# ---- pc_sequencer ----
==> src/rtl/pc_sequencer.sv <==
// pc_sequencer: program counter and fetch sequencer for the 9-bit CPU.
// Fetches at pc, holds the instruction for execution, then advances or branches.
module pc_sequencer #(
   parameter int              PC_W      = 10,
   parameter int              INSTR_W   = 9,
   parameter logic [PC_W-1:0] RESET_VEC = '0
) (
   input  logic               clk,
   input  logic               rst_n,
   input  logic               start,
   output logic               imem_req,
   output logic [PC_W-1:0]    imem_addr,
   input  logic               imem_ack,
   input  logic [INSTR_W-1:0] imem_data,
   output logic [INSTR_W-1:0] instr,
   output logic               instr_valid,
   input  logic               exec_done,
   input  logic               br_take,
   input  logic [PC_W-1:0]    br_target,
   input  logic               halt,
   output logic [PC_W-1:0]    pc,
   output logic               pc_wrap,
   output logic               running
);

   localparam logic [1:0] S_IDLE  = 2'b00;
   localparam logic [1:0] S_FETCH = 2'b01;
   localparam logic [1:0] S_EXEC  = 2'b10;
   localparam logic [1:0] S_HALT  = 2'b11;

   logic [1:0]    state;
   logic [1:0]    state_nx;
   logic [PC_W:0] pc_sum;
   logic          in_fetch;
   logic          in_exec;
   logic          adv;
   logic          seq_adv;
   logic          fetch_hit;

   // One full-width adder; its carry-out is the wrap indication.
   assign pc_sum    = {1'b0, pc} + {{PC_W{1'b0}}, 1'b1};

   assign in_fetch  = (state == S_FETCH);
   assign in_exec   = (state == S_EXEC);
   assign adv       = in_exec & exec_done;
   assign seq_adv   = adv & ~br_take;
   assign fetch_hit = in_fetch & imem_ack;

   assign imem_req    = in_fetch;
   assign imem_addr   = pc;
   assign instr_valid = in_exec;
   assign running     = in_fetch | in_exec;

   // Next-state selection; control inputs only matter in their own state.
   always_comb begin
      state_nx = state;
      unique case (state)
         S_IDLE:  if (start) state_nx = S_FETCH;
         S_FETCH: if (imem_ack) state_nx = S_EXEC;
         S_EXEC: begin
            if (exec_done) state_nx = halt ? S_HALT : S_FETCH;
         end
         S_HALT:  if (start) state_nx = S_FETCH;
         default: state_nx = S_IDLE;
      endcase
   end

   // State register.
   always_ff @(posedge clk or negedge rst_n) begin
      if (!rst_n) state <= S_IDLE;
      else        state <= state_nx;
   end

   // Program counter: branch target or pc+1 at end of execution.
   always_ff @(posedge clk or negedge rst_n) begin
      if (!rst_n) begin
         pc <= RESET_VEC;
      end else if (adv) begin
         pc <= br_take ? br_target : pc_sum[PC_W-1:0];
      end
   end

   // Instruction latch, loaded only when memory acknowledges a fetch.
   always_ff @(posedge clk or negedge rst_n) begin
      if (!rst_n)         instr <= '0;
      else if (fetch_hit) instr <= imem_data;
   end

   // Wrap pulse: one cycle, only for a sequential advance past the top.
   always_ff @(posedge clk or negedge rst_n) begin
      if (!rst_n) pc_wrap <= 1'b0;
      else        pc_wrap <= seq_adv & pc_sum[PC_W];
   end

endmodule

==> config.mk <==
export PLATFORM = sky130hd
export DESIGN_NAME = pc_sequencer
export DESIGN_NICKNAME = d
export VERILOG_FILES = /design/src/rtl/pc_sequencer.sv
export SDC_FILE = /design/constraint.sdc
export NUM_CORES = 1
export LEC_CHECK = 0
export CORE_MARGIN = 1.5
export CORE_UTILIZATION = 40
export CTS_CLUSTER_DIAMETER = 200
export DETAILED_ROUTE_END_ITERATION = 7
export HOLD_SLACK_MARGIN = 0.02
export PLACE_DENSITY_LB_ADDON = 0.25
export SYNTH_ARGS = -nofsm -noshare
export SYNTH_HDL_FRONTEND = slang
export SYNTH_SLANG_ARGS = --single-unit
export TNS_END_PERCENT = 100
==> constraint.sdc <==
create_clock -name clk -period 1.7 [get_ports clk]
set_input_delay 0.17 -clock clk [delete_from_list [all_inputs] [get_ports clk]]
set_output_delay 0.17 -clock clk [all_outputs]
set_load 0.1 [all_outputs]
# ---- alu_operand_stage ----
File: src/rtl/alu_operand_stage.sv
// rtl/alu_operand_stage.sv - operand fetch ahead of the ALU: register file, writeback bypass,
// scoreboard hazard blocking and a registered valid/ready operand bundle
module alu_operand_stage #(
  parameter int NREG = 16,
  parameter int W    = 16
) (
  input  logic         clk,
  input  logic         rst_n,
  input  logic         in_valid,
  output logic         in_ready,
  input  logic [3:0]   in_op,
  input  logic [3:0]   in_rs,
  input  logic [3:0]   in_rt,
  input  logic [3:0]   in_rd,
  input  logic [4:0]   in_imm,
  output logic         out_valid,
  input  logic         out_ready,
  output logic [3:0]   alu_op,
  output logic [W-1:0] alu_a,
  output logic [W-1:0] alu_b,
  output logic [4:0]   alu_imm,
  output logic [3:0]   out_rd,
  input  logic         wb_en,
  input  logic [3:0]   wb_addr,
  input  logic [W-1:0] wb_data
);

  logic [W-1:0]    regs_q [NREG];
  logic [W-1:0]    regs_d [NREG];
  logic [NREG-1:0] pending_q, pending_d, pend_live;
  logic            out_valid_q, out_valid_d;
  logic [3:0]      alu_op_q, alu_op_d;
  logic [W-1:0]    alu_a_q, alu_a_d;
  logic [W-1:0]    alu_b_q, alu_b_d;
  logic [4:0]      alu_imm_q, alu_imm_d;
  logic [3:0]      out_rd_q, out_rd_d;
  logic [W-1:0]    rs_val, rt_val;
  logic            wb_live, hazard, issue;

  always_comb begin
    wb_live = wb_en && (wb_addr != 4'd0);

    // Pending view after this cycle's writeback, so a producer retiring now unblocks its consumer.
    pend_live = pending_q;
    if (wb_live) pend_live[wb_addr] = 1'b0;

    if (in_rs == 4'd0)                     rs_val = '0;
    else if (wb_live && wb_addr == in_rs)  rs_val = wb_data;
    else                                   rs_val = regs_q[in_rs];

    if (in_rt == 4'd0)                     rt_val = '0;
    else if (wb_live && wb_addr == in_rt)  rt_val = wb_data;
    else                                   rt_val = regs_q[in_rt];

    hazard   = pend_live[in_rs] | pend_live[in_rt];
    in_ready = !hazard && (!out_valid_q || out_ready);
    issue    = in_valid && in_ready;

    // Applied after the clear so a new producer on the same register stays outstanding.
    pending_d = pend_live;
    if (issue && in_rd != 4'd0) pending_d[in_rd] = 1'b1;

    for (int i = 0; i < NREG; i++) regs_d[i] = regs_q[i];
    if (wb_live) regs_d[wb_addr] = wb_data;

    out_valid_d = out_valid_q;
    alu_op_d    = alu_op_q;
    alu_a_d     = alu_a_q;
    alu_b_d     = alu_b_q;
    alu_imm_d   = alu_imm_q;
    out_rd_d    = out_rd_q;
    if (issue) begin
      out_valid_d = 1'b1;
      alu_op_d    = in_op;
      alu_a_d     = rs_val;
      alu_b_d     = rt_val;
      alu_imm_d   = in_imm;
      out_rd_d    = in_rd;
    end else if (out_valid_q && out_ready) begin
      out_valid_d = 1'b0;
    end
  end

  always_ff @(posedge clk or negedge rst_n) begin
    if (!rst_n) begin
      for (int i = 0; i < NREG; i++) regs_q[i] <= '0;
      pending_q   <= '0;
      out_valid_q <= 1'b0;
      alu_op_q    <= '0;
      alu_a_q     <= '0;
      alu_b_q     <= '0;
      alu_imm_q   <= '0;
      out_rd_q    <= '0;
    end else begin
      for (int i = 0; i < NREG; i++) regs_q[i] <= regs_d[i];
      pending_q   <= pending_d;
      out_valid_q <= out_valid_d;
      alu_op_q    <= alu_op_d;
      alu_a_q     <= alu_a_d;
      alu_b_q     <= alu_b_d;
      alu_imm_q   <= alu_imm_d;
      out_rd_q    <= out_rd_d;
    end
  end

  assign out_valid = out_valid_q;
  assign alu_op    = alu_op_q;
  assign alu_a     = alu_a_q;
  assign alu_b     = alu_b_q;
  assign alu_imm   = alu_imm_q;
  assign out_rd    = out_rd_q;

endmodule

File: config.mk
export PLATFORM = sky130hd
export DESIGN_NAME = alu_operand_stage
export DESIGN_NICKNAME = d
export VERILOG_FILES = /design/src/rtl/alu_operand_stage.sv
export SDC_FILE = /design/constraint.sdc
export NUM_CORES = 1
export LEC_CHECK = 0
export CORE_MARGIN = 3
export CORE_UTILIZATION = 40
export DETAILED_ROUTE_END_ITERATION = 7
export GPL_TIMING_DRIVEN = 0
export SYNTH_ARGS = -nofsm -noshare
export SYNTH_HDL_FRONTEND = slang
export SYNTH_SLANG_ARGS = --single-unit
File: constraint.sdc
create_clock -name clk -period 3.1 [get_ports clk]
set_input_delay 0.62 -clock clk [delete_from_list [all_inputs] [get_ports clk]]
set_output_delay 0.62 -clock clk [all_outputs]
set_load 0.01 [all_outputs]
### Placement density heat map, pc_sequencer

The bar under the picture is 20 um long. The die is cut into 12 by 12 equal tiles; dark blue is low, red is high, 0 to 100% covered.
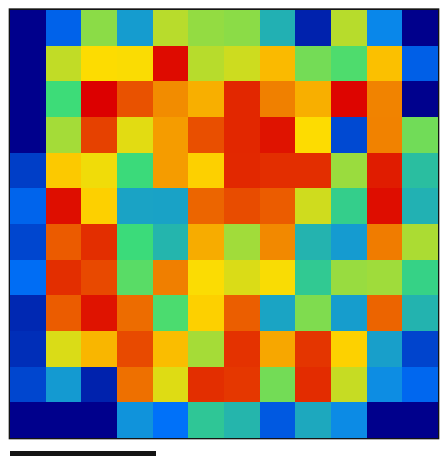
- tiles over 75% full: 39%
- mean over tiles: 59%
- fullest tile: 100%
fp util: 41.5%
Util after Layout: 69.1%
core area: 3000 sq um

==> out/summary.txt, pc_sequencer <==
outcome = completed
Required @ worst endpoint = 1.92 ns
Logic area = 582 sq um
Final Skew = 0.00189 ns
Longest Clk Path Bufs = 2
CP max FO = 12
combinational share of cell area = 28.0%
inverters = 8
max cap viols = 0
antenna violations before repair = 0
WL per Instance = 15.4 um
multi-input gates = 77
first-pass GRT wire length = 5190 um
Num CTS Buffers = 3
Setup crit start kind = register
Cell Count, Final, Fillers Out = 205
Latency at later pin = 0.31 ns
Root Driver = clkbuf_4
flip-flop and latch count = 22
DRC viols = 0
Die X = 58.8 um
Post-CTS Hold Fix Bufs = 0
fin crit period = 1.53 ns
dominant logic cell type in the layout = clkdlybuf4s50_1
H-tree depth = 1
post-detailed-route count of antenna-violating nets = 0
Setup Fix Bufs, Post-CTS = 0
WP data arrival = 1.75 ns
met3 WL = 149 um
Final #Nets = 202
Slew HR = 64.7%
Post-synth top cells = dfrtp_1, buf_4, mux2_2
unrepaired setup endpoints after global routing = no
top cell type by total area after synthesis = dfrtp_1
DR vias/cell = 5.56
CP endpoint kind = register
non-clock buffer count = 61
vias in the first global route = 1,147
CTS sink count = 22
Mean Syn Cell Area = 10.3 sq um
port buffer count = 58
# diodes = 0
CTS tree = yes
Post-synth EDFFs = 0
cts repair resizes = 0
reg2reg setup slack = 0.17 ns
Worst Reg-to-Reg Cells = 5
yosys cell count = 121
dpl cell area = 2020 sq um
[pc_sequencer: logic make-up (layout without fill, tap and decap cells)]
logic type	count (synthesis)	count (layout)	share of synthesized area (%)
AND/OR/NAND/NOR	33	33	16.8
AND-OR/OR-AND	29	29	15.2
flip-flops	22	22	44.2
buffers and inverters	22	73	10.3
multiplexers	12	12	10.6
adder cells (fa/ha/maj)	3	3	3.02
[pc_sequencer: critical path, cell delays in order, from the launching register on]
cell and delay, ns:
dfrtp_1 0.41, inv_1 0.11, ha_4 0.24, and2_2 0.28, o21ai_0 0.14, a22o_1 0.25
### The metal 2 layer, alu_operand_stage

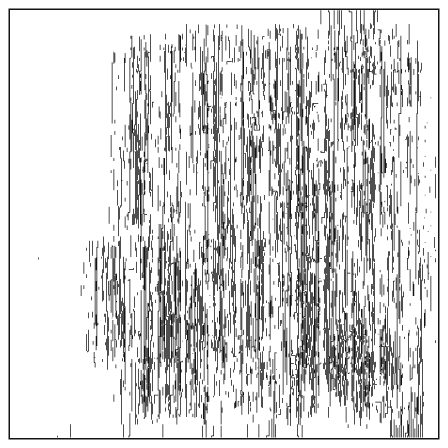
- main direction: vertical
- share of all routed wire: 46%
- wire length on this layer: 21.0 mm
- nets with wire on the layer: 1,155
- longest straight run: 81.3 um
routed vias: 10.4k
GR Util met2: 32.2%
drt total wl: 45,900 um

==> out/summary.txt, alu_operand_stage <==
asr flop ratio synth = 100%
1st-iter DRT viols = 765
die height = 209 um
Basic Gates by Area = 2.57%
fill cell count = 3,476
Critical-path top delay cell = mux4_2
met3 WL = 2990 um
Tap Count = 525
highest routed metal layer = met5
Setup crit start kind = primary input
yosys aoi share = 2.28%
final setup vio count = 0
# diodes = 0
grt met3 use = 4.35%
sequential cell area share = 40.4%
worst r2r src = pending_q[3]
mapped cell area = 16,500 sq um
Seq share, synth = 48.1%
layout cells sized above 1 = 46.9%
TNS Setup = 0 ns
global routing usage on met1 = 30.7%
Slew HR = 23.5%
Synth Instances = 1,067
M1 wire length = 20,700 um
Final non-clock buffer share = 8.56%
grt peak-use layer = met2
combinational share of cell area = 41.9%
unrepaired setup endpoints after global routing = yes
dpl cell area = 18,100 sq um
inverters = 5
Syn Nets = 1,113
largest net degree at the start of global routing = 119
outcome = completed
Die X = 209 um
Post-synth EDFFs = 0
Storage cell area = 7960 sq um
total grt overflow = 0
total I/O pin count = 93
DR WL met2 = 21,000 um
crit path to = in_ready
Worst Reg-to-Reg Cells = 8
Largest cell class = multi-input combinational cells
crit path from = in_rs[0]
multi-input gates = 632
CTS clk-pin slew, worst paths = 0.06 ns
P&R area growth vs syn = 19.1%
Final Worst Setup Slack = 0.0488 ns
Mean Syn Cell Area = 15.5 sq um
Cell Type Count = 43
Worst Hold Class = in -> async
H-tree depth = 2
Root Driver = clkbuf_16
Synth Flop Type = dfrtp_1
-- alu_operand_stage: cells in the mapped netlist (5+ instances only) --
master / number / area (sq um)
clkbuf_1: 71 / 267
mux2_2: 269 / 3030
xnor2_1: 8 / 70.1
buf_2: 27 / 135
nand2_1: 10 / 37.5
buf_1: 6 / 22.5
buf_6: 5 / 56.3
nand2b_1: 7 / 43.8
o31ai_1: 10 / 75.1
o41ai_1: 6 / 52.6
mux2i_1: 35 / 350
mux4_2: 161 / 3630
o21ai_0: 15 / 75.1
nor2_1: 49 / 184
dfrtp_1: 318 / 7960
mux2_1: 16 / 180
inv_1: 5 / 18.8

# ---- serial_adder ----
==> src/rtl/serial_adder.sv <==
`default_nettype none
// ============================================================================
// Module      : serial_adder
// Description : Bit-serial unsigned adder. Computes S = A + B one bit per
//               clock, LSB first, with a single full-adder cell and a carry
//               flip-flop. A start/busy/done handshake sequences each add.
// Revision    : 1.0 - initial release
// ============================================================================
module serial_adder #(
    parameter int N = 4
) (
    input  logic         clk,
    input  logic         rst_n,
    input  logic         start,
    input  logic [N-1:0] A,
    input  logic [N-1:0] B,
    output logic [N:0]   S,
    output logic         busy,
    output logic         done
);

    // Counter is at least one bit wide and reaches N-1 without wrapping.
    localparam int               c_CW   = (N > 1) ? $clog2(N) : 1;
    localparam logic [c_CW-1:0]  c_LAST = c_CW'(N - 1);

    typedef enum logic [1:0] {
        IDLE  = 2'd0,
        SHIFT = 2'd1,
        DONE  = 2'd2
    } state_t;

    state_t            r_state;
    state_t            w_state_next;

    logic [N-1:0]      r_ra;
    logic [N-1:0]      r_rb;
    logic [N-1:0]      r_result;
    logic [N-1:0]      w_result_next;
    logic              r_carry;
    logic [c_CW-1:0]   r_count;
    logic              w_s_bit;
    logic              w_carry_next;
    logic              w_last_step;

    // Single full-adder cell working on the current LSBs.
    assign w_s_bit      = r_ra[0] ^ r_rb[0] ^ r_carry;
    assign w_carry_next = (r_ra[0] & r_rb[0]) | (r_ra[0] & r_carry) | (r_rb[0] & r_carry);
    assign w_last_step  = (r_count == c_LAST);

    // Sum bits enter at the MSB so that after N steps the result is LSB-aligned.
    generate
        if (N == 1) begin : g_single_bit
            assign w_result_next = w_s_bit;
        end else begin : g_multi_bit
            assign w_result_next = {w_s_bit, r_result[N-1:1]};
        end
    endgenerate

    // State register; reset takes effect immediately.
    always_ff @(posedge clk or negedge rst_n) begin
        if (!rst_n) begin
            r_state <= IDLE;
        end else begin
            r_state <= w_state_next;
        end
    end

    // Next-state decode and handshake outputs.
    always_comb begin
        w_state_next = r_state;
        busy         = 1'b0;
        done         = 1'b0;
        case (r_state)
            IDLE: begin
                if (start) begin
                    w_state_next = SHIFT;
                end
            end
            SHIFT: begin
                busy = 1'b1;
                if (w_last_step) begin
                    w_state_next = DONE;
                end
            end
            DONE: begin
                done         = 1'b1;
                w_state_next = IDLE;
            end
            default: begin
                w_state_next = IDLE;
            end
        endcase
    end

    // Operand capture, serial add step and result publication.
    always_ff @(posedge clk or negedge rst_n) begin
        if (!rst_n) begin
            r_ra     <= '0;
            r_rb     <= '0;
            r_result <= '0;
            r_carry  <= 1'b0;
            r_count  <= '0;
            S        <= '0;
        end else begin
            case (r_state)
                IDLE: begin
                    if (start) begin
                        r_ra    <= A;
                        r_rb    <= B;
                        r_carry <= 1'b0;
                        r_count <= '0;
                    end
                end
                SHIFT: begin
                    r_ra     <= r_ra >> 1;
                    r_rb     <= r_rb >> 1;
                    r_carry  <= w_carry_next;
                    r_result <= w_result_next;
                    r_count  <= r_count + 1'b1;
                    // S only changes on completion; it holds between operations.
                    if (w_last_step) begin
                        S <= {w_carry_next, w_result_next};
                    end
                end
                default: begin
                end
            endcase
        end
    end

endmodule
`default_nettype wire

==> config.mk <==
export PLATFORM = sky130hd
export DESIGN_NAME = serial_adder
export DESIGN_NICKNAME = d
export VERILOG_FILES = /design/src/rtl/serial_adder.sv
export SDC_FILE = /design/constraint.sdc
export NUM_CORES = 1
export LEC_CHECK = 0
export ABC_AREA = 1
export CAP_MARGIN = 10
export CORE_AREA = 2 2 47 49
export CTS_BUF_LIST = sky130_fd_sc_hd__clkbuf_4
export DETAILED_ROUTE_END_ITERATION = 8
export DIE_AREA = 0 0 49 51
export HOLD_SLACK_MARGIN = 0.1
export PLACE_DENSITY = 0.75
export SLEW_MARGIN = 10
export SYNTH_ARGS = -nofsm -noshare
export SYNTH_HDL_FRONTEND = slang
export SYNTH_SLANG_ARGS = --single-unit
==> constraint.sdc <==
create_clock -name clk -period 3.6 [get_ports clk]
set_input_delay 0.54 -clock clk [delete_from_list [all_inputs] [get_ports clk]]
set_output_delay 0.54 -clock clk [all_outputs]
set_load 0.05 [all_outputs]
# ---- ahb_apb_req_arbiter ----
--- src/rtl/ahb_apb_req_arbiter.sv ---
`timescale 1ns/1ps
`default_nettype none
// ============================================================================
// Module  : ahb_apb_req_arbiter
// Purpose : Round-robin arbiter that shares the single AHB-lite slave port of
//           the AHB-to-APB bridge between NUM_REQ req/ack requesters. It runs
//           one single transfer at a time (address phase, then data phase).
//           It returns read data and the error status to the winning requester.
// Ports   : HCLK, HRESETn            clock, synchronous active-low reset
//           req/req_write/req_addr/
//           req_wdata                per-requester request bundle (flattened)
//           ack/rdata/err            completion pulse, read data, error flag
//           grant                    one-hot owner of the transfer in flight
//           HADDR/HWRITE/HTRANS/
//           HWDATA                   AHB-lite master outputs to the bridge
//           HREADY/HRDATA/HRESP      AHB-lite responses from the bridge
// Revision: 1.0 - initial release
// ============================================================================
module ahb_apb_req_arbiter #(
  parameter int NUM_REQ    = 2,
  parameter int ADDR_WIDTH = 32,
  parameter int DATA_WIDTH = 32
) (
  input  logic                          HCLK,
  input  logic                          HRESETn,
  input  logic [NUM_REQ-1:0]            req,
  input  logic [NUM_REQ-1:0]            req_write,
  input  logic [NUM_REQ*ADDR_WIDTH-1:0] req_addr,
  input  logic [NUM_REQ*DATA_WIDTH-1:0] req_wdata,
  output logic [NUM_REQ-1:0]            ack,
  output logic [DATA_WIDTH-1:0]         rdata,
  output logic                          err,
  output logic [NUM_REQ-1:0]            grant,
  output logic [ADDR_WIDTH-1:0]         HADDR,
  output logic                          HWRITE,
  output logic [1:0]                    HTRANS,
  output logic [DATA_WIDTH-1:0]         HWDATA,
  input  logic                          HREADY,
  input  logic [DATA_WIDTH-1:0]         HRDATA,
  input  logic                          HRESP
);

  localparam int               IDX_W           = (NUM_REQ > 1) ? $clog2(NUM_REQ) : 1;
  localparam logic [1:0]       c_HTRANS_IDLE   = 2'b00;
  localparam logic [1:0]       c_HTRANS_NONSEQ = 2'b10;
  // Reset value of the last winner makes requester 0 the first one served.
  localparam logic [IDX_W-1:0] c_LAST_RESET    = IDX_W'(NUM_REQ - 1);

  typedef enum logic [1:0] {
    ST_IDLE = 2'd0,
    ST_ADDR = 2'd1,
    ST_DATA = 2'd2
  } state_t;

  state_t                  state_q,      state_d;
  logic [IDX_W-1:0]        last_grant_q, last_grant_d;
  logic [NUM_REQ-1:0]      grant_q,      grant_d;
  logic [NUM_REQ-1:0]      ack_q,        ack_d;
  logic [DATA_WIDTH-1:0]   rdata_q,      rdata_d;
  logic                    err_q,        err_d;
  logic [ADDR_WIDTH-1:0]   haddr_q,      haddr_d;
  logic                    hwrite_q,     hwrite_d;
  logic [1:0]              htrans_q,     htrans_d;
  logic [DATA_WIDTH-1:0]   hwdata_q,     hwdata_d;
  logic [DATA_WIDTH-1:0]   wdata_lat_q,  wdata_lat_d;

  logic [NUM_REQ-1:0]      w_eligible;
  logic                    w_win_found;
  logic [IDX_W-1:0]        w_win_idx;
  logic [IDX_W-1:0]        w_cand;

  // Round-robin search starting just after the previous winner. A requester
  // whose ack is on the wire right now is masked, because it has not yet had
  // a chance to drop req for the transfer that just finished.
  always_comb begin : arbitrate
    w_eligible  = req & ~ack_q;
    w_win_found = 1'b0;
    w_win_idx   = '0;
    w_cand      = '0;
    for (int off = 1; off <= NUM_REQ; off++) begin
      w_cand = IDX_W'((int'(last_grant_q) + off) % NUM_REQ);
      if (!w_win_found && w_eligible[w_cand]) begin
        w_win_found = 1'b1;
        w_win_idx   = w_cand;
      end
    end
  end

  always_comb begin : next_state
    state_d      = state_q;
    last_grant_d = last_grant_q;
    grant_d      = grant_q;
    ack_d        = '0;               // ack is a single-cycle pulse
    rdata_d      = rdata_q;
    err_d        = err_q;
    haddr_d      = haddr_q;
    hwrite_d     = hwrite_q;
    htrans_d     = htrans_q;
    hwdata_d     = hwdata_q;
    wdata_lat_d  = wdata_lat_q;

    case (state_q)
      ST_IDLE: begin
        if (w_win_found) begin
          // The request bundle is captured here; later changes on the
          // requester side cannot affect the transfer.
          grant_d      = NUM_REQ'(1) << w_win_idx;
          last_grant_d = w_win_idx;
          haddr_d      = req_addr[int'(w_win_idx)*ADDR_WIDTH +: ADDR_WIDTH];
          hwrite_d     = req_write[w_win_idx];
          wdata_lat_d  = req_wdata[int'(w_win_idx)*DATA_WIDTH +: DATA_WIDTH];
          htrans_d     = c_HTRANS_NONSEQ;
          state_d      = ST_ADDR;
        end
      end
      ST_ADDR: begin
        if (HREADY) begin
          htrans_d = c_HTRANS_IDLE;
          hwdata_d = wdata_lat_q;
          state_d  = ST_DATA;
        end
      end
      ST_DATA: begin
        if (HREADY) begin
          if (!hwrite_q) begin
            rdata_d = HRDATA;
          end
          err_d   = HRESP;
          ack_d   = grant_q;
          grant_d = '0;
          state_d = ST_IDLE;
        end
      end
      default: begin
        htrans_d = c_HTRANS_IDLE;
        grant_d  = '0;
        state_d  = ST_IDLE;
      end
    endcase
  end

  always_ff @(posedge HCLK) begin : regs
    if (!HRESETn) begin
      state_q      <= ST_IDLE;
      last_grant_q <= c_LAST_RESET;
      grant_q      <= '0;
      ack_q        <= '0;
      rdata_q      <= '0;
      err_q        <= 1'b0;
      haddr_q      <= '0;
      hwrite_q     <= 1'b0;
      htrans_q     <= c_HTRANS_IDLE;
      hwdata_q     <= '0;
      wdata_lat_q  <= '0;
    end else begin
      state_q      <= state_d;
      last_grant_q <= last_grant_d;
      grant_q      <= grant_d;
      ack_q        <= ack_d;
      rdata_q      <= rdata_d;
      err_q        <= err_d;
      haddr_q      <= haddr_d;
      hwrite_q     <= hwrite_d;
      htrans_q     <= htrans_d;
      hwdata_q     <= hwdata_d;
      wdata_lat_q  <= wdata_lat_d;
    end
  end

  assign ack    = ack_q;
  assign rdata  = rdata_q;
  assign err    = err_q;
  assign grant  = grant_q;
  assign HADDR  = haddr_q;
  assign HWRITE = hwrite_q;
  assign HTRANS = htrans_q;
  assign HWDATA = hwdata_q;

endmodule
`default_nettype wire
--- config.mk ---
export PLATFORM = sky130hd
export DESIGN_NAME = ahb_apb_req_arbiter
export DESIGN_NICKNAME = d
export VERILOG_FILES = /design/src/rtl/ahb_apb_req_arbiter.sv
export SDC_FILE = /design/constraint.sdc
export NUM_CORES = 1
export LEC_CHECK = 0
export CAP_MARGIN = 20
export CORE_MARGIN = 5
export CORE_UTILIZATION = 44
export DETAILED_ROUTE_END_ITERATION = 10
export PLACE_DENSITY = 0.95
export REMOVE_ABC_BUFFERS = 1
export SYNTH_ARGS = -nofsm -noshare
export SYNTH_HDL_FRONTEND = slang
export SYNTH_SLANG_ARGS = --single-unit
--- constraint.sdc ---
create_clock -name HCLK -period 3.1 [get_ports HCLK]
set_clock_uncertainty 0.05 [all_clocks]
set_input_delay 0.93 -clock HCLK [delete_from_list [all_inputs] [get_ports HCLK]]
set_output_delay 0.93 -clock HCLK [all_outputs]
set_load 0.02 [all_outputs]
# ---- nbit_logic_sweep_unit ----
$ cat config.mk
export PLATFORM = sky130hd
export DESIGN_NAME = nbit_logic_sweep_unit
export DESIGN_NICKNAME = d
export VERILOG_FILES = /design/src/rtl/nbit_logic_sweep_unit.sv
export SDC_FILE = /design/constraint.sdc
export NUM_CORES = 1
export LEC_CHECK = 0
export ABC_AREA = 1
export CORE_MARGIN = 2
export CORE_UTILIZATION = 35
export CTS_CLUSTER_DIAMETER = 40
export DETAILED_ROUTE_END_ITERATION = 8
export HOLD_SLACK_MARGIN = 0.08
export PLACE_DENSITY_LB_ADDON = 0.05
export SYNTH_ARGS = -nofsm -noshare
export SYNTH_HDL_FRONTEND = slang
export SYNTH_SLANG_ARGS = --single-unit
$ cat constraint.sdc
create_clock -name clk -period 2 [get_ports clk]
set_input_delay 0.6 -clock clk [delete_from_list [all_inputs] [get_ports clk]]
set_output_delay 0.6 -clock clk [all_outputs]
set_load 0.1 [all_outputs]
$ cat src/rtl/nbit_logic_sweep_unit.sv
// nbit_logic_sweep_unit: registered WIDTH-bit AND/OR/NAND/XOR unit.
// Modes: a single operation under in_valid, or a self-driven exhaustive sweep over every {a,b}.
// Optional feature macro: LU_CHECKSUM_EN adds an XOR checksum of all results in a sweep.
module nbit_logic_sweep_unit #(
  parameter int unsigned WIDTH = 4
) (
  input  logic               clk,
  input  logic               rst_n,
  input  logic               in_valid,
  input  logic [WIDTH-1:0]   in_a,
  input  logic [WIDTH-1:0]   in_b,
  input  logic               sweep_start,
  output logic               busy,
  output logic               out_valid,
  output logic [WIDTH-1:0]   out_a,
  output logic [WIDTH-1:0]   out_b,
  output logic [WIDTH-1:0]   out_c,
  output logic [WIDTH-1:0]   out_d,
  output logic [WIDTH-1:0]   out_e,
  output logic [WIDTH-1:0]   out_f,
`ifdef LU_CHECKSUM_EN
  output logic [4*WIDTH-1:0] checksum,
`endif
  output logic               sweep_done
);

  localparam int unsigned CntW = 2 * WIDTH;

  localparam logic [1:0] StIdle  = 2'd0;
  localparam logic [1:0] StSweep = 2'd1;
  localparam logic [1:0] StDone  = 2'd2;

  logic [1:0]      state_q, state_d;
  logic [CntW-1:0] cnt_q, cnt_d;
  logic            busy_q, valid_q, done_q;
  logic            valid_d, done_d;
  logic [WIDTH-1:0] a_q, b_q, c_q, d_q, e_q, f_q;
  logic [WIDTH-1:0] op_a, op_b;
  logic            load;

  // Next-state decode: picks the operand source and whether results load this edge.
  always_comb begin
    state_d = state_q;
    cnt_d   = cnt_q;
    done_d  = 1'b0;
    op_a    = in_a;
    op_b    = in_b;
    load    = 1'b0;
    case (state_q)
      StIdle: begin
        // sweep_start takes priority; a coincident single request is dropped
        if (sweep_start) begin
          state_d = StSweep;
          cnt_d   = '0;
        end else if (in_valid) begin
          load = 1'b1;
        end
      end
      StSweep: begin
        // b occupies the low half so it toggles fastest
        op_a  = cnt_q[CntW-1:WIDTH];
        op_b  = cnt_q[WIDTH-1:0];
        load  = 1'b1;
        cnt_d = cnt_q + {{(CntW-1){1'b0}}, 1'b1};
        if (&cnt_q) begin
          state_d = StDone;
        end
      end
      StDone: begin
        done_d  = 1'b1;
        state_d = StIdle;
      end
      default: state_d = StIdle;
    endcase
    valid_d = load;
  end

  // Control state: FSM, sweep counter, handshake flags.
  always_ff @(posedge clk) begin
    if (!rst_n) begin
      state_q <= StIdle;
      cnt_q   <= '0;
      busy_q  <= 1'b0;
      valid_q <= 1'b0;
      done_q  <= 1'b0;
    end else begin
      state_q <= state_d;
      cnt_q   <= cnt_d;
      busy_q  <= (state_d != StIdle);
      valid_q <= valid_d;
      done_q  <= done_d;
    end
  end

  // Result registers: load on a request or sweep step, otherwise hold.
  always_ff @(posedge clk) begin
    if (!rst_n) begin
      a_q <= '0;
      b_q <= '0;
      c_q <= '0;
      d_q <= '0;
      e_q <= '0;
      f_q <= '0;
    end else if (load) begin
      a_q <= op_a;
      b_q <= op_b;
      c_q <= op_a & op_b;
      d_q <= op_a | op_b;
      e_q <= ~(op_a & op_b);
      f_q <= op_a ^ op_b;
    end
  end

`ifdef LU_CHECKSUM_EN
  logic [4*WIDTH-1:0] checksum_q;

  // Checksum accumulator: cleared on sweep start, folds in every sweep result.
  always_ff @(posedge clk) begin
    if (!rst_n) begin
      checksum_q <= '0;
    end else if ((state_q == StIdle) && sweep_start) begin
      checksum_q <= '0;
    end else if (state_q == StSweep) begin
      checksum_q <= checksum_q ^ {op_a & op_b, op_a | op_b, ~(op_a & op_b), op_a ^ op_b};
    end
  end

  assign checksum = checksum_q;
`endif

  assign busy       = busy_q;
  assign out_valid  = valid_q;
  assign sweep_done = done_q;
  assign out_a      = a_q;
  assign out_b      = b_q;
  assign out_c      = c_q;
  assign out_d      = d_q;
  assign out_e      = e_q;
  assign out_f      = f_q;

endmodule

# ---- mdu_ctrl ----
$ cat config.mk
export PLATFORM = sky130hd
export DESIGN_NAME = mdu_ctrl
export DESIGN_NICKNAME = d
export VERILOG_FILES = /design/src/rtl/mdu_ctrl.sv
export SDC_FILE = /design/constraint.sdc
export NUM_CORES = 1
export LEC_CHECK = 0
export CORE_ASPECT_RATIO = 1.1
export CORE_UTILIZATION = 50
export CTS_CLUSTER_SIZE = 30
export DETAILED_ROUTE_END_ITERATION = 16
export PLACE_DENSITY = 0.78
export SLEW_MARGIN = 40
export SYNTH_ARGS = -nofsm -noshare
export SYNTH_HDL_FRONTEND = slang
export SYNTH_SLANG_ARGS = --single-unit
export TNS_END_PERCENT = 30
$ cat constraint.sdc
create_clock -name clk -period 5 [get_ports clk]
set_input_delay 1.25 -clock clk [delete_from_list [all_inputs] [get_ports clk]]
set_output_delay 1.25 -clock clk [all_outputs]
set_load 0.02 [all_outputs]
$ cat src/rtl/mdu_ctrl.sv
// mdu_ctrl: RV32M multiply/divide sequencer beside the EX stage.
//
// Accepts one M-extension op at a time. Multiplies are issued to a shared
// external pipelined signed 33x33 multiplier; divides/remainders run on an
// internal radix-2 restoring divider (one quotient bit per cycle). The
// pipeline is held with `stall` until a one-cycle `done` strobe returns the
// 32-bit result.
//
// Ports:
//   clk        system clock
//   rst        synchronous active-high reset
//   req_valid  EX holds a valid RV32M op
//   funct3     RV32M funct3 (MUL..REMU)
//   rs1_data   operand A / dividend
//   rs2_data   operand B / divisor
//   rd_addr    destination register, returned on result_rd
//   flush      abort the current op (redirect)
//   stall      combinational pipeline freeze
//   mult_a     registered extended operand A to the multiplier
//   mult_b     registered extended operand B to the multiplier
//   mult_p     multiplier product (two's complement)
//   done       registered one-cycle completion strobe
//   result     registered result, held until the next completion
//   result_rd  registered rd of the completed op
//
// State       | meaning
// ------------+------------------------------------------------------------
// S_IDLE      | waiting for req_valid; latches the op on acceptance
// S_MUL_WAIT  | operands at multiplier, counting down its pipeline latency
// S_DIV_RUN   | one restoring-divide iteration per cycle, 32 iterations
// S_DONE      | done strobe cycle; always returns to S_IDLE

module mdu_ctrl #(
  parameter int unsigned MULT_LATENCY = 2
) (
  input  logic        clk,
  input  logic        rst,
  input  logic        req_valid,
  input  logic [2:0]  funct3,
  input  logic [31:0] rs1_data,
  input  logic [31:0] rs2_data,
  input  logic [4:0]  rd_addr,
  input  logic        flush,
  output logic        stall,
  output logic [32:0] mult_a,
  output logic [32:0] mult_b,
  input  logic [65:0] mult_p,
  output logic        done,
  output logic [31:0] result,
  output logic [4:0]  result_rd
);

  typedef enum logic [1:0] {
    S_IDLE     = 2'd0,
    S_MUL_WAIT = 2'd1,
    S_DIV_RUN  = 2'd2,
    S_DONE     = 2'd3
  } state_e;

  localparam logic [2:0] F3_MUL    = 3'b000;
  localparam logic [2:0] F3_MULH   = 3'b001;
  localparam logic [2:0] F3_MULHU  = 3'b011;
  localparam logic [5:0] DIV_ITERS = 6'd32;

  state_e      state_q, state_d;
  logic [5:0]  cnt_q, cnt_d;
  logic [2:0]  f3_q, f3_d;
  logic [4:0]  rd_q, rd_d;
  logic [32:0] mult_a_q, mult_a_d;
  logic [32:0] mult_b_q, mult_b_d;
  logic [32:0] rem_q, rem_d;
  logic [31:0] dvd_q, dvd_d;
  logic [31:0] dvs_q, dvs_d;
  logic        neg_quo_q, neg_quo_d;
  logic        neg_rem_q, neg_rem_d;
  logic        done_q, done_d;
  logic [31:0] result_q, result_d;
  logic [4:0]  result_rd_q, result_rd_d;

  // ---------------------------------------------------------------------
  // Request decode (valid only while in S_IDLE with req_valid)
  // ---------------------------------------------------------------------
  logic        req_is_div;
  logic        req_signed_div;
  logic        req_div_zero;
  logic        req_div_ovf;
  logic [31:0] req_special_res;
  logic [31:0] rs1_abs;
  logic [31:0] rs2_abs;
  logic        ext_a_sign;
  logic        ext_b_sign;

  always_comb begin
    req_is_div     = funct3[2];
    // DIV (100) and REM (110) are signed; DIVU/REMU have funct3[0] set.
    req_signed_div = ~funct3[0];
    req_div_zero   = (rs2_data == 32'd0);
    req_div_ovf    = req_signed_div && (rs1_data == 32'h8000_0000) &&
                     (rs2_data == 32'hFFFF_FFFF);

    // Divide-by-zero takes precedence over overflow.
    if (req_div_zero) begin
      req_special_res = funct3[1] ? rs1_data : 32'hFFFF_FFFF;
    end else begin
      req_special_res = funct3[1] ? 32'd0 : 32'h8000_0000;
    end

    // |0x80000000| stays 0x80000000, which is correct when read unsigned.
    rs1_abs = (req_signed_div && rs1_data[31]) ? (~rs1_data + 32'd1) : rs1_data;
    rs2_abs = (req_signed_div && rs2_data[31]) ? (~rs2_data + 32'd1) : rs2_data;

    // MUL/MULH/MULHSU treat A as signed; only MUL/MULH treat B as signed.
    ext_a_sign = (funct3 != F3_MULHU) && rs1_data[31];
    ext_b_sign = ((funct3 == F3_MUL) || (funct3 == F3_MULH)) && rs2_data[31];
  end

  // ---------------------------------------------------------------------
  // Restoring divider datapath: one iteration per cycle
  // ---------------------------------------------------------------------
  logic [33:0] div_shift;
  logic        div_ge;
  logic [32:0] div_diff;
  logic [32:0] div_rem_next;
  logic [31:0] div_dvd_next;
  logic [31:0] div_quo_final;
  logic [31:0] div_rem_final;

  always_comb begin
    div_shift     = {rem_q, dvd_q[31]};
    div_ge        = (div_shift >= {2'b00, dvs_q});
    div_diff      = div_shift[32:0] - {1'b0, dvs_q};
    div_rem_next  = div_ge ? div_diff : div_shift[32:0];
    // The dividend register doubles as the quotient shift register.
    div_dvd_next  = {dvd_q[30:0], div_ge};
    div_quo_final = neg_quo_q ? (~div_dvd_next + 32'd1) : div_dvd_next;
    div_rem_final = neg_rem_q ? (~div_rem_next[31:0] + 32'd1) : div_rem_next[31:0];
  end

  // ---------------------------------------------------------------------
  // Next-state logic
  // ---------------------------------------------------------------------
  always_comb begin
    state_d     = state_q;
    cnt_d       = cnt_q;
    f3_d        = f3_q;
    rd_d        = rd_q;
    mult_a_d    = mult_a_q;
    mult_b_d    = mult_b_q;
    rem_d       = rem_q;
    dvd_d       = dvd_q;
    dvs_d       = dvs_q;
    neg_quo_d   = neg_quo_q;
    neg_rem_d   = neg_rem_q;
    done_d      = 1'b0;
    result_d    = result_q;
    result_rd_d = result_rd_q;

    if (flush) begin
      // Abort silently: no done, result/result_rd untouched.
      state_d = S_IDLE;
    end else begin
      unique case (state_q)
        S_IDLE: begin
          if (req_valid) begin
            f3_d = funct3;
            rd_d = rd_addr;
            if (!req_is_div) begin
              mult_a_d = {ext_a_sign, rs1_data};
              mult_b_d = {ext_b_sign, rs2_data};
              cnt_d    = 6'(MULT_LATENCY);
              state_d  = S_MUL_WAIT;
            end else if (req_div_zero || req_div_ovf) begin
              result_d    = req_special_res;
              result_rd_d = rd_addr;
              done_d      = 1'b1;
              state_d     = S_DONE;
            end else begin
              rem_d     = 33'd0;
              dvd_d     = rs1_abs;
              dvs_d     = rs2_abs;
              neg_quo_d = req_signed_div && (rs1_data[31] ^ rs2_data[31]);
              neg_rem_d = req_signed_div && rs1_data[31];
              cnt_d     = DIV_ITERS;
              state_d   = S_DIV_RUN;
            end
          end
        end

        S_MUL_WAIT: begin
          if (cnt_q == 6'd0) begin
            result_d    = (f3_q == F3_MUL) ? mult_p[31:0] : mult_p[63:32];
            result_rd_d = rd_q;
            done_d      = 1'b1;
            state_d     = S_DONE;
          end else begin
            cnt_d = cnt_q - 6'd1;
          end
        end

        S_DIV_RUN: begin
          rem_d = div_rem_next;
          dvd_d = div_dvd_next;
          cnt_d = cnt_q - 6'd1;
          if (cnt_q == 6'd1) begin
            // funct3[1] selects REM/REMU over DIV/DIVU.
            result_d    = f3_q[1] ? div_rem_final : div_quo_final;
            result_rd_d = rd_q;
            done_d      = 1'b1;
            state_d     = S_DONE;
          end
        end

        S_DONE: begin
          state_d = S_IDLE;
        end

        default: begin
          state_d = S_IDLE;
        end
      endcase
    end
  end

  // ---------------------------------------------------------------------
  // State registers
  // ---------------------------------------------------------------------
  always_ff @(posedge clk) begin
    if (rst) begin
      state_q     <= S_IDLE;
      cnt_q       <= 6'd0;
      f3_q        <= 3'd0;
      rd_q        <= 5'd0;
      mult_a_q    <= 33'd0;
      mult_b_q    <= 33'd0;
      rem_q       <= 33'd0;
      dvd_q       <= 32'd0;
      dvs_q       <= 32'd0;
      neg_quo_q   <= 1'b0;
      neg_rem_q   <= 1'b0;
      done_q      <= 1'b0;
      result_q    <= 32'd0;
      result_rd_q <= 5'd0;
    end else begin
      state_q     <= state_d;
      cnt_q       <= cnt_d;
      f3_q        <= f3_d;
      rd_q        <= rd_d;
      mult_a_q    <= mult_a_d;
      mult_b_q    <= mult_b_d;
      rem_q       <= rem_d;
      dvd_q       <= dvd_d;
      dvs_q       <= dvs_d;
      neg_quo_q   <= neg_quo_d;
      neg_rem_q   <= neg_rem_d;
      done_q      <= done_d;
      result_q    <= result_d;
      result_rd_q <= result_rd_d;
    end
  end

  // ---------------------------------------------------------------------
  // Outputs
  // ---------------------------------------------------------------------
  assign stall = ~rst & (((state_q == S_IDLE) & req_valid & ~flush) |
                         (state_q == S_MUL_WAIT) |
                         (state_q == S_DIV_RUN));

  assign mult_a    = mult_a_q;
  assign mult_b    = mult_b_q;
  assign done      = done_q;
  assign result    = result_q;
  assign result_rd = result_rd_q;

  // Product bits above 63 carry no information for RV32M results.
  logic unused_mult_p_hi;
  assign unused_mult_p_hi = ^mult_p[65:64];

endmodule


==> notes/layouts.md <==
Pictures saved along the way, in no particular order.

Placement density heat map.
Plate I
The bar under the picture is 20 um long. The die is cut into 12 by 12 equal tiles; dark blue is low, red is high, 0 to 100% covered.
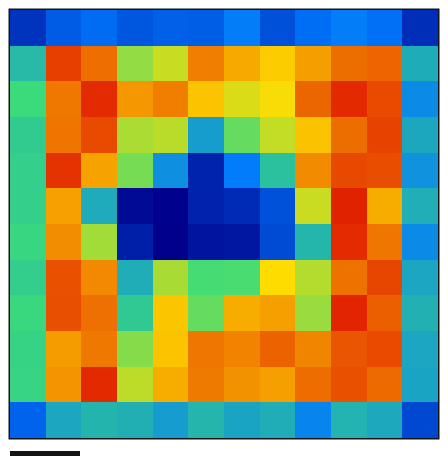
Plate II
The bar under the picture is 10 um long. The die is cut into 10 by 10 equal tiles; dark blue is low, red is high, 0 to 100% covered.
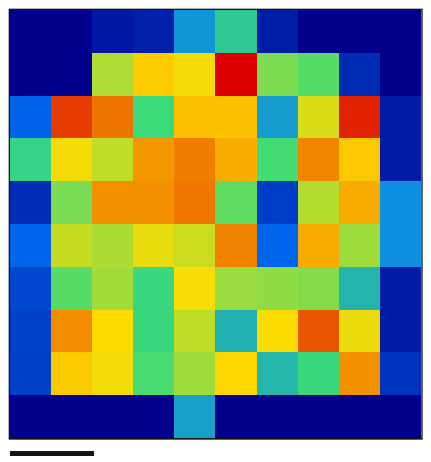
Plate III
The bar under the picture is 50 um long. The die is cut into 17 by 19 equal tiles; dark blue is low, red is high, 0 to 100% covered.
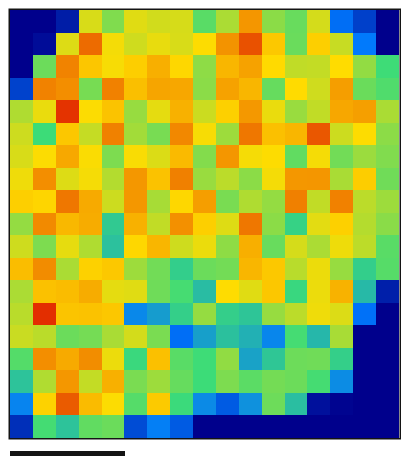
Plate IV
The bar under the picture is 20 um long. The die is cut into 7 by 7 equal tiles; dark blue is low, red is high, 0 to 100% covered.
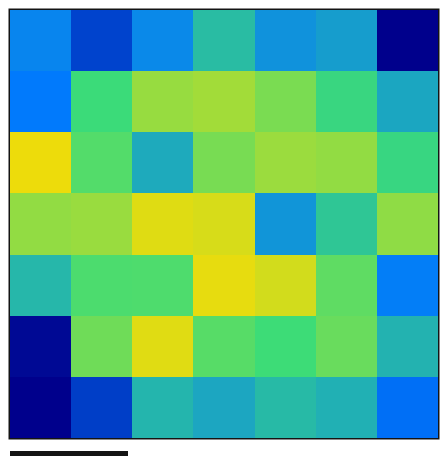
- ahb_apb_req_arbiter = Plate I
- serial_adder = Plate II
- nbit_logic_sweep_unit = Plate IV
- mdu_ctrl = Plate III

Key to Plate III:
- fullest tile: 95%
- tiles over 75% full: 29%
- emptiest ninth of the die: bottom right

### Signal wires on met4, mdu_ctrl

Cells faint in the background.
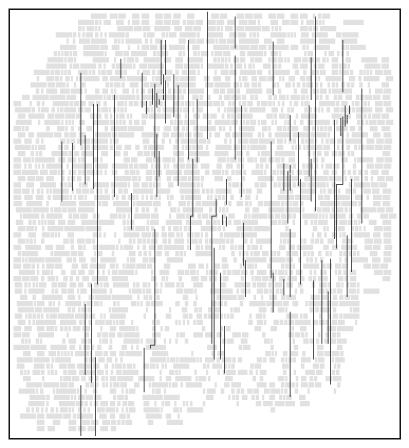
- main direction: vertical
- longest straight run: 84.3 um
- wire length on this layer: 2,090 um

==> out/summary.txt, mdu_ctrl <==
CTS tree = yes
#FFs+latches synth = 219
drt pass-1 iters = 7
max frequency = 0.210 GHz
worst r2r src = dvd_q[31]
Worst Hold Class = reg -> reg
layout cells sized above 1 = 8.69%
PwrDens = 286 nW/um^2
Worst Path Buf+Inv = 3
DR WL met2 = 24,700 um
combinational share of cell area = 52.8%
unrepaired setup endpoints after global routing = no
sequential cell area share = 22.7%
Comb. pwr = 1.78 mW
Seq share, synth = 28.4%
H-tree depth = 1
post-detailed-route count of antenna-violating nets = 0
final hold slack = 0.440 ns
Required @ worst endpoint = 5.47 ns
grt met3 use = 5.25%
Worst path max stage delay = 0.47 ns
inverters = 64
cts repair resizes = 0
Synth Warn # = 0
RR Endpoint = result[30]
Num CTS Buffers = 27
outcome = completed
leak pwr = 7.06 nW
P&R area growth vs syn = 25.0%
Area leader share = 28.4%
Storage cell area = 4380 sq um
Top pwr grp = clock
Synth Instances = 2,112
fill cell count = 2,683
Post-CTS Hold Fix Bufs = 0
# diodes = 1
Pwr Total = 5.52 mW
hold depth = 2
top cell type by total area after synthesis = dfxtp_1
crit path from = dvd_q[31]
1st-iter DRT viols = 1,742
Longest Clk Path Bufs = 3
WL per Instance = 19.4 um
Final #Nets = 2,503
multi-input gates = 1,684
Util after Layout = 63.4%
Latency at later pin = 0.55 ns
Sequential Power = 1.86 mW
dpl cell area = 18,400 sq um
Pint = 3.59 mW
die area = 31,600 sq um
largest net degree at the start of global routing = 78
fin crit period = 4.75 ns
Synth top cell by count = nand2_1
CTS sink count = 219
Final Hold Viols = 0
Final Wtd Congestion = 0.953
Max rail drop VDD = 283 uV
WP data arrival = 5.22 ns
port buffer count = 244
flip-flop and latch count = 219
Slew @ Worst Pin = 0.857 ns
grt peak-use layer = met2
antenna violations before repair = 0
die height = 186 um
fp util = 50.7%
CP Class = reg -> reg
## mdu_ctrl: cells by family after synthesis
family | after synthesis | synth area share, %
xor gates and xnor gates | 131 | 7.43
adders and majority gates | 45 | 3.70
AOI/OAI and AO/OA | 659 | 26.9
buffers and inverters | 209 | 6.08
DFF | 219 | 28.4
and+or+nand+nor | 788 | 23.4
muxes | 61 | 4.11
## mdu_ctrl: state kept, by name (all words and copies together) (netlist names)
name       count
neg_rem_q      1
cnt_q          6
mult_b        33
result        32
done           1
dvs_q         32
dvd_q         32
result_rd      5
state_q        2
f3_q           3
neg_quo_q      1
mult_a        33
rem_q         33
rd_q           5
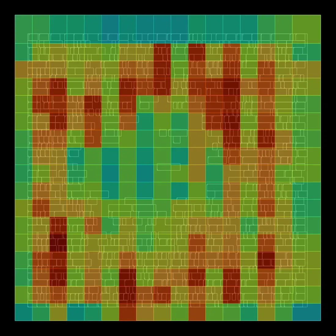
*Track usage over the die, ahb_apb_req_arbiter*
grt peak-use layer: met2
grt met3 use: 10.6%
global routing usage on met1: 27.5%
GR Util met2: 45.8%
overall routing resource usage: 26.0%

==> out/summary.txt, ahb_apb_req_arbiter <==
combinational share of power = 19.1%
cycle use final = 84.4%
Synth Warn # = 0
cts repair resizes = 0
Required @ worst endpoint = 3.37 ns
Seq share, synth = 50.3%
max cap viols = 0
Slew HR = 29.5%
Synth Flop Type = dfxtp_1
antenna violations before repair = 0
fp util = 45.3%
yosys aoi share = 28.3%
Worst path max stage delay = 0.82 ns
sequential power share = 40.6%
Slew @ Worst Pin = 1.06 ns
final setup vio count = 0
crit path from = HREADY
Latency at later pin = 0.41 ns
Worst Hold Class = reg -> reg
Switching Fraction = 26.7%
outcome = completed
#FFs+latches synth = 138
Worst Reg-to-Reg Cells = 4
Final Worst Setup Slack = 0.483 ns
unrepaired setup endpoints after global routing = no
routed vias = 5,936
hold depth = 2
clock share of power = 40.3%
critical-path cell list = clkdlybuf4s50_1, nand3b_4, or2_1, nand2_1, a21boi_0
dpl ws = 0.141 ns
Post-synth EDFFs = 0
CP max FO = 32
mux frac, synth = 0%
crit path to = rdata[0]
1st-iter DRT viols = 498
drt total wl = 19,700 um
Mean Syn Cell Area = 8.01 sq um
RR Endpoint = rdata[0]
WP data arrival = 2.89 ns
Critical-path top delay cell = or2_1
met3 WL = 2100 um
==> ahb_apb_req_arbiter: metrics by stage <==
stage / power, mW / instances
final: 4.89 / 1112
after global routing: 5.08 / 1112
after global placement: 2.91 / 1081
after detailed placement: 2.94 / 1081
after floorplan: 2.40 / 627
after CTS: 4.91 / 1112
==> ahb_apb_req_arbiter: cell type report <==
type | count | area (sq um) | area share [%]
multi-input cells | 489 | 2450 | 27.7
repair buffers | 286 | 2850 | 32.2
clock inverters | 12 | 125 | 1.42
clock buffers | 19 | 453 | 5.12
well taps | 168 | 210 | 2.38
flip-flops and latches | 138 | 2760 | 31.2
### The metal 2 layer, serial_adder

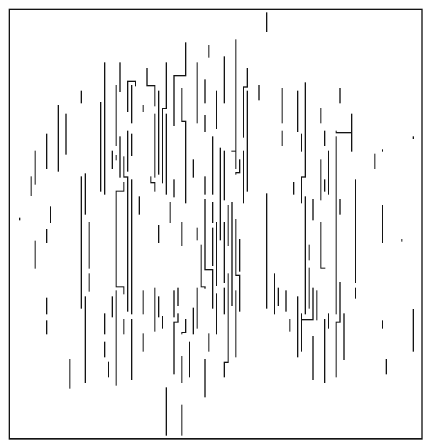
- nets with wire on the layer: 107
- main direction: vertical
- share of all routed wire: 49%
routed vias: 721
GR Util met2: 25.8%
drt total wl: 1580 um

==> out/summary.txt, serial_adder <==
outcome = completed
max cap viols = 0
first-pass GRT wire length = 2750 um
adder share = 3.39%
CTS sink count = 21
Slew HR = 36.9%
Cell Count, Final, Fillers Out = 159
leak pwr = 0.617 nW
Syn Nets = 125
yosys aoi share = 5.21%
antenna violations before repair = 0
post-DP HPWL = 1150 um
Biggest register = S
num rows = 17
Final Skew = 0.0114 ns
port buffer count = 17
dpl ws = 1.42 ns
crit path from = r_state[0]
Root Driver = clkbuf_4
Worst Reg-to-Reg Cells = 6
CP Class = reg -> out
dpl cell area = 1150 sq um
Pint = 0.579 mW
PwrDens = 915 nW/um^2
asr flop ratio synth = 100%
Post-synth EDFFs = 0
Min-Delay Startpoint = r_count[0]
largest net degree at the start of global routing = 22
clock share of power = 10.5%
Sequential Power = 0.416 mW
max frequency = 0.399 GHz
critical-path cell list = inv_1, nor2_4, clkdlybuf4s50_1
Synth Warn # = 0
Final Worst Setup Slack = 1.09 ns
CP max FO = 11
die height = 51 um
Final #Nets = 145
drt pass-1 iters = 4
Comb. pwr = 0.547 mW
Top Registers = S x5, r_ra x4, r_rb x4
Required @ worst endpoint = 3.06 ns
CTS tree = yes
Post-synth top cells = nand2_1, dfrtp_1, inv_1, nand3_1, o21ai_0
Worst path max stage delay = 0.82 ns
cts repair resizes = 0
worst r2r src = r_state[0]
serial_adder: layout make-up:
type | instances | area [sq um]
Clock inverter | 1 | 5.00
Timing Repair Buffer | 17 | 170
Sequential cell | 21 | 526
Fill cell | 210 | 888
Tap cell | 28 | 35.0
Multi-Input combinational cell | 70 | 343
Inverter | 19 | 73.8
Clock buffer | 3 | 22.5
serial_adder: layer usage:
layer	vias to the layer above	global-route usage, %	wire [um]
met2	17	25.8	767
met4	0	2.86	0
met5	-	0	0
met1	323	16.8	749
li1	381	-	-
met3	0	2.92	65
### Met1 routing, nbit_logic_sweep_unit

Cells faint in the background.
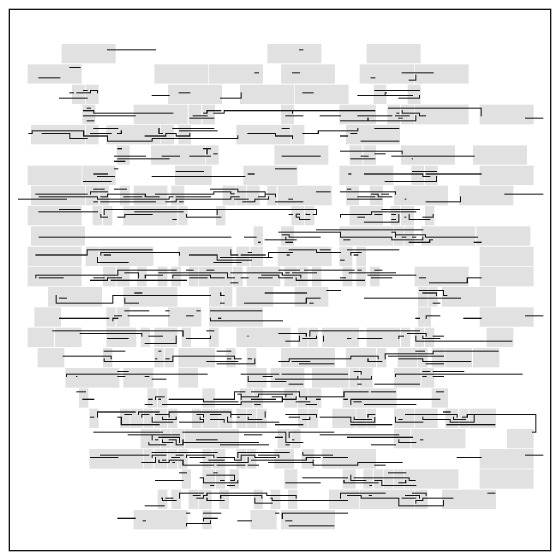
- wire length on this layer: 1,890 um
- longest straight run: 28.5 um
routed vias: 1,417
drt total wl: 3730 um

==> out/summary.txt, nbit_logic_sweep_unit <==
OpenROAD warning count = 30
Mean Syn Cell Area = 7.68 sq um
Switching Fraction = 37.8%
Setup crit start kind = register
Min-Delay Startpoint = out_e[1]
total grt overflow = 0
P&R area growth vs syn = 47.9%
Util after Layout = 54.7%
Critical-path top delay cell = dfxtp_1
hold path endpoint = out_e[1]
multi-input gates = 140
grt peak-use layer = met1
Slew @ Worst Pin = 0.415 ns
CP endpoint kind = register
fill cell count = 423
Synth Warn # = 0
Tap Count = 52
drt pass-1 iters = 4
sequential power share = 39.7%
clock network area share = 3.71%
combinational share of cell area = 30.6%
Final non-clock buffer share = 28.2%
Final Wtd Congestion = 0.817
Post-synth EDFFs = 0
Final Hold Viols = 0
outcome = completed
yosys xor share = 0%
top cell type by total area after synthesis = dfxtp_1
H-tree depth = 2
Required @ worst endpoint = 2.18 ns
Num CTS Buffers = 5
clock share of power = 25.1%
mapped cell area = 1640 sq um
post-detailed-route count of antenna-violating nets = 0
==> nbit_logic_sweep_unit: placed cells by master, fill, tap and decap left out, drive strengths merged <==
master,n
a31oi,1
nand2,35
clkbuf,6
nor3,3
dfxtp,37
o21ai,29
clkinv,1
inv,27
nand3b,1
a22oi,2
ha,9
buf,30
clkinvlp,1
a21oi,23
nand3,8
clkdlybuf4s50,11
nor2,29
==> nbit_logic_sweep_unit: kinds of logic after synthesis <==
group | count (synthesis)
buf+inv | 37
fa+ha+maj | 9
simple gates | 76
compound gates | 55
flops | 37

# ---- mem_viewer ----
### The metal 2 layer, mem_viewer

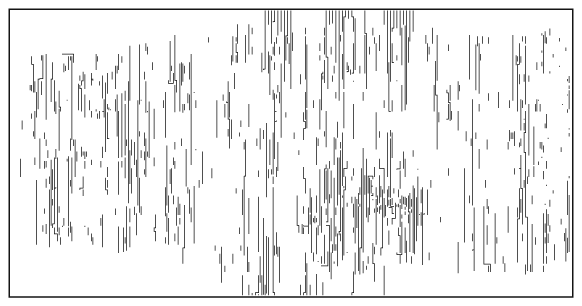

===== src/rtl/mem_viewer.sv =====
// Debug memory viewer: walks a 7-bit read address and captures the returned word, with live refresh while holding.
// Optional change-watch output enabled by defining MEM_VIEWER_WATCH_EN.
module mem_viewer #(
    parameter int unsigned MAX_ADDR = 127,
    parameter int unsigned DWELL    = 50_000_000
) (
    input  logic        clk,
    input  logic        rst,
    input  logic        auto_en,
    input  logic        step,
    input  logic        back,
    input  logic        jump,
    input  logic [6:0]  jump_addr,
    output logic [6:0]  sw_addr,
    input  logic [31:0] out_data,
    output logic [6:0]  view_addr,
    output logic [31:0] view_data,
    output logic        view_valid,
`ifdef MEM_VIEWER_WATCH_EN
    output logic        changed,
`endif
    output logic        busy
);

    localparam logic [6:0]  ADDR_LAST  = 7'(MAX_ADDR);
    localparam logic [31:0] DWELL_LAST = 32'(DWELL - 1);

    typedef enum logic [1:0] {
        IDLE,
        FETCH,
        CAPTURE,
        HOLD
    } state_t;

    state_t      state_q, state_d;
    logic [6:0]  sw_addr_q, sw_addr_d;
    logic [6:0]  view_addr_q, view_addr_d;
    logic [31:0] view_data_q, view_data_d;
    logic        view_valid_q, view_valid_d;
    logic [31:0] dwell_cnt_q, dwell_cnt_d;
    logic        auto_tick_q, auto_tick_d;
    logic        step_prev_q, back_prev_q;

    logic        step_rise, back_rise, auto_fire;
    logic [6:0]  addr_inc, addr_dec, jump_tgt;

    assign step_rise = step & ~step_prev_q;
    assign back_rise = back & ~back_prev_q;
    // The dwell expiry is staged through auto_tick_q so an automatic advance is
    // accepted one HOLD cycle later, exactly like a registered button edge.
    assign auto_fire = auto_en & auto_tick_q;

    assign addr_inc = (sw_addr_q == ADDR_LAST) ? 7'd0 : sw_addr_q + 7'd1;
    assign addr_dec = (sw_addr_q == 7'd0) ? ADDR_LAST : sw_addr_q - 7'd1;
    assign jump_tgt = (jump_addr > ADDR_LAST) ? ADDR_LAST : jump_addr;

    always_ff @(posedge clk) begin
        if (rst) begin
            state_q      <= IDLE;
            sw_addr_q    <= 7'd0;
            view_addr_q  <= 7'd0;
            view_data_q  <= 32'd0;
            view_valid_q <= 1'b0;
            dwell_cnt_q  <= 32'd0;
            auto_tick_q  <= 1'b0;
            step_prev_q  <= 1'b0;
            back_prev_q  <= 1'b0;
        end else begin
            state_q      <= state_d;
            sw_addr_q    <= sw_addr_d;
            view_addr_q  <= view_addr_d;
            view_data_q  <= view_data_d;
            view_valid_q <= view_valid_d;
            dwell_cnt_q  <= dwell_cnt_d;
            auto_tick_q  <= auto_tick_d;
            step_prev_q  <= step;
            back_prev_q  <= back;
        end
    end

    always_comb begin
        state_d      = state_q;
        sw_addr_d    = sw_addr_q;
        view_addr_d  = view_addr_q;
        view_data_d  = view_data_q;
        view_valid_d = 1'b0;
        dwell_cnt_d  = 32'd0;
        auto_tick_d  = 1'b0;
        case (state_q)
            IDLE: begin
                state_d = FETCH;
            end
            FETCH: begin
                state_d = CAPTURE;
            end
            CAPTURE: begin
                view_data_d  = out_data;
                view_addr_d  = sw_addr_q;
                view_valid_d = 1'b1;
                state_d      = HOLD;
            end
            HOLD: begin
                view_data_d = out_data;
                // Exactly one event is honoured; any event restarts the dwell interval.
                if (jump) begin
                    sw_addr_d = jump_tgt;
                    state_d   = FETCH;
                end else if (step_rise) begin
                    sw_addr_d = addr_inc;
                    state_d   = FETCH;
                end else if (back_rise) begin
                    sw_addr_d = addr_dec;
                    state_d   = FETCH;
                end else if (auto_fire) begin
                    sw_addr_d = addr_inc;
                    state_d   = FETCH;
                end else if (auto_en) begin
                    if (dwell_cnt_q == DWELL_LAST) begin
                        auto_tick_d = 1'b1;
                    end else begin
                        dwell_cnt_d = dwell_cnt_q + 32'd1;
                    end
                end
            end
            default: begin
                state_d = IDLE;
            end
        endcase
    end

`ifdef MEM_VIEWER_WATCH_EN
    logic changed_q, changed_d;

    always_ff @(posedge clk) begin
        if (rst) begin
            changed_q <= 1'b0;
        end else begin
            changed_q <= changed_d;
        end
    end

    // Sticky flag: a refresh in HOLD saw the word differ from what is displayed.
    always_comb begin
        changed_d = changed_q;
        if (state_q == CAPTURE) begin
            changed_d = 1'b0;
        end else if (state_q == HOLD && out_data != view_data_q) begin
            changed_d = 1'b1;
        end
    end

    assign changed = changed_q;
`endif

    assign sw_addr    = sw_addr_q;
    assign view_addr  = view_addr_q;
    assign view_data  = view_data_q;
    assign view_valid = view_valid_q;
    assign busy       = (state_q == FETCH) || (state_q == CAPTURE);

endmodule


===== config.mk =====
export PLATFORM = sky130hd
export DESIGN_NAME = mem_viewer
export DESIGN_NICKNAME = d
export VERILOG_FILES = /design/src/rtl/mem_viewer.sv
export SDC_FILE = /design/constraint.sdc
export NUM_CORES = 1
export LEC_CHECK = 0
export ABC_CLOCK_PERIOD_IN_PS = 3350
export CAP_MARGIN = 25
export CELL_PAD_IN_SITES_DETAIL_PLACEMENT = 0
export CELL_PAD_IN_SITES_GLOBAL_PLACEMENT = 2
export CORE_ASPECT_RATIO = 0.5
export CORE_MARGIN = 1.5
export CORE_UTILIZATION = 30
export DETAILED_ROUTE_END_ITERATION = 8
export PLACE_DENSITY_LB_ADDON = 0.1
export SLEW_MARGIN = 20
export SYNTH_ARGS = -nofsm -noshare
export SYNTH_HDL_FRONTEND = slang
export SYNTH_SLANG_ARGS = --single-unit

===== constraint.sdc =====
create_clock -name clk -period 3.35 [get_ports clk]
set_input_delay 0.67 -clock clk [delete_from_list [all_inputs] [get_ports clk]]
set_output_delay 0.67 -clock clk [all_outputs]
set_load 0.01 [all_outputs]

# ---- inst_split_pipe ----
<file path="src/rtl/inst_split_pipe_pkg.sv">
// Shared widths, opcode constants and the decoded-instruction record used by
// the instruction splitter pipeline.
package inst_split_pipe_pkg;

    localparam int INST_W = 16;
    localparam int COND_W = 2;
    localparam int OPCD_W = 4;
    localparam int REG_W  = 3;
    localparam int SRC2_W = INST_W - COND_W - OPCD_W - 2*REG_W;
    localparam int IMM_W  = REG_W + SRC2_W;

    localparam logic [OPCD_W-1:0] IMM_OPCD = 4'hF;

    typedef struct packed {
        logic [COND_W-1:0] cond;
        logic [OPCD_W-1:0] opcd;
        logic [REG_W-1:0]  dest;
        logic [REG_W-1:0]  source;
        logic [SRC2_W-1:0] source2;
        logic [IMM_W-1:0]  imm;
        logic              is_imm;
        logic              is_nop;
    } decoded_t;

endpackage

</file>
<file path="src/rtl/inst_field_decode.sv">
// Pure combinational split of one instruction word into its fields and class
// flags; sits at the buffer write port so entries are stored already decoded.
module inst_field_decode
    import inst_split_pipe_pkg::*;
#(
    parameter logic [OPCD_W-1:0] IMM_OP = IMM_OPCD
) (
    input  logic [INST_W-1:0] inst,
    output decoded_t          dec
);

    always_comb begin
        dec         = '0;
        dec.cond    = inst[INST_W-1 -: COND_W];
        dec.opcd    = inst[INST_W-COND_W-1 -: OPCD_W];
        dec.dest    = inst[INST_W-COND_W-OPCD_W-1 -: REG_W];
        dec.source  = inst[SRC2_W+REG_W-1 -: REG_W];
        dec.source2 = inst[SRC2_W-1:0];
        dec.is_imm  = (dec.opcd == IMM_OP);
        dec.imm     = dec.is_imm ? {dec.source, dec.source2} : '0;
        dec.is_nop  = (inst == '0);
    end

endmodule

</file>
<file path="src/rtl/inst_split_pipe.sv">
// Registered instruction splitter: valid/ready input, DEPTH-entry circular
// buffer of decoded instructions, head entry presented on the outputs.
module inst_split_pipe
    import inst_split_pipe_pkg::*;
#(
    parameter int                DEPTH  = 2,
    parameter logic [OPCD_W-1:0] IMM_OP = IMM_OPCD
) (
    input  logic                    clk,
    input  logic                    rst,
    input  logic                    flush,
    input  logic                    in_valid,
    output logic                    in_ready,
    input  logic [INST_W-1:0]       inst,
    output logic                    out_valid,
    input  logic                    out_ready,
    output logic [COND_W-1:0]       cond,
    output logic [OPCD_W-1:0]       opcd,
    output logic [REG_W-1:0]        dest,
    output logic [REG_W-1:0]        source,
    output logic [SRC2_W-1:0]       source2,
    output logic [IMM_W-1:0]        imm,
    output logic                    is_imm,
    output logic                    is_nop,
    output logic [$clog2(DEPTH):0]  count
);

    localparam int PTR_W = $clog2(DEPTH);
    localparam int CNT_W = PTR_W + 1;
    localparam logic [CNT_W-1:0] DEPTH_C = CNT_W'(DEPTH);

    if (SRC2_W < 1) begin : g_bad_src2
        $error("inst_split_pipe: source2 field width must be at least 1");
    end
    if (DEPTH < 2 || (DEPTH & (DEPTH - 1)) != 0) begin : g_bad_depth
        $error("inst_split_pipe: DEPTH must be a power of 2 and at least 2");
    end

    decoded_t dec;

    inst_field_decode #(.IMM_OP(IMM_OP)) u_decode (
        .inst (inst),
        .dec  (dec)
    );

    decoded_t          mem_q [DEPTH];
    decoded_t          mem_d [DEPTH];
    logic [PTR_W-1:0]  wr_ptr_q, wr_ptr_d;
    logic [PTR_W-1:0]  rd_ptr_q, rd_ptr_d;
    logic [CNT_W-1:0]  count_q, count_d;
    logic              push, pop;
    decoded_t          head;

    always_comb begin
        out_valid = (count_q != '0);
        in_ready  = (count_q < DEPTH_C) | out_ready;
        push      = in_valid & in_ready & ~flush;
        pop       = out_valid & out_ready & ~flush;

        mem_d    = mem_q;
        wr_ptr_d = wr_ptr_q;
        rd_ptr_d = rd_ptr_q;
        count_d  = count_q;

        // Flush wins over both a same-cycle push and pop.
        if (flush) begin
            wr_ptr_d = '0;
            rd_ptr_d = '0;
            count_d  = '0;
        end else begin
            if (push) begin
                mem_d[wr_ptr_q] = dec;
                wr_ptr_d        = wr_ptr_q + PTR_W'(1);
            end
            if (pop) begin
                rd_ptr_d = rd_ptr_q + PTR_W'(1);
            end
            case ({push, pop})
                2'b10:   count_d = count_q + CNT_W'(1);
                2'b01:   count_d = count_q - CNT_W'(1);
                default: count_d = count_q;
            endcase
        end

        head = out_valid ? mem_q[rd_ptr_q] : '0;
    end

    always_ff @(posedge clk or posedge rst) begin
        if (rst) begin
            for (int i = 0; i < DEPTH; i++) begin
                mem_q[i] <= '0;
            end
            wr_ptr_q <= '0;
            rd_ptr_q <= '0;
            count_q  <= '0;
        end else begin
            mem_q    <= mem_d;
            wr_ptr_q <= wr_ptr_d;
            rd_ptr_q <= rd_ptr_d;
            count_q  <= count_d;
        end
    end

    assign cond    = head.cond;
    assign opcd    = head.opcd;
    assign dest    = head.dest;
    assign source  = head.source;
    assign source2 = head.source2;
    assign imm     = head.imm;
    assign is_imm  = head.is_imm;
    assign is_nop  = head.is_nop;
    assign count   = count_q;

endmodule

</file>
<file path="config.mk">
export PLATFORM = sky130hd
export DESIGN_NAME = inst_split_pipe
export DESIGN_NICKNAME = d
export VERILOG_FILES = /design/src/rtl/inst_split_pipe_pkg.sv /design/src/rtl/inst_field_decode.sv /design/src/rtl/inst_split_pipe.sv
export SDC_FILE = /design/constraint.sdc
export NUM_CORES = 1
export LEC_CHECK = 0
export CAP_MARGIN = 20
export CORE_MARGIN = 2
export CORE_UTILIZATION = 34
export CTS_CLUSTER_DIAMETER = 120
export DETAILED_ROUTE_END_ITERATION = 10
export PLACE_DENSITY = 0.55
export SLEW_MARGIN = 20
export SYNTH_ARGS = -nofsm -noshare
export SYNTH_HDL_FRONTEND = slang
export SYNTH_SLANG_ARGS = --single-unit
</file>
<file path="constraint.sdc">
create_clock -name clk -period 2.4 [get_ports clk]
set_clock_uncertainty 0.05 [all_clocks]
set_input_delay 0.36 -clock clk [delete_from_list [all_inputs] [get_ports clk]]
set_output_delay 0.36 -clock clk [all_outputs]
set_load 0.05 [all_outputs]
</file>
### Met1 routing, mem_viewer

Cells faint in the background.
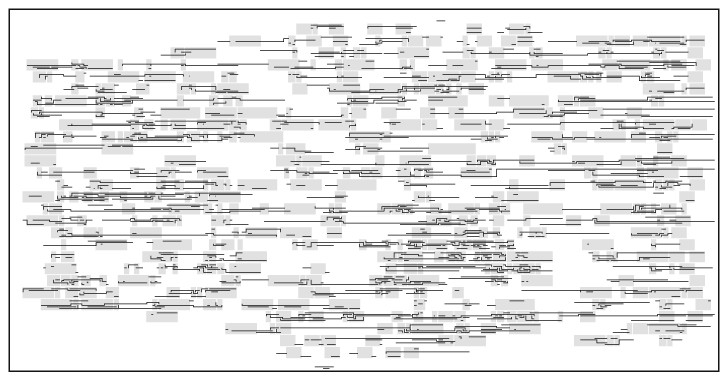
- nets with wire on the layer: 534
- wire length on this layer: 5,050 um
- longest straight run: 49.4 um
- share of all routed wire: 52%
drt total wl: 9740 um
routed vias: 3,280

### Placement density heat map, mem_viewer

The bar under the picture is 50 um long. The die is cut into 16 by 8 equal tiles; dark blue is low, red is high, 0 to 100% covered.
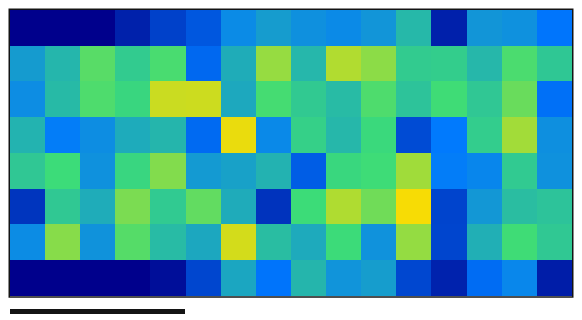
- fullest tile: 74%
- emptiest ninth of the die: bottom left
- mean over tiles: 37%

## Picture notes: 'The metal 2 layer' of mem_viewer
- longest straight run: 34.7 um
- main direction: vertical
- wire length on this layer: 4,040 um
GR Util met2: 22.7%

==> out/summary.txt, mem_viewer <==
final hold slack = 0.448 ns
first-pass GRT wire length = 16,100 um
M1 wire length = 5050 um
PwrDens = 487 nW/um^2
fin crit period = 2.33 ns
hold path endpoint = view_data[25]
outcome = completed
Root Driver = clkbuf_16
WL per Instance = 14.0 um
dpl cells = 681
TNS Setup = 0 ns
leak pwr = 1.74 nW
overall routing resource usage = 15.7%
Pwr Total = 2.47 mW
H-tree depth = 3
Storage cell area = 1680 sq um
Synth Flop Type = dfxtp_1
Critical-path top delay cell = clkdlybuf4s50_1
main logic family after synthesis = simple AND/OR/NAND/NOR gates
dpl cell area = 4750 sq um
die area = 13,100 sq um
OpenROAD warning count = 30
CLK BUF = 11
grt met3 use = 4.49%
cycle use final = 69.6%
hold depth = 2
dominant logic cell type in the layout = clkdlybuf4s50_1
Switching Fraction = 25.8%
clock network area share = 5.63%
Util after Layout = 42.3%
cts repair resizes = 0
total I/O pin count = 93
yosys cell count = 446
fill cell count = 1,217
WP data arrival = 1.66 ns
CTS clk-pin slew, worst paths = 0.06 ns
CP dominant cell by count = inv_1
reg2reg setup slack = 1.29 ns
Required @ worst endpoint = 2.68 ns
Pint = 1.83 mW
adder share = 2.35%
CTS sink count = 84
DR WL met2 = 4040 um
Top Layout Cells = clkdlybuf4s50_1, dfxtp_1, nand2_1
switching pwr = 0.635 mW
CP Class = reg -> out
Post-synth top cells = dfxtp_1, nand2_1, nor2_1, a21oi_1, xor2_1
DR vias/cell = 4.70
Seq share, synth = 45.1%
Worst path max stage delay = 0.54 ns
DRC viols = 0
post-detailed-route count of antenna-violating nets = 0
top cell type by total area after synthesis = dfxtp_1
clock share of power = 39.6%
Largest cell class = multi-input combinational cells
Tap Count = 165
largest net degree at the start of global routing = 53
Longest Clk Path Bufs = 2
CP max FO = 4
Setup crit start kind = register
Final #Nets = 580
Yosys Chip Area = 3730 sq um
## mem_viewer: worst max path at each step
| stage | from | endpoint | depth (start not counted) |
|---|---|---|---|
| finish | state_q[0] | busy | 4 |
| global route | step | dwell_cnt_q[30] | 7 |
| CTS | back | dwell_cnt_q[24] | 7 |
| detailed placement | back | dwell_cnt_q[24] | 7 |
| global placement | back | dwell_cnt_q[30] | 7 |
| floorplan | back | dwell_cnt_q[18] | 8 |
## mem_viewer: tightest hold or removal path: stages, from the launching register on
cell and delay [ns]:
dfxtp_1 0.31, nand2_1 0.05, a21oi_1 0.05
### Placement density heat map, inst_split_pipe

The bar under the picture is 20 um long. The die is cut into 9 by 9 equal tiles; dark blue is low, red is high, 0 to 100% covered.
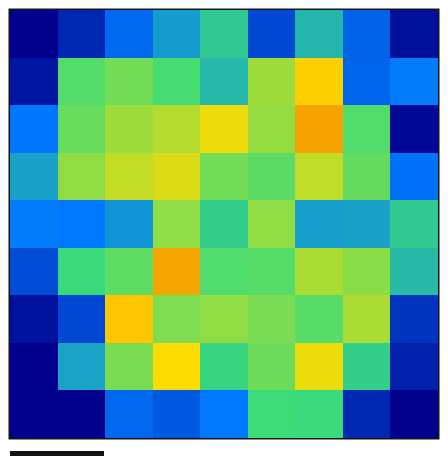
- tiles over 75% full: 4.9%
- fullest tile: 82%
- nearly empty tiles: 7.4%
- densest ninth of the die: middle
- mean over tiles: 42%
- emptiest ninth of the die: bottom left

==> out/summary.txt, inst_split_pipe <==
Synth top cell by count = dfrtp_1
Final #Nets = 276
outcome = completed
post-detailed-route count of antenna-violating nets = 0
WL per Instance = 14.8 um
Final Wtd Congestion = 0.700
Post-synth top cells = dfrtp_1, mux2_2, mux2i_1, nor2_1, and2_1
Num CTS Buffers = 5
Tap Count = 99
Worst Hold Class = in -> async
worst r2r src = count[1]
combinational share of power = 28.3%
Die X = 91.3 um
Final Worst Setup Slack = 0.270 ns
Slew @ Worst Pin = 0.502 ns
PwrDens = 678 nW/um^2
Setup crit start kind = register
inst_split_pipe: logic make-up after synthesis:
logic type                share of synthesized area [%]
AOI/OAI and AO/OA                                  1.45
xor gates and xnor gates                          0.338
buffers and inverters                              3.33
DFF                                                52.2
muxes                                              31.3
and+or+nand+nor                                    11.4
inst_split_pipe: flip-flops by register name, indices dropped and copies added (netlist names):
signal	count
count	2
rd_ptr_q	1
wr_ptr_q	1
mem_q	50

==> notes/layouts.md <==
Pictures saved along the way, in no particular order.

Cells by drive strength.
image #1
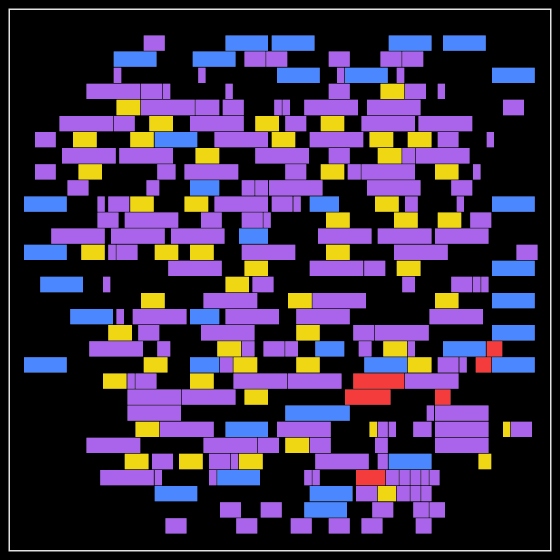
image #2
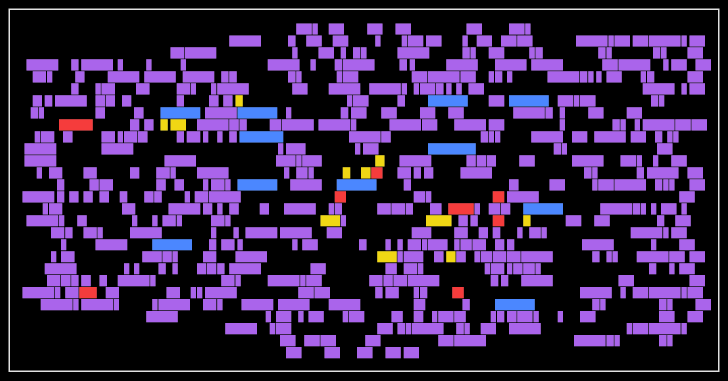
Image #1 comes from inst_split_pipe.
Image #2 comes from mem_viewer.
- most cells: image #2


# ---- ccff_cfg_loader_flat ----
### Track usage over the die, ccff_cfg_loader_flat

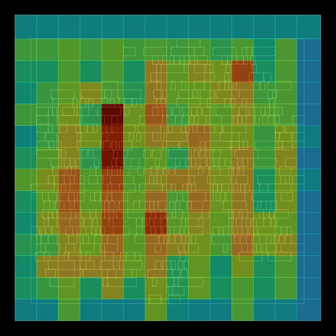

$ cat src/rtl/fpga_cfg_pkg.sv
// rtl/fpga_cfg_pkg.sv - shared types and CRC-8 helper for the config chain loader
// Contents: loader state enum, CRC-8 constants (poly 0x07, init 0x00), one-bit CRC step.
package fpga_cfg_pkg;

    typedef enum logic [2:0] {
        ST_IDLE,
        ST_LOAD,
        ST_VERIFY,
        ST_CHECK,
        ST_DONE,
        ST_ERROR
    } cfg_state_t;

    localparam logic [7:0] CFG_CRC_POLY = 8'h07;
    localparam logic [7:0] CFG_CRC_INIT = 8'h00;

    // One serial step, MSB-first, no reflection, no final XOR.
    function automatic logic [7:0] crc8_step(input logic [7:0] crc, input logic bit_in);
        logic fb;
        fb = crc[7] ^ bit_in;
        return {crc[6:0], 1'b0} ^ (fb ? CFG_CRC_POLY : 8'h00);
    endfunction

endpackage

$ cat src/rtl/ccff_cfg_loader_if.sv
// rtl/ccff_cfg_loader_if.sv - bitstream word stream between host port and loader
// Signals: s_data (word, MSB first), s_valid (word valid), s_ready (loader accepts).
// Modports: master drives data/valid, slave returns ready.
interface ccff_cfg_loader_if #(
    parameter int DATA_W = 8
);
    logic [DATA_W-1:0] s_data;
    logic              s_valid;
    logic              s_ready;

    modport master (output s_data, output s_valid, input s_ready);
    modport slave  (input s_data, input s_valid, output s_ready);
endinterface

$ cat src/rtl/ccff_crc8.sv
// rtl/ccff_crc8.sv - serial bit-in CRC-8 accumulator with clear and enable
// Ports: clk, rst (sync, active-high), clr (load init value), en (absorb bit_in), bit_in, crc (state).
module ccff_crc8
    import fpga_cfg_pkg::*;
(
    input  logic       clk,
    input  logic       rst,
    input  logic       clr,
    input  logic       en,
    input  logic       bit_in,
    output logic [7:0] crc
);

    always_ff @(posedge clk) begin
        if (rst || clr) begin
            crc <= CFG_CRC_INIT;
        end else if (en) begin
            crc <= crc8_step(crc, bit_in);
        end
    end

endmodule

$ cat src/rtl/ccff_cfg_loader.sv
// rtl/ccff_cfg_loader.sv - loads, recirculates and CRC-verifies the IO tile config chain
// Ports: prog_clk, prog_reset (sync, active-high), start, cfg (slave word stream),
//        ccff_head/ccff_tail (chain ends), ccff_shift_en (chain clock enable),
//        IO_ISOL_N (0 = isolated), busy, done, error (status levels).
module ccff_cfg_loader
    import fpga_cfg_pkg::*;
#(
    parameter int CHAIN_LEN = 88,
    parameter int DATA_W    = 8
) (
    input  logic              prog_clk,
    input  logic              prog_reset,
    input  logic              start,
    ccff_cfg_loader_if.slave  cfg,
    output logic              ccff_head,
    input  logic              ccff_tail,
    output logic              ccff_shift_en,
    output logic              IO_ISOL_N,
    output logic              busy,
    output logic              done,
    output logic              error
);

    localparam int CW = $clog2(CHAIN_LEN + 1);
    localparam int KW = $clog2(DATA_W + 1);

    cfg_state_t        state, st_n;
    logic [DATA_W-1:0] sreg, sreg_n;
    logic [KW-1:0]     cnt, cnt_n;     // bits of sreg still to shift out
    logic [CW-1:0]     acc, acc_n;     // bits accepted into the chain so far
    logic [CW-1:0]     vcnt, vcnt_n;   // recirculation cycles done
    logic              head_q, shift_en_q, isol_q, busy_q, done_q, error_q;
    logic              crc_clr, load_shift, ready, accept;
    logic [7:0]        crc_load, crc_ver;
    int                rem_bits, take_bits;

    assign load_shift = (state == ST_LOAD) && (cnt != '0);

    // A word may land in the same cycle the last bit of the previous one
    // leaves, so consecutive words shift without a bubble.
    assign ready  = (state == ST_LOAD) && (acc != CW'(CHAIN_LEN)) && (cnt <= KW'(1));
    assign accept = ready && cfg.s_valid;

    // The final word only contributes what the chain still needs; its
    // low-order surplus bits sit in sreg and are never shifted.
    always_comb begin
        rem_bits  = CHAIN_LEN - int'(acc);
        take_bits = (rem_bits < DATA_W) ? rem_bits : DATA_W;
    end

    always_comb begin
        st_n    = state;
        sreg_n  = sreg;
        cnt_n   = cnt;
        acc_n   = acc;
        vcnt_n  = vcnt;
        crc_clr = 1'b0;
        case (state)
            ST_IDLE, ST_DONE, ST_ERROR: begin
                if (start) begin
                    st_n    = ST_LOAD;
                    sreg_n  = '0;
                    cnt_n   = '0;
                    acc_n   = '0;
                    vcnt_n  = '0;
                    crc_clr = 1'b1;
                end
            end
            ST_LOAD: begin
                if (load_shift) begin
                    sreg_n = sreg << 1;
                    cnt_n  = cnt - KW'(1);
                end
                if (accept) begin
                    sreg_n = cfg.s_data;
                    cnt_n  = KW'(take_bits);
                    acc_n  = acc + CW'(take_bits);
                end else if (load_shift && (cnt == KW'(1)) && (acc == CW'(CHAIN_LEN))) begin
                    st_n = ST_VERIFY;
                end
            end
            ST_VERIFY: begin
                vcnt_n = vcnt + CW'(1);
                if (vcnt == CW'(CHAIN_LEN - 1)) begin
                    st_n = ST_CHECK;
                end
            end
            ST_CHECK: begin
                st_n = (crc_load == crc_ver) ? ST_DONE : ST_ERROR;
            end
            default: st_n = ST_IDLE;
        endcase
    end

    // Outputs are registered from the next-state values so each one is
    // valid for the whole cycle the corresponding state occupies.
    always_ff @(posedge prog_clk) begin
        if (prog_reset) begin
            state      <= ST_IDLE;
            sreg       <= '0;
            cnt        <= '0;
            acc        <= '0;
            vcnt       <= '0;
            head_q     <= 1'b0;
            shift_en_q <= 1'b0;
            isol_q     <= 1'b0;
            busy_q     <= 1'b0;
            done_q     <= 1'b0;
            error_q    <= 1'b0;
        end else begin
            state      <= st_n;
            sreg       <= sreg_n;
            cnt        <= cnt_n;
            acc        <= acc_n;
            vcnt       <= vcnt_n;
            shift_en_q <= ((st_n == ST_LOAD) && (cnt_n != '0)) || (st_n == ST_VERIFY);
            head_q     <= ((st_n == ST_LOAD) && (cnt_n != '0)) ? sreg_n[DATA_W-1] : 1'b0;
            isol_q     <= (st_n == ST_DONE);
            busy_q     <= (st_n == ST_LOAD) || (st_n == ST_VERIFY) || (st_n == ST_CHECK);
            done_q     <= (st_n == ST_DONE);
            error_q    <= (st_n == ST_ERROR);
        end
    end

    ccff_crc8 u_crc_load (
        .clk    (prog_clk),
        .rst    (prog_reset),
        .clr    (crc_clr),
        .en     (load_shift),
        .bit_in (head_q),
        .crc    (crc_load)
    );

    ccff_crc8 u_crc_ver (
        .clk    (prog_clk),
        .rst    (prog_reset),
        .clr    (crc_clr),
        .en     (state == ST_VERIFY),
        .bit_in (ccff_tail),
        .crc    (crc_ver)
    );

    // Recirculation: the tail feeds straight back into the head.
    assign ccff_head     = (state == ST_VERIFY) ? ccff_tail : head_q;
    assign ccff_shift_en = shift_en_q;
    assign cfg.s_ready   = ready;
    assign IO_ISOL_N     = isol_q;
    assign busy          = busy_q;
    assign done          = done_q;
    assign error         = error_q;

endmodule

$ cat src/flat_wrapper.sv
// flat-port wrapper written by rule: the top's interface ports become plain ports
module ccff_cfg_loader_flat import fpga_cfg_pkg::*;
#(
    parameter int CHAIN_LEN = 88,
    parameter int DATA_W    = 8
)
  (prog_clk, prog_reset, start, ccff_head, ccff_tail, ccff_shift_en, IO_ISOL_N, busy, done, error, cfg_s_data, cfg_s_valid, cfg_s_ready);
  ccff_cfg_loader_if #(.DATA_W(DATA_W)) cfg_i ();
  input  logic prog_clk;
  input  logic prog_reset;
  input  logic start;
  output logic ccff_head;
  input  logic ccff_tail;
  output logic ccff_shift_en;
  output logic IO_ISOL_N;
  output logic busy;
  output logic done;
  output logic error;
  input wire logic [$bits(cfg_i.s_data)-1:0] cfg_s_data;
  input wire logic [$bits(cfg_i.s_valid)-1:0] cfg_s_valid;
  output wire logic [$bits(cfg_i.s_ready)-1:0] cfg_s_ready;
  assign cfg_i.s_data = cfg_s_data;
  assign cfg_i.s_valid = cfg_s_valid;
  assign cfg_s_ready = cfg_i.s_ready;
  ccff_cfg_loader #(.CHAIN_LEN(CHAIN_LEN), .DATA_W(DATA_W)) u_core (.prog_clk(prog_clk), .prog_reset(prog_reset), .start(start), .cfg(cfg_i), .ccff_head(ccff_head), .ccff_tail(ccff_tail), .ccff_shift_en(ccff_shift_en), .IO_ISOL_N(IO_ISOL_N), .busy(busy), .done(done), .error(error));
endmodule
$ cat config.mk
export PLATFORM = sky130hd
export DESIGN_NAME = ccff_cfg_loader_flat
export DESIGN_NICKNAME = d
export VERILOG_FILES = /design/src/rtl/fpga_cfg_pkg.sv /design/src/rtl/ccff_cfg_loader_if.sv /design/src/rtl/ccff_crc8.sv /design/src/rtl/ccff_cfg_loader.sv /design/src/flat_wrapper.sv
export SDC_FILE = /design/constraint.sdc
export NUM_CORES = 1
export LEC_CHECK = 0
export ABC_AREA = 1
export CAP_MARGIN = 10
export CORE_MARGIN = 5
export CORE_UTILIZATION = 38
export DETAILED_ROUTE_END_ITERATION = 6
export GPL_ROUTABILITY_DRIVEN = 0
export SYNTH_ARGS = -nofsm -noshare
export SYNTH_HDL_FRONTEND = slang
export SYNTH_HIERARCHICAL = 1
export SYNTH_SLANG_ARGS = --single-unit
$ cat constraint.sdc
create_clock -name prog_clk -period 2.3 [get_ports prog_clk]
set_input_delay 0.69 -clock prog_clk [delete_from_list [all_inputs] [get_ports prog_clk]]
set_output_delay 0.69 -clock prog_clk [all_outputs]
set_load 0.01 [all_outputs]
# ---- eeprom_burst_sched ----
File: src/rtl/eeprom_burst_sched.sv
// eeprom_burst_sched: splits user read/write requests into I2C EEPROM engine
// transactions, cutting writes at page boundaries and holding off bus access
// until the internal write cycle (tWR) of the last page write has elapsed.
module eeprom_burst_sched #(
  parameter int unsigned PAGE_SIZE  = 8,
  parameter int unsigned ADDR_W     = 16,
  parameter int unsigned LEN_W      = 8,
  parameter int unsigned TWR_CYCLES = 250000
) (
  input  logic              clk,
  input  logic              rst,
  // command side
  input  logic              cmd_valid,
  output logic              cmd_ready,
  input  logic              cmd_rd,
  input  logic [ADDR_W-1:0] cmd_addr,
  input  logic [LEN_W-1:0]  cmd_len,
  input  logic [7:0]        wdata,
  output logic              wdata_ready,
  output logic [7:0]        rdata,
  output logic              rdata_valid,
  output logic              done,
  output logic              err,
  output logic              busy,
  // engine side
  output logic              eng_req,
  output logic              eng_rd,
  output logic [ADDR_W-1:0] eng_addr,
  output logic [LEN_W-1:0]  eng_len,
  input  logic              eng_ack,
  input  logic              eng_wpop,
  output logic [7:0]        eng_wdata,
  input  logic              eng_rvalid,
  input  logic [7:0]        eng_rdata,
  input  logic              eng_done,
  input  logic              eng_nack
);

  localparam int unsigned TWR_W = (TWR_CYCLES > 1) ? $clog2(TWR_CYCLES + 1) : 1;

  typedef enum logic [2:0] {
    ST_IDLE  = 3'd0,
    ST_GAP   = 3'd1,
    ST_ISSUE = 3'd2,
    ST_RUN   = 3'd3,
    ST_FIN   = 3'd4
  } state_t;

  state_t              r_state;
  state_t              w_state_nxt;

  logic                r_rd;
  logic [ADDR_W-1:0]   r_cur_addr;
  logic [LEN_W-1:0]    r_remaining;
  logic [LEN_W-1:0]    r_chunk;
  logic [TWR_W-1:0]    r_twr_cnt;
  logic                r_err;
  logic                r_rdata_valid;
  logic [7:0]          r_rdata;

  logic [LEN_W-1:0]    w_page_off;
  logic [LEN_W-1:0]    w_page_room;
  logic [LEN_W-1:0]    w_chunk;
  logic                w_accept;
  logic                w_run_done;
  logic                w_in_run;

  // Chunk size: reads go in one sequential transaction, writes stop at the page end
  always_comb begin
    w_page_off  = LEN_W'(r_cur_addr & ADDR_W'(PAGE_SIZE - 1));
    w_page_room = LEN_W'(PAGE_SIZE) - w_page_off;
    if (r_rd) begin
      w_chunk = r_remaining;
    end else if (r_remaining < w_page_room) begin
      w_chunk = r_remaining;
    end else begin
      w_chunk = w_page_room;
    end
  end

  assign w_accept   = (r_state == ST_IDLE) && cmd_valid;
  assign w_in_run   = (r_state == ST_RUN);
  assign w_run_done = w_in_run && eng_done;

  // State register
  always_ff @(posedge clk) begin
    if (rst) begin
      r_state <= ST_IDLE;
    end else begin
      r_state <= w_state_nxt;
    end
  end

  // Next-state logic; a zero-length command passes through GAP so that
  // accept-to-done latency matches the two-cycle command turnaround
  always_comb begin
    w_state_nxt = r_state;
    case (r_state)
      ST_IDLE: begin
        if (cmd_valid) begin
          w_state_nxt = ST_GAP;
        end
      end
      ST_GAP: begin
        if (r_remaining == '0) begin
          w_state_nxt = ST_FIN;
        end else if (r_twr_cnt == '0) begin
          w_state_nxt = ST_ISSUE;
        end
      end
      ST_ISSUE: begin
        if (eng_ack) begin
          w_state_nxt = ST_RUN;
        end
      end
      ST_RUN: begin
        if (eng_done) begin
          if (eng_nack || (r_remaining == r_chunk)) begin
            w_state_nxt = ST_FIN;
          end else begin
            w_state_nxt = ST_GAP;
          end
        end
      end
      ST_FIN: begin
        w_state_nxt = ST_IDLE;
      end
      default: begin
        w_state_nxt = ST_IDLE;
      end
    endcase
  end

  // State-decoded control outputs
  always_comb begin
    cmd_ready   = 1'b0;
    busy        = 1'b0;
    eng_req     = 1'b0;
    done        = 1'b0;
    err         = 1'b0;
    wdata_ready = 1'b0;
    case (r_state)
      ST_IDLE: begin
        cmd_ready = 1'b1;
      end
      ST_GAP: begin
        busy = 1'b1;
      end
      ST_ISSUE: begin
        busy    = 1'b1;
        eng_req = 1'b1;
      end
      ST_RUN: begin
        busy        = 1'b1;
        wdata_ready = eng_wpop;
      end
      ST_FIN: begin
        busy = 1'b1;
        done = 1'b1;
        err  = r_err;
      end
      default: begin
        cmd_ready = 1'b0;
      end
    endcase
  end

  // Command context: address/length bookkeeping and the abort flag
  always_ff @(posedge clk) begin
    if (rst) begin
      r_rd        <= 1'b0;
      r_cur_addr  <= '0;
      r_remaining <= '0;
      r_chunk     <= '0;
      r_err       <= 1'b0;
    end else begin
      if (w_accept) begin
        r_rd        <= cmd_rd;
        r_cur_addr  <= cmd_addr;
        r_remaining <= cmd_len;
        r_err       <= 1'b0;
      end
      // Descriptor is frozen from here until the transaction completes
      if ((r_state == ST_GAP) && (w_state_nxt == ST_ISSUE)) begin
        r_chunk <= w_chunk;
      end
      if (w_run_done) begin
        if (eng_nack) begin
          r_err <= 1'b1;
        end else begin
          r_cur_addr  <= r_cur_addr + ADDR_W'(r_chunk);
          r_remaining <= r_remaining - r_chunk;
        end
      end
      if (r_state == ST_FIN) begin
        r_err <= 1'b0;
      end
    end
  end

  // tWR countdown; runs in every state and outlives the command
  always_ff @(posedge clk) begin
    if (rst) begin
      r_twr_cnt <= '0;
    end else if (w_run_done && !eng_nack && !r_rd) begin
      r_twr_cnt <= TWR_W'(TWR_CYCLES);
    end else if (r_twr_cnt != '0) begin
      r_twr_cnt <= r_twr_cnt - TWR_W'(1);
    end
  end

  // Read byte forwarding, one cycle behind the engine
  always_ff @(posedge clk) begin
    if (rst) begin
      r_rdata_valid <= 1'b0;
      r_rdata       <= '0;
    end else begin
      r_rdata_valid <= w_in_run && eng_rvalid;
      if (w_in_run && eng_rvalid) begin
        r_rdata <= eng_rdata;
      end
    end
  end

  assign rdata       = r_rdata;
  assign rdata_valid = r_rdata_valid;
  assign eng_rd      = r_rd;
  assign eng_addr    = r_cur_addr;
  assign eng_len     = r_chunk;
  assign eng_wdata   = wdata;

endmodule

File: config.mk
export PLATFORM = sky130hd
export DESIGN_NAME = eeprom_burst_sched
export DESIGN_NICKNAME = d
export VERILOG_FILES = /design/src/rtl/eeprom_burst_sched.sv
export SDC_FILE = /design/constraint.sdc
export NUM_CORES = 1
export LEC_CHECK = 0
export CAP_MARGIN = 5
export CORE_ASPECT_RATIO = 0.7
export CORE_MARGIN = 2
export CORE_UTILIZATION = 30
export DETAILED_ROUTE_END_ITERATION = 16
export PLACE_DENSITY = 0.5
export SLEW_MARGIN = 10
export SYNTH_ARGS = -nofsm -noshare
export SYNTH_HDL_FRONTEND = slang
export SYNTH_SLANG_ARGS = --single-unit
File: constraint.sdc
create_clock -name clk -period 4.8 [get_ports clk]
set_clock_uncertainty 0.05 [all_clocks]
set_input_delay 0.72 -clock clk [delete_from_list [all_inputs] [get_ports clk]]
set_output_delay 0.72 -clock clk [all_outputs]
set_load 0.01 [all_outputs]
# ---- csr_machine_file ----
==> src/rtl/csr_pkg.sv <==
// csr_pkg
// Shared constants for the machine-mode CSR file: CSR addresses, mstatus and
// mip/mie bit positions, the misa value and the reset values of the
// registers that do not reset to zero.
// No ports; imported by csr_machine_file and csr_counter64.
package csr_pkg;

    // Read-only identification CSRs
    localparam logic [11:0] ADDR_MVENDORID     = 12'hF11;
    localparam logic [11:0] ADDR_MARCHID       = 12'hF12;
    localparam logic [11:0] ADDR_MIMPID        = 12'hF13;
    localparam logic [11:0] ADDR_MHARTID       = 12'hF14;

    // Machine trap setup / handling
    localparam logic [11:0] ADDR_MSTATUS       = 12'h300;
    localparam logic [11:0] ADDR_MISA          = 12'h301;
    localparam logic [11:0] ADDR_MIE           = 12'h304;
    localparam logic [11:0] ADDR_MTVEC         = 12'h305;
    localparam logic [11:0] ADDR_MCOUNTINHIBIT = 12'h320;
    localparam logic [11:0] ADDR_MSCRATCH      = 12'h340;
    localparam logic [11:0] ADDR_MEPC          = 12'h341;
    localparam logic [11:0] ADDR_MCAUSE        = 12'h342;
    localparam logic [11:0] ADDR_MTVAL         = 12'h343;
    localparam logic [11:0] ADDR_MIP           = 12'h344;

    // Machine counters and their user-level read-only aliases
    localparam logic [11:0] ADDR_MCYCLE        = 12'hB00;
    localparam logic [11:0] ADDR_MINSTRET      = 12'hB02;
    localparam logic [11:0] ADDR_MCYCLEH       = 12'hB80;
    localparam logic [11:0] ADDR_MINSTRETH     = 12'hB82;
    localparam logic [11:0] ADDR_CYCLE         = 12'hC00;
    localparam logic [11:0] ADDR_INSTRET       = 12'hC02;
    localparam logic [11:0] ADDR_CYCLEH        = 12'hC80;
    localparam logic [11:0] ADDR_INSTRETH      = 12'hC82;

    // mstatus bit positions
    localparam int MSTATUS_MIE  = 3;
    localparam int MSTATUS_MPIE = 7;

    // mip/mie bit positions; local interrupt i lives at MIP_LOCAL_BASE + i
    localparam int MIP_MSI        = 3;
    localparam int MIP_MTI        = 7;
    localparam int MIP_MEI        = 11;
    localparam int MIP_LOCAL_BASE = 16;

    // mcountinhibit bit positions
    localparam int INHIBIT_CY = 0;
    localparam int INHIBIT_IR = 2;

    // Fixed values and non-zero reset values
    localparam logic [31:0] MISA_VALUE  = 32'h4000_0010;
    localparam logic [31:0] MTVEC_RESET = 32'h0000_0004;

    // Mask of the interrupt bits present in mip/mie for a given local count
    function automatic logic [31:0] irqMask(input int numLocal);
        logic [63:0] localBits;
        localBits = ((64'h1 << numLocal) - 64'h1) << MIP_LOCAL_BASE;
        return localBits[31:0] | (32'h1 << MIP_MSI) | (32'h1 << MIP_MTI) | (32'h1 << MIP_MEI);
    endfunction

endpackage

==> src/rtl/csr_counter64.sv <==
// csr_counter64
// A 64-bit free-running counter with a software-writable low and high half.
// Ports:
//   clk, reset       - clock and asynchronous active-high reset
//   inc              - count enable for this edge
//   inhibit          - freezes the counter (mcountinhibit bit)
//   wr_lo, wr_hi     - load din into the low / high half this edge
//   din              - write data
//   count            - current 64-bit value
module csr_counter64
    import csr_pkg::*;
(
    input  logic        clk,
    input  logic        reset,
    input  logic        inc,
    input  logic        inhibit,
    input  logic        wr_lo,
    input  logic        wr_hi,
    input  logic [31:0] din,
    output logic [63:0] count
);

    logic [63:0] count_q;
    logic [63:0] count_d;

    // A software write to either half wins over counting on that edge, so the
    // value read back right after the write is exactly what was written.
    always_comb begin
        count_d = count_q;
        if (wr_lo || wr_hi) begin
            if (wr_lo) count_d[31:0]  = din;
            if (wr_hi) count_d[63:32] = din;
        end else if (inc && !inhibit) begin
            count_d = count_q + 64'd1;
        end
    end

    // Counter register
    always_ff @(posedge clk or posedge reset) begin
        if (reset) count_q <= '0;
        else       count_q <= count_d;
    end

    assign count = count_q;

endmodule

==> src/rtl/csr_machine_file.sv <==
// csr_machine_file
// Machine-mode CSR file: identification, trap setup/handling, interrupt
// pending/enable with fixed-priority selection, and the cycle/instret counters.
// Ports:
//   clk, reset                       - clock, asynchronous active-high reset
//   din, addr, write_en, read_en     - CSR access
//   dout, illegal                    - read data, illegal-access flag
//   trap_en, trap_pc, trap_int,
//   trap_cause, trap_val             - trap entry
//   mret_en, instret_inc             - trap return, retired-instruction pulse
//   irq_mtip, irq_meip, irq_local    - interrupt sources
//   irq_req, irq_cause               - pending enabled interrupt and its cause
//   trap_target, mepc_out            - handler address, return address
module csr_machine_file
    import csr_pkg::*;
#(
    parameter int          NUM_LOCAL_IRQ = 4,
    parameter bit          VECTORED_EN   = 1'b1,
    parameter logic [31:0] HART_ID       = 32'd0
) (
    input  logic        clk,
    input  logic        reset,
    input  logic [31:0] din,
    input  logic [11:0] addr,
    input  logic        write_en,
    input  logic        read_en,
    output logic [31:0] dout,
    output logic        illegal,
    input  logic        trap_en,
    input  logic [31:0] trap_pc,
    input  logic        trap_int,
    input  logic [4:0]  trap_cause,
    input  logic [31:0] trap_val,
    input  logic        mret_en,
    input  logic        instret_inc,
    input  logic        irq_mtip,
    input  logic        irq_meip,
    input  logic [((NUM_LOCAL_IRQ > 0) ? NUM_LOCAL_IRQ : 1)-1:0] irq_local,
    output logic        irq_req,
    output logic [4:0]  irq_cause,
    output logic [31:0] trap_target,
    output logic [31:0] mepc_out
);

    localparam logic [31:0] IRQ_MASK = irqMask(NUM_LOCAL_IRQ);

    logic        mstatusMie_q, mstatusMie_d;
    logic        mstatusMpie_q, mstatusMpie_d;
    logic [31:0] mie_q, mie_d;
    logic [31:0] mip_q, mip_d;
    logic [31:0] mtvec_q, mtvec_d;
    logic [31:0] mscratch_q, mscratch_d;
    logic [31:0] mepc_q, mepc_d;
    logic [31:0] mcause_q, mcause_d;
    logic [31:0] mtval_q, mtval_d;
    logic [31:0] mcountinhibit_q, mcountinhibit_d;

    logic [63:0] mcycle, minstret;
    logic [31:0] csrRdata;
    logic        implemented;
    logic        writeOk;
    logic [31:0] irqSrc;
    logic [31:0] pending;
    logic [4:0]  irqCause;

    // Read mux; anything not listed here is unimplemented and reads as zero.
    always_comb begin
        csrRdata    = '0;
        implemented = 1'b1;
        case (addr)
            ADDR_MVENDORID, ADDR_MARCHID, ADDR_MIMPID: csrRdata = '0;
            ADDR_MHARTID:       csrRdata = HART_ID;
            ADDR_MSTATUS: begin
                csrRdata[MSTATUS_MIE]  = mstatusMie_q;
                csrRdata[MSTATUS_MPIE] = mstatusMpie_q;
            end
            ADDR_MISA:          csrRdata = MISA_VALUE;
            ADDR_MIE:           csrRdata = mie_q;
            ADDR_MTVEC:         csrRdata = mtvec_q;
            ADDR_MCOUNTINHIBIT: csrRdata = mcountinhibit_q;
            ADDR_MSCRATCH:      csrRdata = mscratch_q;
            ADDR_MEPC:          csrRdata = mepc_q;
            ADDR_MCAUSE:        csrRdata = mcause_q;
            ADDR_MTVAL:         csrRdata = mtval_q;
            ADDR_MIP:           csrRdata = mip_q;
            ADDR_MCYCLE,   ADDR_CYCLE:    csrRdata = mcycle[31:0];
            ADDR_MCYCLEH,  ADDR_CYCLEH:   csrRdata = mcycle[63:32];
            ADDR_MINSTRET, ADDR_INSTRET:  csrRdata = minstret[31:0];
            ADDR_MINSTRETH, ADDR_INSTRETH: csrRdata = minstret[63:32];
            default:            implemented = 1'b0;
        endcase
    end

    assign dout = read_en ? csrRdata : 32'd0;

    // Identification CSRs and the whole 0xCxx page are read-only, so writes
    // there are flagged and discarded just like accesses to unknown addresses.
    assign illegal = ((read_en || write_en) && !implemented) ||
                     (write_en && ((addr[11:8] == 4'hC) ||
                                   ((addr >= ADDR_MVENDORID) && (addr <= ADDR_MHARTID))));
    assign writeOk = write_en && !illegal;

    // Gather the hardware interrupt sources into their mip bit positions.
    always_comb begin
        irqSrc          = '0;
        irqSrc[MIP_MTI] = irq_mtip;
        irqSrc[MIP_MEI] = irq_meip;
        for (int i = 0; i < NUM_LOCAL_IRQ; i++) begin
            irqSrc[MIP_LOCAL_BASE + i] = irq_local[i];
        end
    end

    // Next-state for the trap-related CSRs: trap entry beats mret, and both
    // beat a software write to mstatus/mepc/mcause/mtval on the same edge.
    always_comb begin
        mstatusMie_d  = mstatusMie_q;
        mstatusMpie_d = mstatusMpie_q;
        mepc_d        = mepc_q;
        mcause_d      = mcause_q;
        mtval_d       = mtval_q;
        if (trap_en) begin
            mstatusMpie_d = mstatusMie_q;
            mstatusMie_d  = 1'b0;
            mepc_d        = {trap_pc[31:2], 2'b00};
            mcause_d      = {trap_int, 26'b0, trap_cause};
            mtval_d       = trap_val;
        end else if (mret_en) begin
            mstatusMie_d  = mstatusMpie_q;
            mstatusMpie_d = 1'b1;
        end else if (writeOk) begin
            case (addr)
                ADDR_MSTATUS: begin
                    mstatusMie_d  = din[MSTATUS_MIE];
                    mstatusMpie_d = din[MSTATUS_MPIE];
                end
                ADDR_MEPC:   mepc_d   = {din[31:2], 2'b00};
                ADDR_MCAUSE: mcause_d = din;
                ADDR_MTVAL:  mtval_d  = din;
                default: ;
            endcase
        end
    end

    // Next-state for the plain software CSRs. Hardware-driven mip bits are
    // sticky: a source that is high this edge sets its bit even if software
    // is writing a zero to it at the same time.
    always_comb begin
        mie_d           = mie_q;
        mtvec_d         = mtvec_q;
        mscratch_d      = mscratch_q;
        mcountinhibit_d = mcountinhibit_q;
        mip_d           = (mip_q & IRQ_MASK) | irqSrc;
        if (writeOk) begin
            case (addr)
                ADDR_MIE:           mie_d           = din & IRQ_MASK;
                ADDR_MTVEC:         mtvec_d         = {din[31:2], 1'b0, VECTORED_EN & din[0]};
                ADDR_MSCRATCH:      mscratch_d      = din;
                ADDR_MCOUNTINHIBIT: mcountinhibit_d = din & ((32'h1 << INHIBIT_CY) | (32'h1 << INHIBIT_IR));
                ADDR_MIP:           mip_d           = (din & IRQ_MASK) | irqSrc;
                default: ;
            endcase
        end
    end

    // All CSR state registers
    always_ff @(posedge clk or posedge reset) begin
        if (reset) begin
            mstatusMie_q    <= 1'b0;
            mstatusMpie_q   <= 1'b0;
            mie_q           <= '0;
            mip_q           <= '0;
            mtvec_q         <= MTVEC_RESET;
            mscratch_q      <= '0;
            mepc_q          <= '0;
            mcause_q        <= '0;
            mtval_q         <= '0;
            mcountinhibit_q <= '0;
        end else begin
            mstatusMie_q    <= mstatusMie_d;
            mstatusMpie_q   <= mstatusMpie_d;
            mie_q           <= mie_d;
            mip_q           <= mip_d;
            mtvec_q         <= mtvec_d;
            mscratch_q      <= mscratch_d;
            mepc_q          <= mepc_d;
            mcause_q        <= mcause_d;
            mtval_q         <= mtval_d;
            mcountinhibit_q <= mcountinhibit_d;
        end
    end

    // Fixed-priority interrupt selection: MEI, then MSI, then MTI, then the
    // local lines with the lowest index winning.
    assign pending = mip_q & mie_q;
    assign irq_req = mstatusMie_q && (pending != 32'd0);

    always_comb begin
        irqCause = '0;
        if (irq_req) begin
            if (pending[MIP_MEI])      irqCause = 5'(MIP_MEI);
            else if (pending[MIP_MSI]) irqCause = 5'(MIP_MSI);
            else if (pending[MIP_MTI]) irqCause = 5'(MIP_MTI);
            else begin
                for (int i = NUM_LOCAL_IRQ - 1; i >= 0; i--) begin
                    if (pending[MIP_LOCAL_BASE + i]) irqCause = 5'(MIP_LOCAL_BASE + i);
                end
            end
        end
    end

    assign irq_cause   = irqCause;
    assign trap_target = {mtvec_q[31:2], 2'b00} +
                         ((mtvec_q[0] && irq_req) ? {25'b0, irqCause, 2'b00} : 32'd0);
    assign mepc_out    = mepc_q;

    csr_counter64 u_mcycle (
        .clk     (clk),
        .reset   (reset),
        .inc     (1'b1),
        .inhibit (mcountinhibit_q[INHIBIT_CY]),
        .wr_lo   (writeOk && (addr == ADDR_MCYCLE)),
        .wr_hi   (writeOk && (addr == ADDR_MCYCLEH)),
        .din     (din),
        .count   (mcycle)
    );

    csr_counter64 u_minstret (
        .clk     (clk),
        .reset   (reset),
        .inc     (instret_inc),
        .inhibit (mcountinhibit_q[INHIBIT_IR]),
        .wr_lo   (writeOk && (addr == ADDR_MINSTRET)),
        .wr_hi   (writeOk && (addr == ADDR_MINSTRETH)),
        .din     (din),
        .count   (minstret)
    );

endmodule

==> config.mk <==
export PLATFORM = sky130hd
export DESIGN_NAME = csr_machine_file
export DESIGN_NICKNAME = d
export VERILOG_FILES = /design/src/rtl/csr_pkg.sv /design/src/rtl/csr_counter64.sv /design/src/rtl/csr_machine_file.sv
export SDC_FILE = /design/constraint.sdc
export NUM_CORES = 1
export LEC_CHECK = 0
export CAP_MARGIN = 10
export CORE_MARGIN = 2
export CORE_UTILIZATION = 40
export DETAILED_ROUTE_END_ITERATION = 10
export PLACE_DENSITY = 0.68
export SLEW_MARGIN = 20
export SYNTH_ARGS = -nofsm -noshare
export SYNTH_HDL_FRONTEND = slang
export SYNTH_SLANG_ARGS = --single-unit
==> constraint.sdc <==
create_clock -name clk -period 11.4 [get_ports clk]
set_input_delay 2.28 -clock clk [delete_from_list [all_inputs] [get_ports clk]]
set_output_delay 2.28 -clock clk [all_outputs]
set_load 0.01 [all_outputs]
### Met1 routing, eeprom_burst_sched

Cells faint in the background.
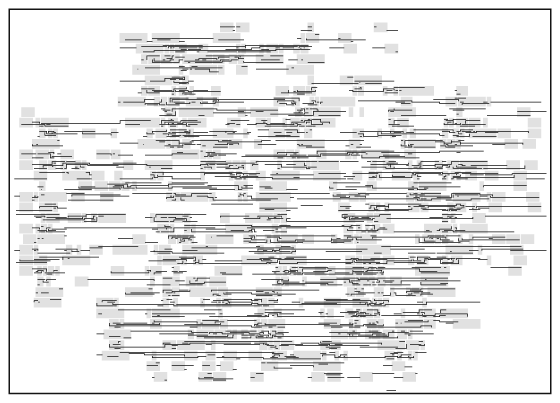
- share of all routed wire: 51%
- wire length on this layer: 5,730 um
- longest straight run: 39.6 um
- nets with wire on the layer: 545
- main direction: horizontal

==> out/summary.txt, eeprom_burst_sched <==
outcome = completed
CP Class = reg -> reg
crit path from = eng_len[0]
yosys aoi share = 20.0%
GR Util met2 = 25.1%
core area = 12,400 sq um
yosys xor share = 6.43%
Largest cell class = multi-input combinational cells
H-tree depth = 3
global routing usage on met1 = 24.0%
Post-synth EDFFs = 0
crit path to = eng_addr[12]
Worst path max stage delay = 0.44 ns
fin crit period = 2.68 ns
Root Driver = clkbuf_16
layout cells sized above 1 = 5.47%
Final Wtd Congestion = 0.854
combinational share of cell area = 46.8%
## eeprom_burst_sched: where the power goes
part	internal [mW]	leakage [nW]	switching, mW
Combinational	0.408	1.16	0.489
Clock	0.368	0.130	0.227
Sequential	0.630	0.523	0.126
Total	1.41	1.81	0.841
## eeprom_burst_sched: registers in the layout, summed over array words and instances (netlist names)
signal / count
r_remaining: 8
eng_addr: 16
eng_rd: 1
r_state: 3
rdata: 8
r_twr_cnt: 18
r_err: 1
rdata_valid: 1
eng_len: 8
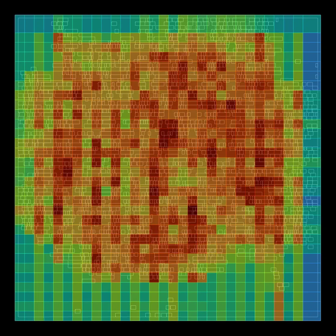
*Track usage over the die, csr_machine_file*
grt peak-use layer: met2
GR Util met2: 44.4%
grt met3 use: 6.87%
overall routing resource usage: 30.7%

### The metal 2 layer, csr_machine_file

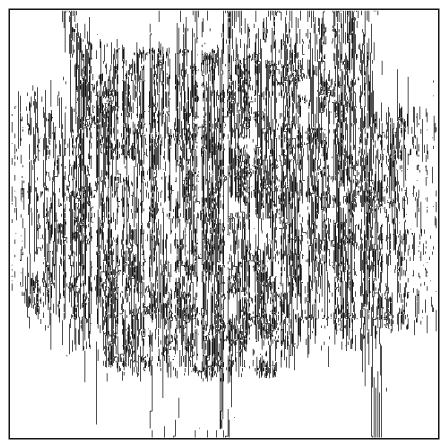
- share of all routed wire: 42%
- main direction: vertical

==> out/summary.txt, csr_machine_file <==
outcome = completed
dpl cells = 2,846
WP data arrival = 6.53 ns
yosys xor share = 1.36%
drt pass-1 iters = 7
post-detailed-route count of antenna-violating nets = 0
Worst Hold Class = reg -> reg
TNS Setup = 0 ns
hold depth = 1
1st-iter DRT viols = 2,691
CP Class = in -> out
leak pwr = 9.16 nW
PwrDens = 128 nW/um^2
clock network area share = 5.96%
DR vias/cell = 6.63
Worst Reg-to-Reg Cells = 7
Seq share, synth = 40.7%
Critical-path top delay cell = clkdlybuf4s50_1
fill cell count = 4,359
CP dominant cell by count = clkdlybuf4s50_1
Top pwr grp = clock
Post-synth top cells = dfrtp_1, nand2_1, a21oi_1, clkbuf_1, nor2_1
Num CTS Buffers = 36
top cell type by total area after synthesis = dfrtp_1
Final Cell Area = 22,600 sq um
Logic area = 10,300 sq um
combinational share of cell area = 45.5%
die area = 48,300 sq um
Util after Layout = 48.9%
csr_machine_file: worst min path at each step:
stage / startpoint / to / slack [ns]
floorplan: mip_q[7] / mip_q[7] / 0.48
global placement: mscratch_q[18] / mscratch_q[18] / 0.49
detailed placement: mscratch_q[8] / mscratch_q[8] / 0.49
CTS: mscratch_q[8] / mscratch_q[8] / 0.51
global route: mscratch_q[0] / mscratch_q[0] / 0.52
finish: mscratch_q[17] / mscratch_q[17] / 0.51
### Met1 routing, ccff_cfg_loader_flat

Cells faint in the background.
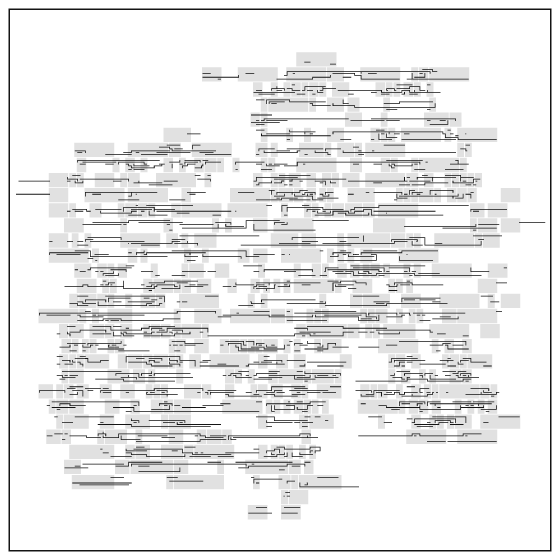
- wire length on this layer: 3,260 um
- nets with wire on the layer: 449
- main direction: horizontal

### Cells by drive strength, ccff_cfg_loader_flat

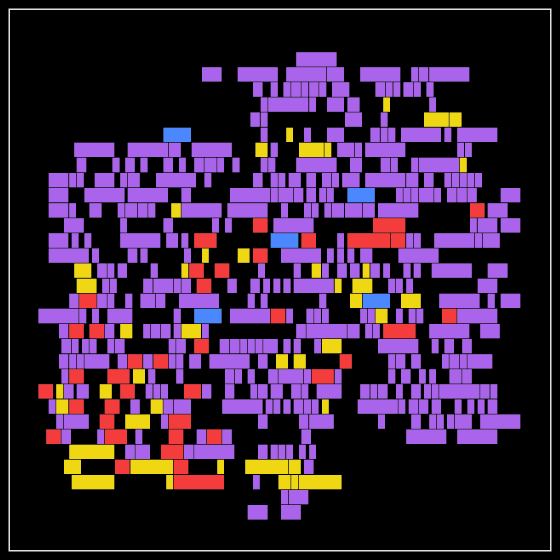
- purple: x1 and smaller (cells 373; share 81%)
- yellow: x2 (cells 44; share 9.5%)
- blue: x6 and larger (cells 5; share 1.1%)
- red: x3 and x4 (cells 39; share 8.5%)

## Picture notes: 'Track usage over the die' of ccff_cfg_loader_flat
global routing usage on met1: 18.7%
Util after Layout: 47.4%
overall routing resource usage: 13.9%

==> out/summary.txt, ccff_cfg_loader_flat <==
Root Driver = clkbuf_8
fill cell count = 733
hold depth = 2
total I/O pin count = 20
Sequential Power = 0.899 mW
worst r2r src = u_core/acc[1]
die area = 9460 sq um
drt pass-1 iters = 4
Syn Nets = 444
Post-CTS Hold Fix Bufs = 0
max-slew violations = 0
leak pwr = 1.44 nW
Largest cell class = multi-input combinational cells
sequential power share = 53.1%
1st-iter DRT viols = 174
Synth Instances = 422
hold path endpoint = u_core/sreg[0]
CTS clk-pin slew, worst paths = 0.09 ns
Basic Gates by Area = 34.3%
dpl cell area = 3280 sq um
TNS Setup = 0 ns
first-pass GRT wire length = 11,100 um
H-tree depth = 2
Tap Count = 99
Final Worst Setup Slack = 0.0241 ns
routed vias = 2,660
combinational share of cell area = 48.3%
OpenROAD warning count = 29
Longest Clk Path Bufs = 2
Mean Syn Cell Area = 6.86 sq um
CP dominant cell by count = nand2_1
num rows = 31
non-clock buffer count = 45
yosys aoi share = 13.6%
Final Hold Viols = 0
inverters = 51
adder share = 4.15%
PwrDens = 487 nW/um^2
Required @ worst endpoint = 2.50 ns
Post-synth EDFFs = 0
Top Registers = u_core/sreg x8, u_core/u_crc_load/crc x8, u_core/u_crc_ver/crc x8
WL per Instance = 11.5 um
Seq share, synth = 34.6%
DR vias/cell = 4.75
Worst path top cell family by delay = simple AND/OR/NAND/NOR gates
outcome = completed
total grt overflow = 0
cycle use final = 99.0%
reg2reg setup slack = 0.02 ns
Switching Fraction = 28.2%
Cell Count, Final, Fillers Out = 560
CLK BUF = 6
Min-Delay Startpoint = u_core/sreg[0]
cts repair resizes = 7
CTS tree = yes
Slew @ Worst Pin = 0.322 ns
CTS sink count = 50
Worst Hold Class = reg -> reg
critical-path cell list = inv_2, ha_4, nand2_4, nand2_1, nand2_1, nand2_1, nand2_1, nand2_2, nand2_4, nor2_4, fa_2, nand2_2, inv_2, o21ai_1, nand2_1, or2_4, nand3_2, a21oi_2
port buffer count = 19
Setup Fix Bufs, Post-CTS = 2
Latency at later pin = 0.31 ns
sequential cell area share = 29.0%
antenna violations before repair = 0
layout cells sized above 1 = 19.1%
[ccff_cfg_loader_flat: kinds of logic (layout without fill, tap and decap cells)]
logic type,after synthesis,in the layout
flip-flops,50,50
AND/OR/NAND/NOR,223,223
XOR/XNOR,9,9
multiplexers,1,1
adder cells (fa/ha/maj),9,9
AND-OR/OR-AND,65,65
buffers and inverters,65,104
[ccff_cfg_loader_flat: layer usage]
layer	vias up	track usage (%)	wire length, um
met5	-	0	0
met4	0	3.51	54
met3	5	3.37	203
met2	30	22.2	2920
met1	1186	18.7	3260
li1	1439	-	-


## Gallery

Signal wires on met4.
Cells faint in the background.
shot_01.png
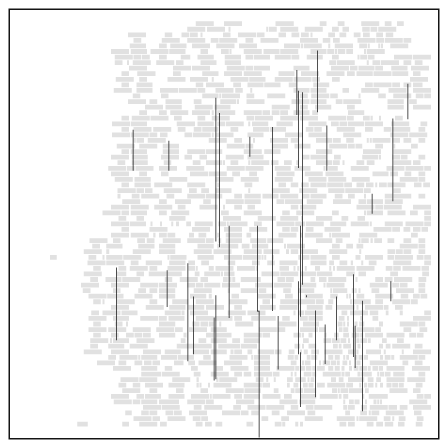
shot_02.png
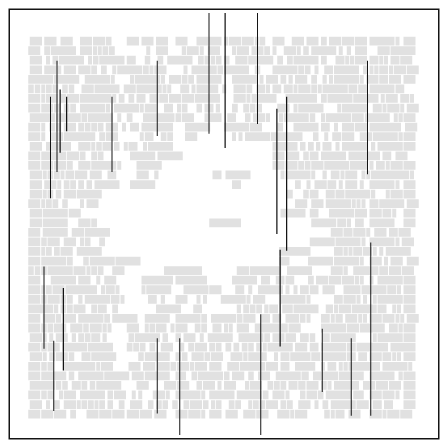
shot_03.png
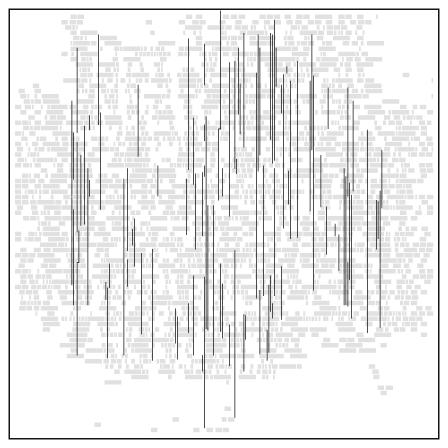
shot_02.png: ahb_apb_req_arbiter
shot_03.png: csr_machine_file
shot_01.png: alu_operand_stage

Key to shot_02.png:
- share of all routed wire: 3.1%
- main direction: vertical
- nets with wire on the layer: 19
- longest straight run: 49.0 um
- wire length on this layer: 607 um


==> gallery <==
Cells by drive strength.
picture 1
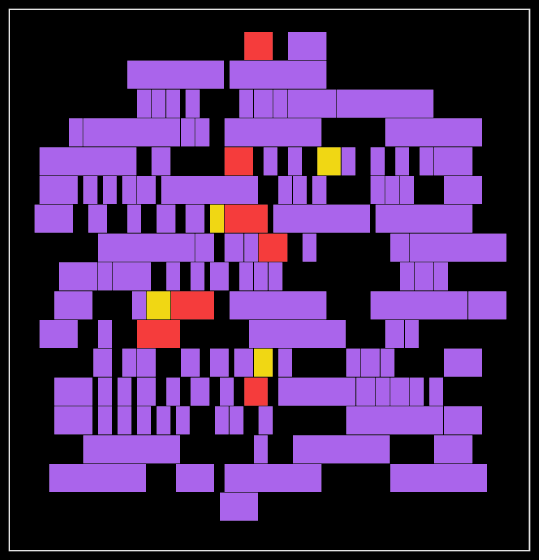
picture 2
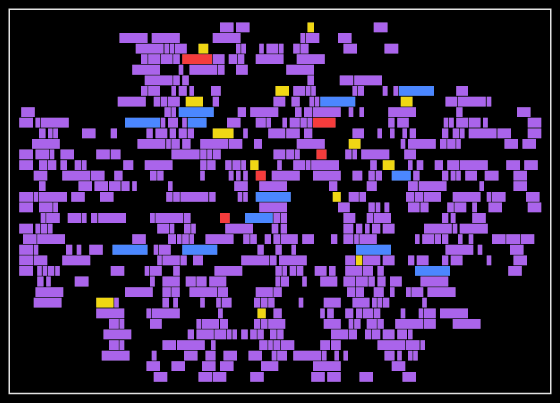
picture 3
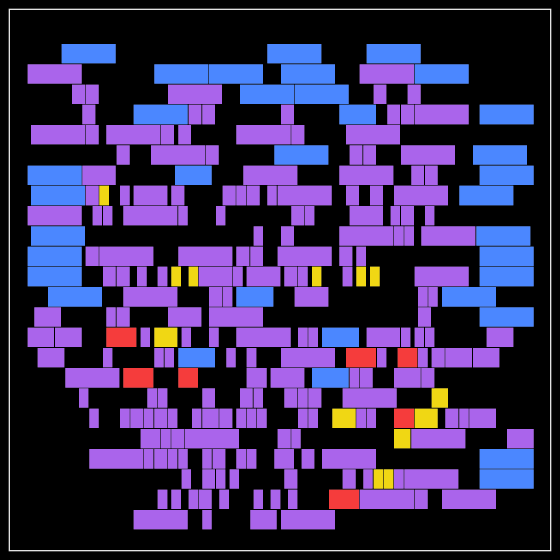
picture 4
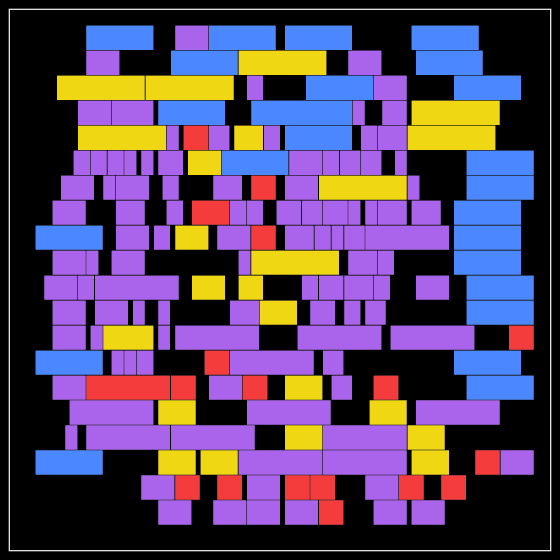
Of these, most cells: picture 2
Of these, fewest cells: picture 1
| from | picture |
|---|---|
| serial_adder | picture 1 |
| eeprom_burst_sched | picture 2 |
| pc_sequencer | picture 4 |
| nbit_logic_sweep_unit | picture 3 |

Key to picture 3:
- red: x3 and x4 (cells 7; share 2.8%)
- yellow: x2 (cells 13; share 5.1%)
- blue: x6 and larger (cells 34; share 13%)
- purple: x1 and smaller (cells 199; share 79%)

Power is estimated from default activity; no workload was simulated.
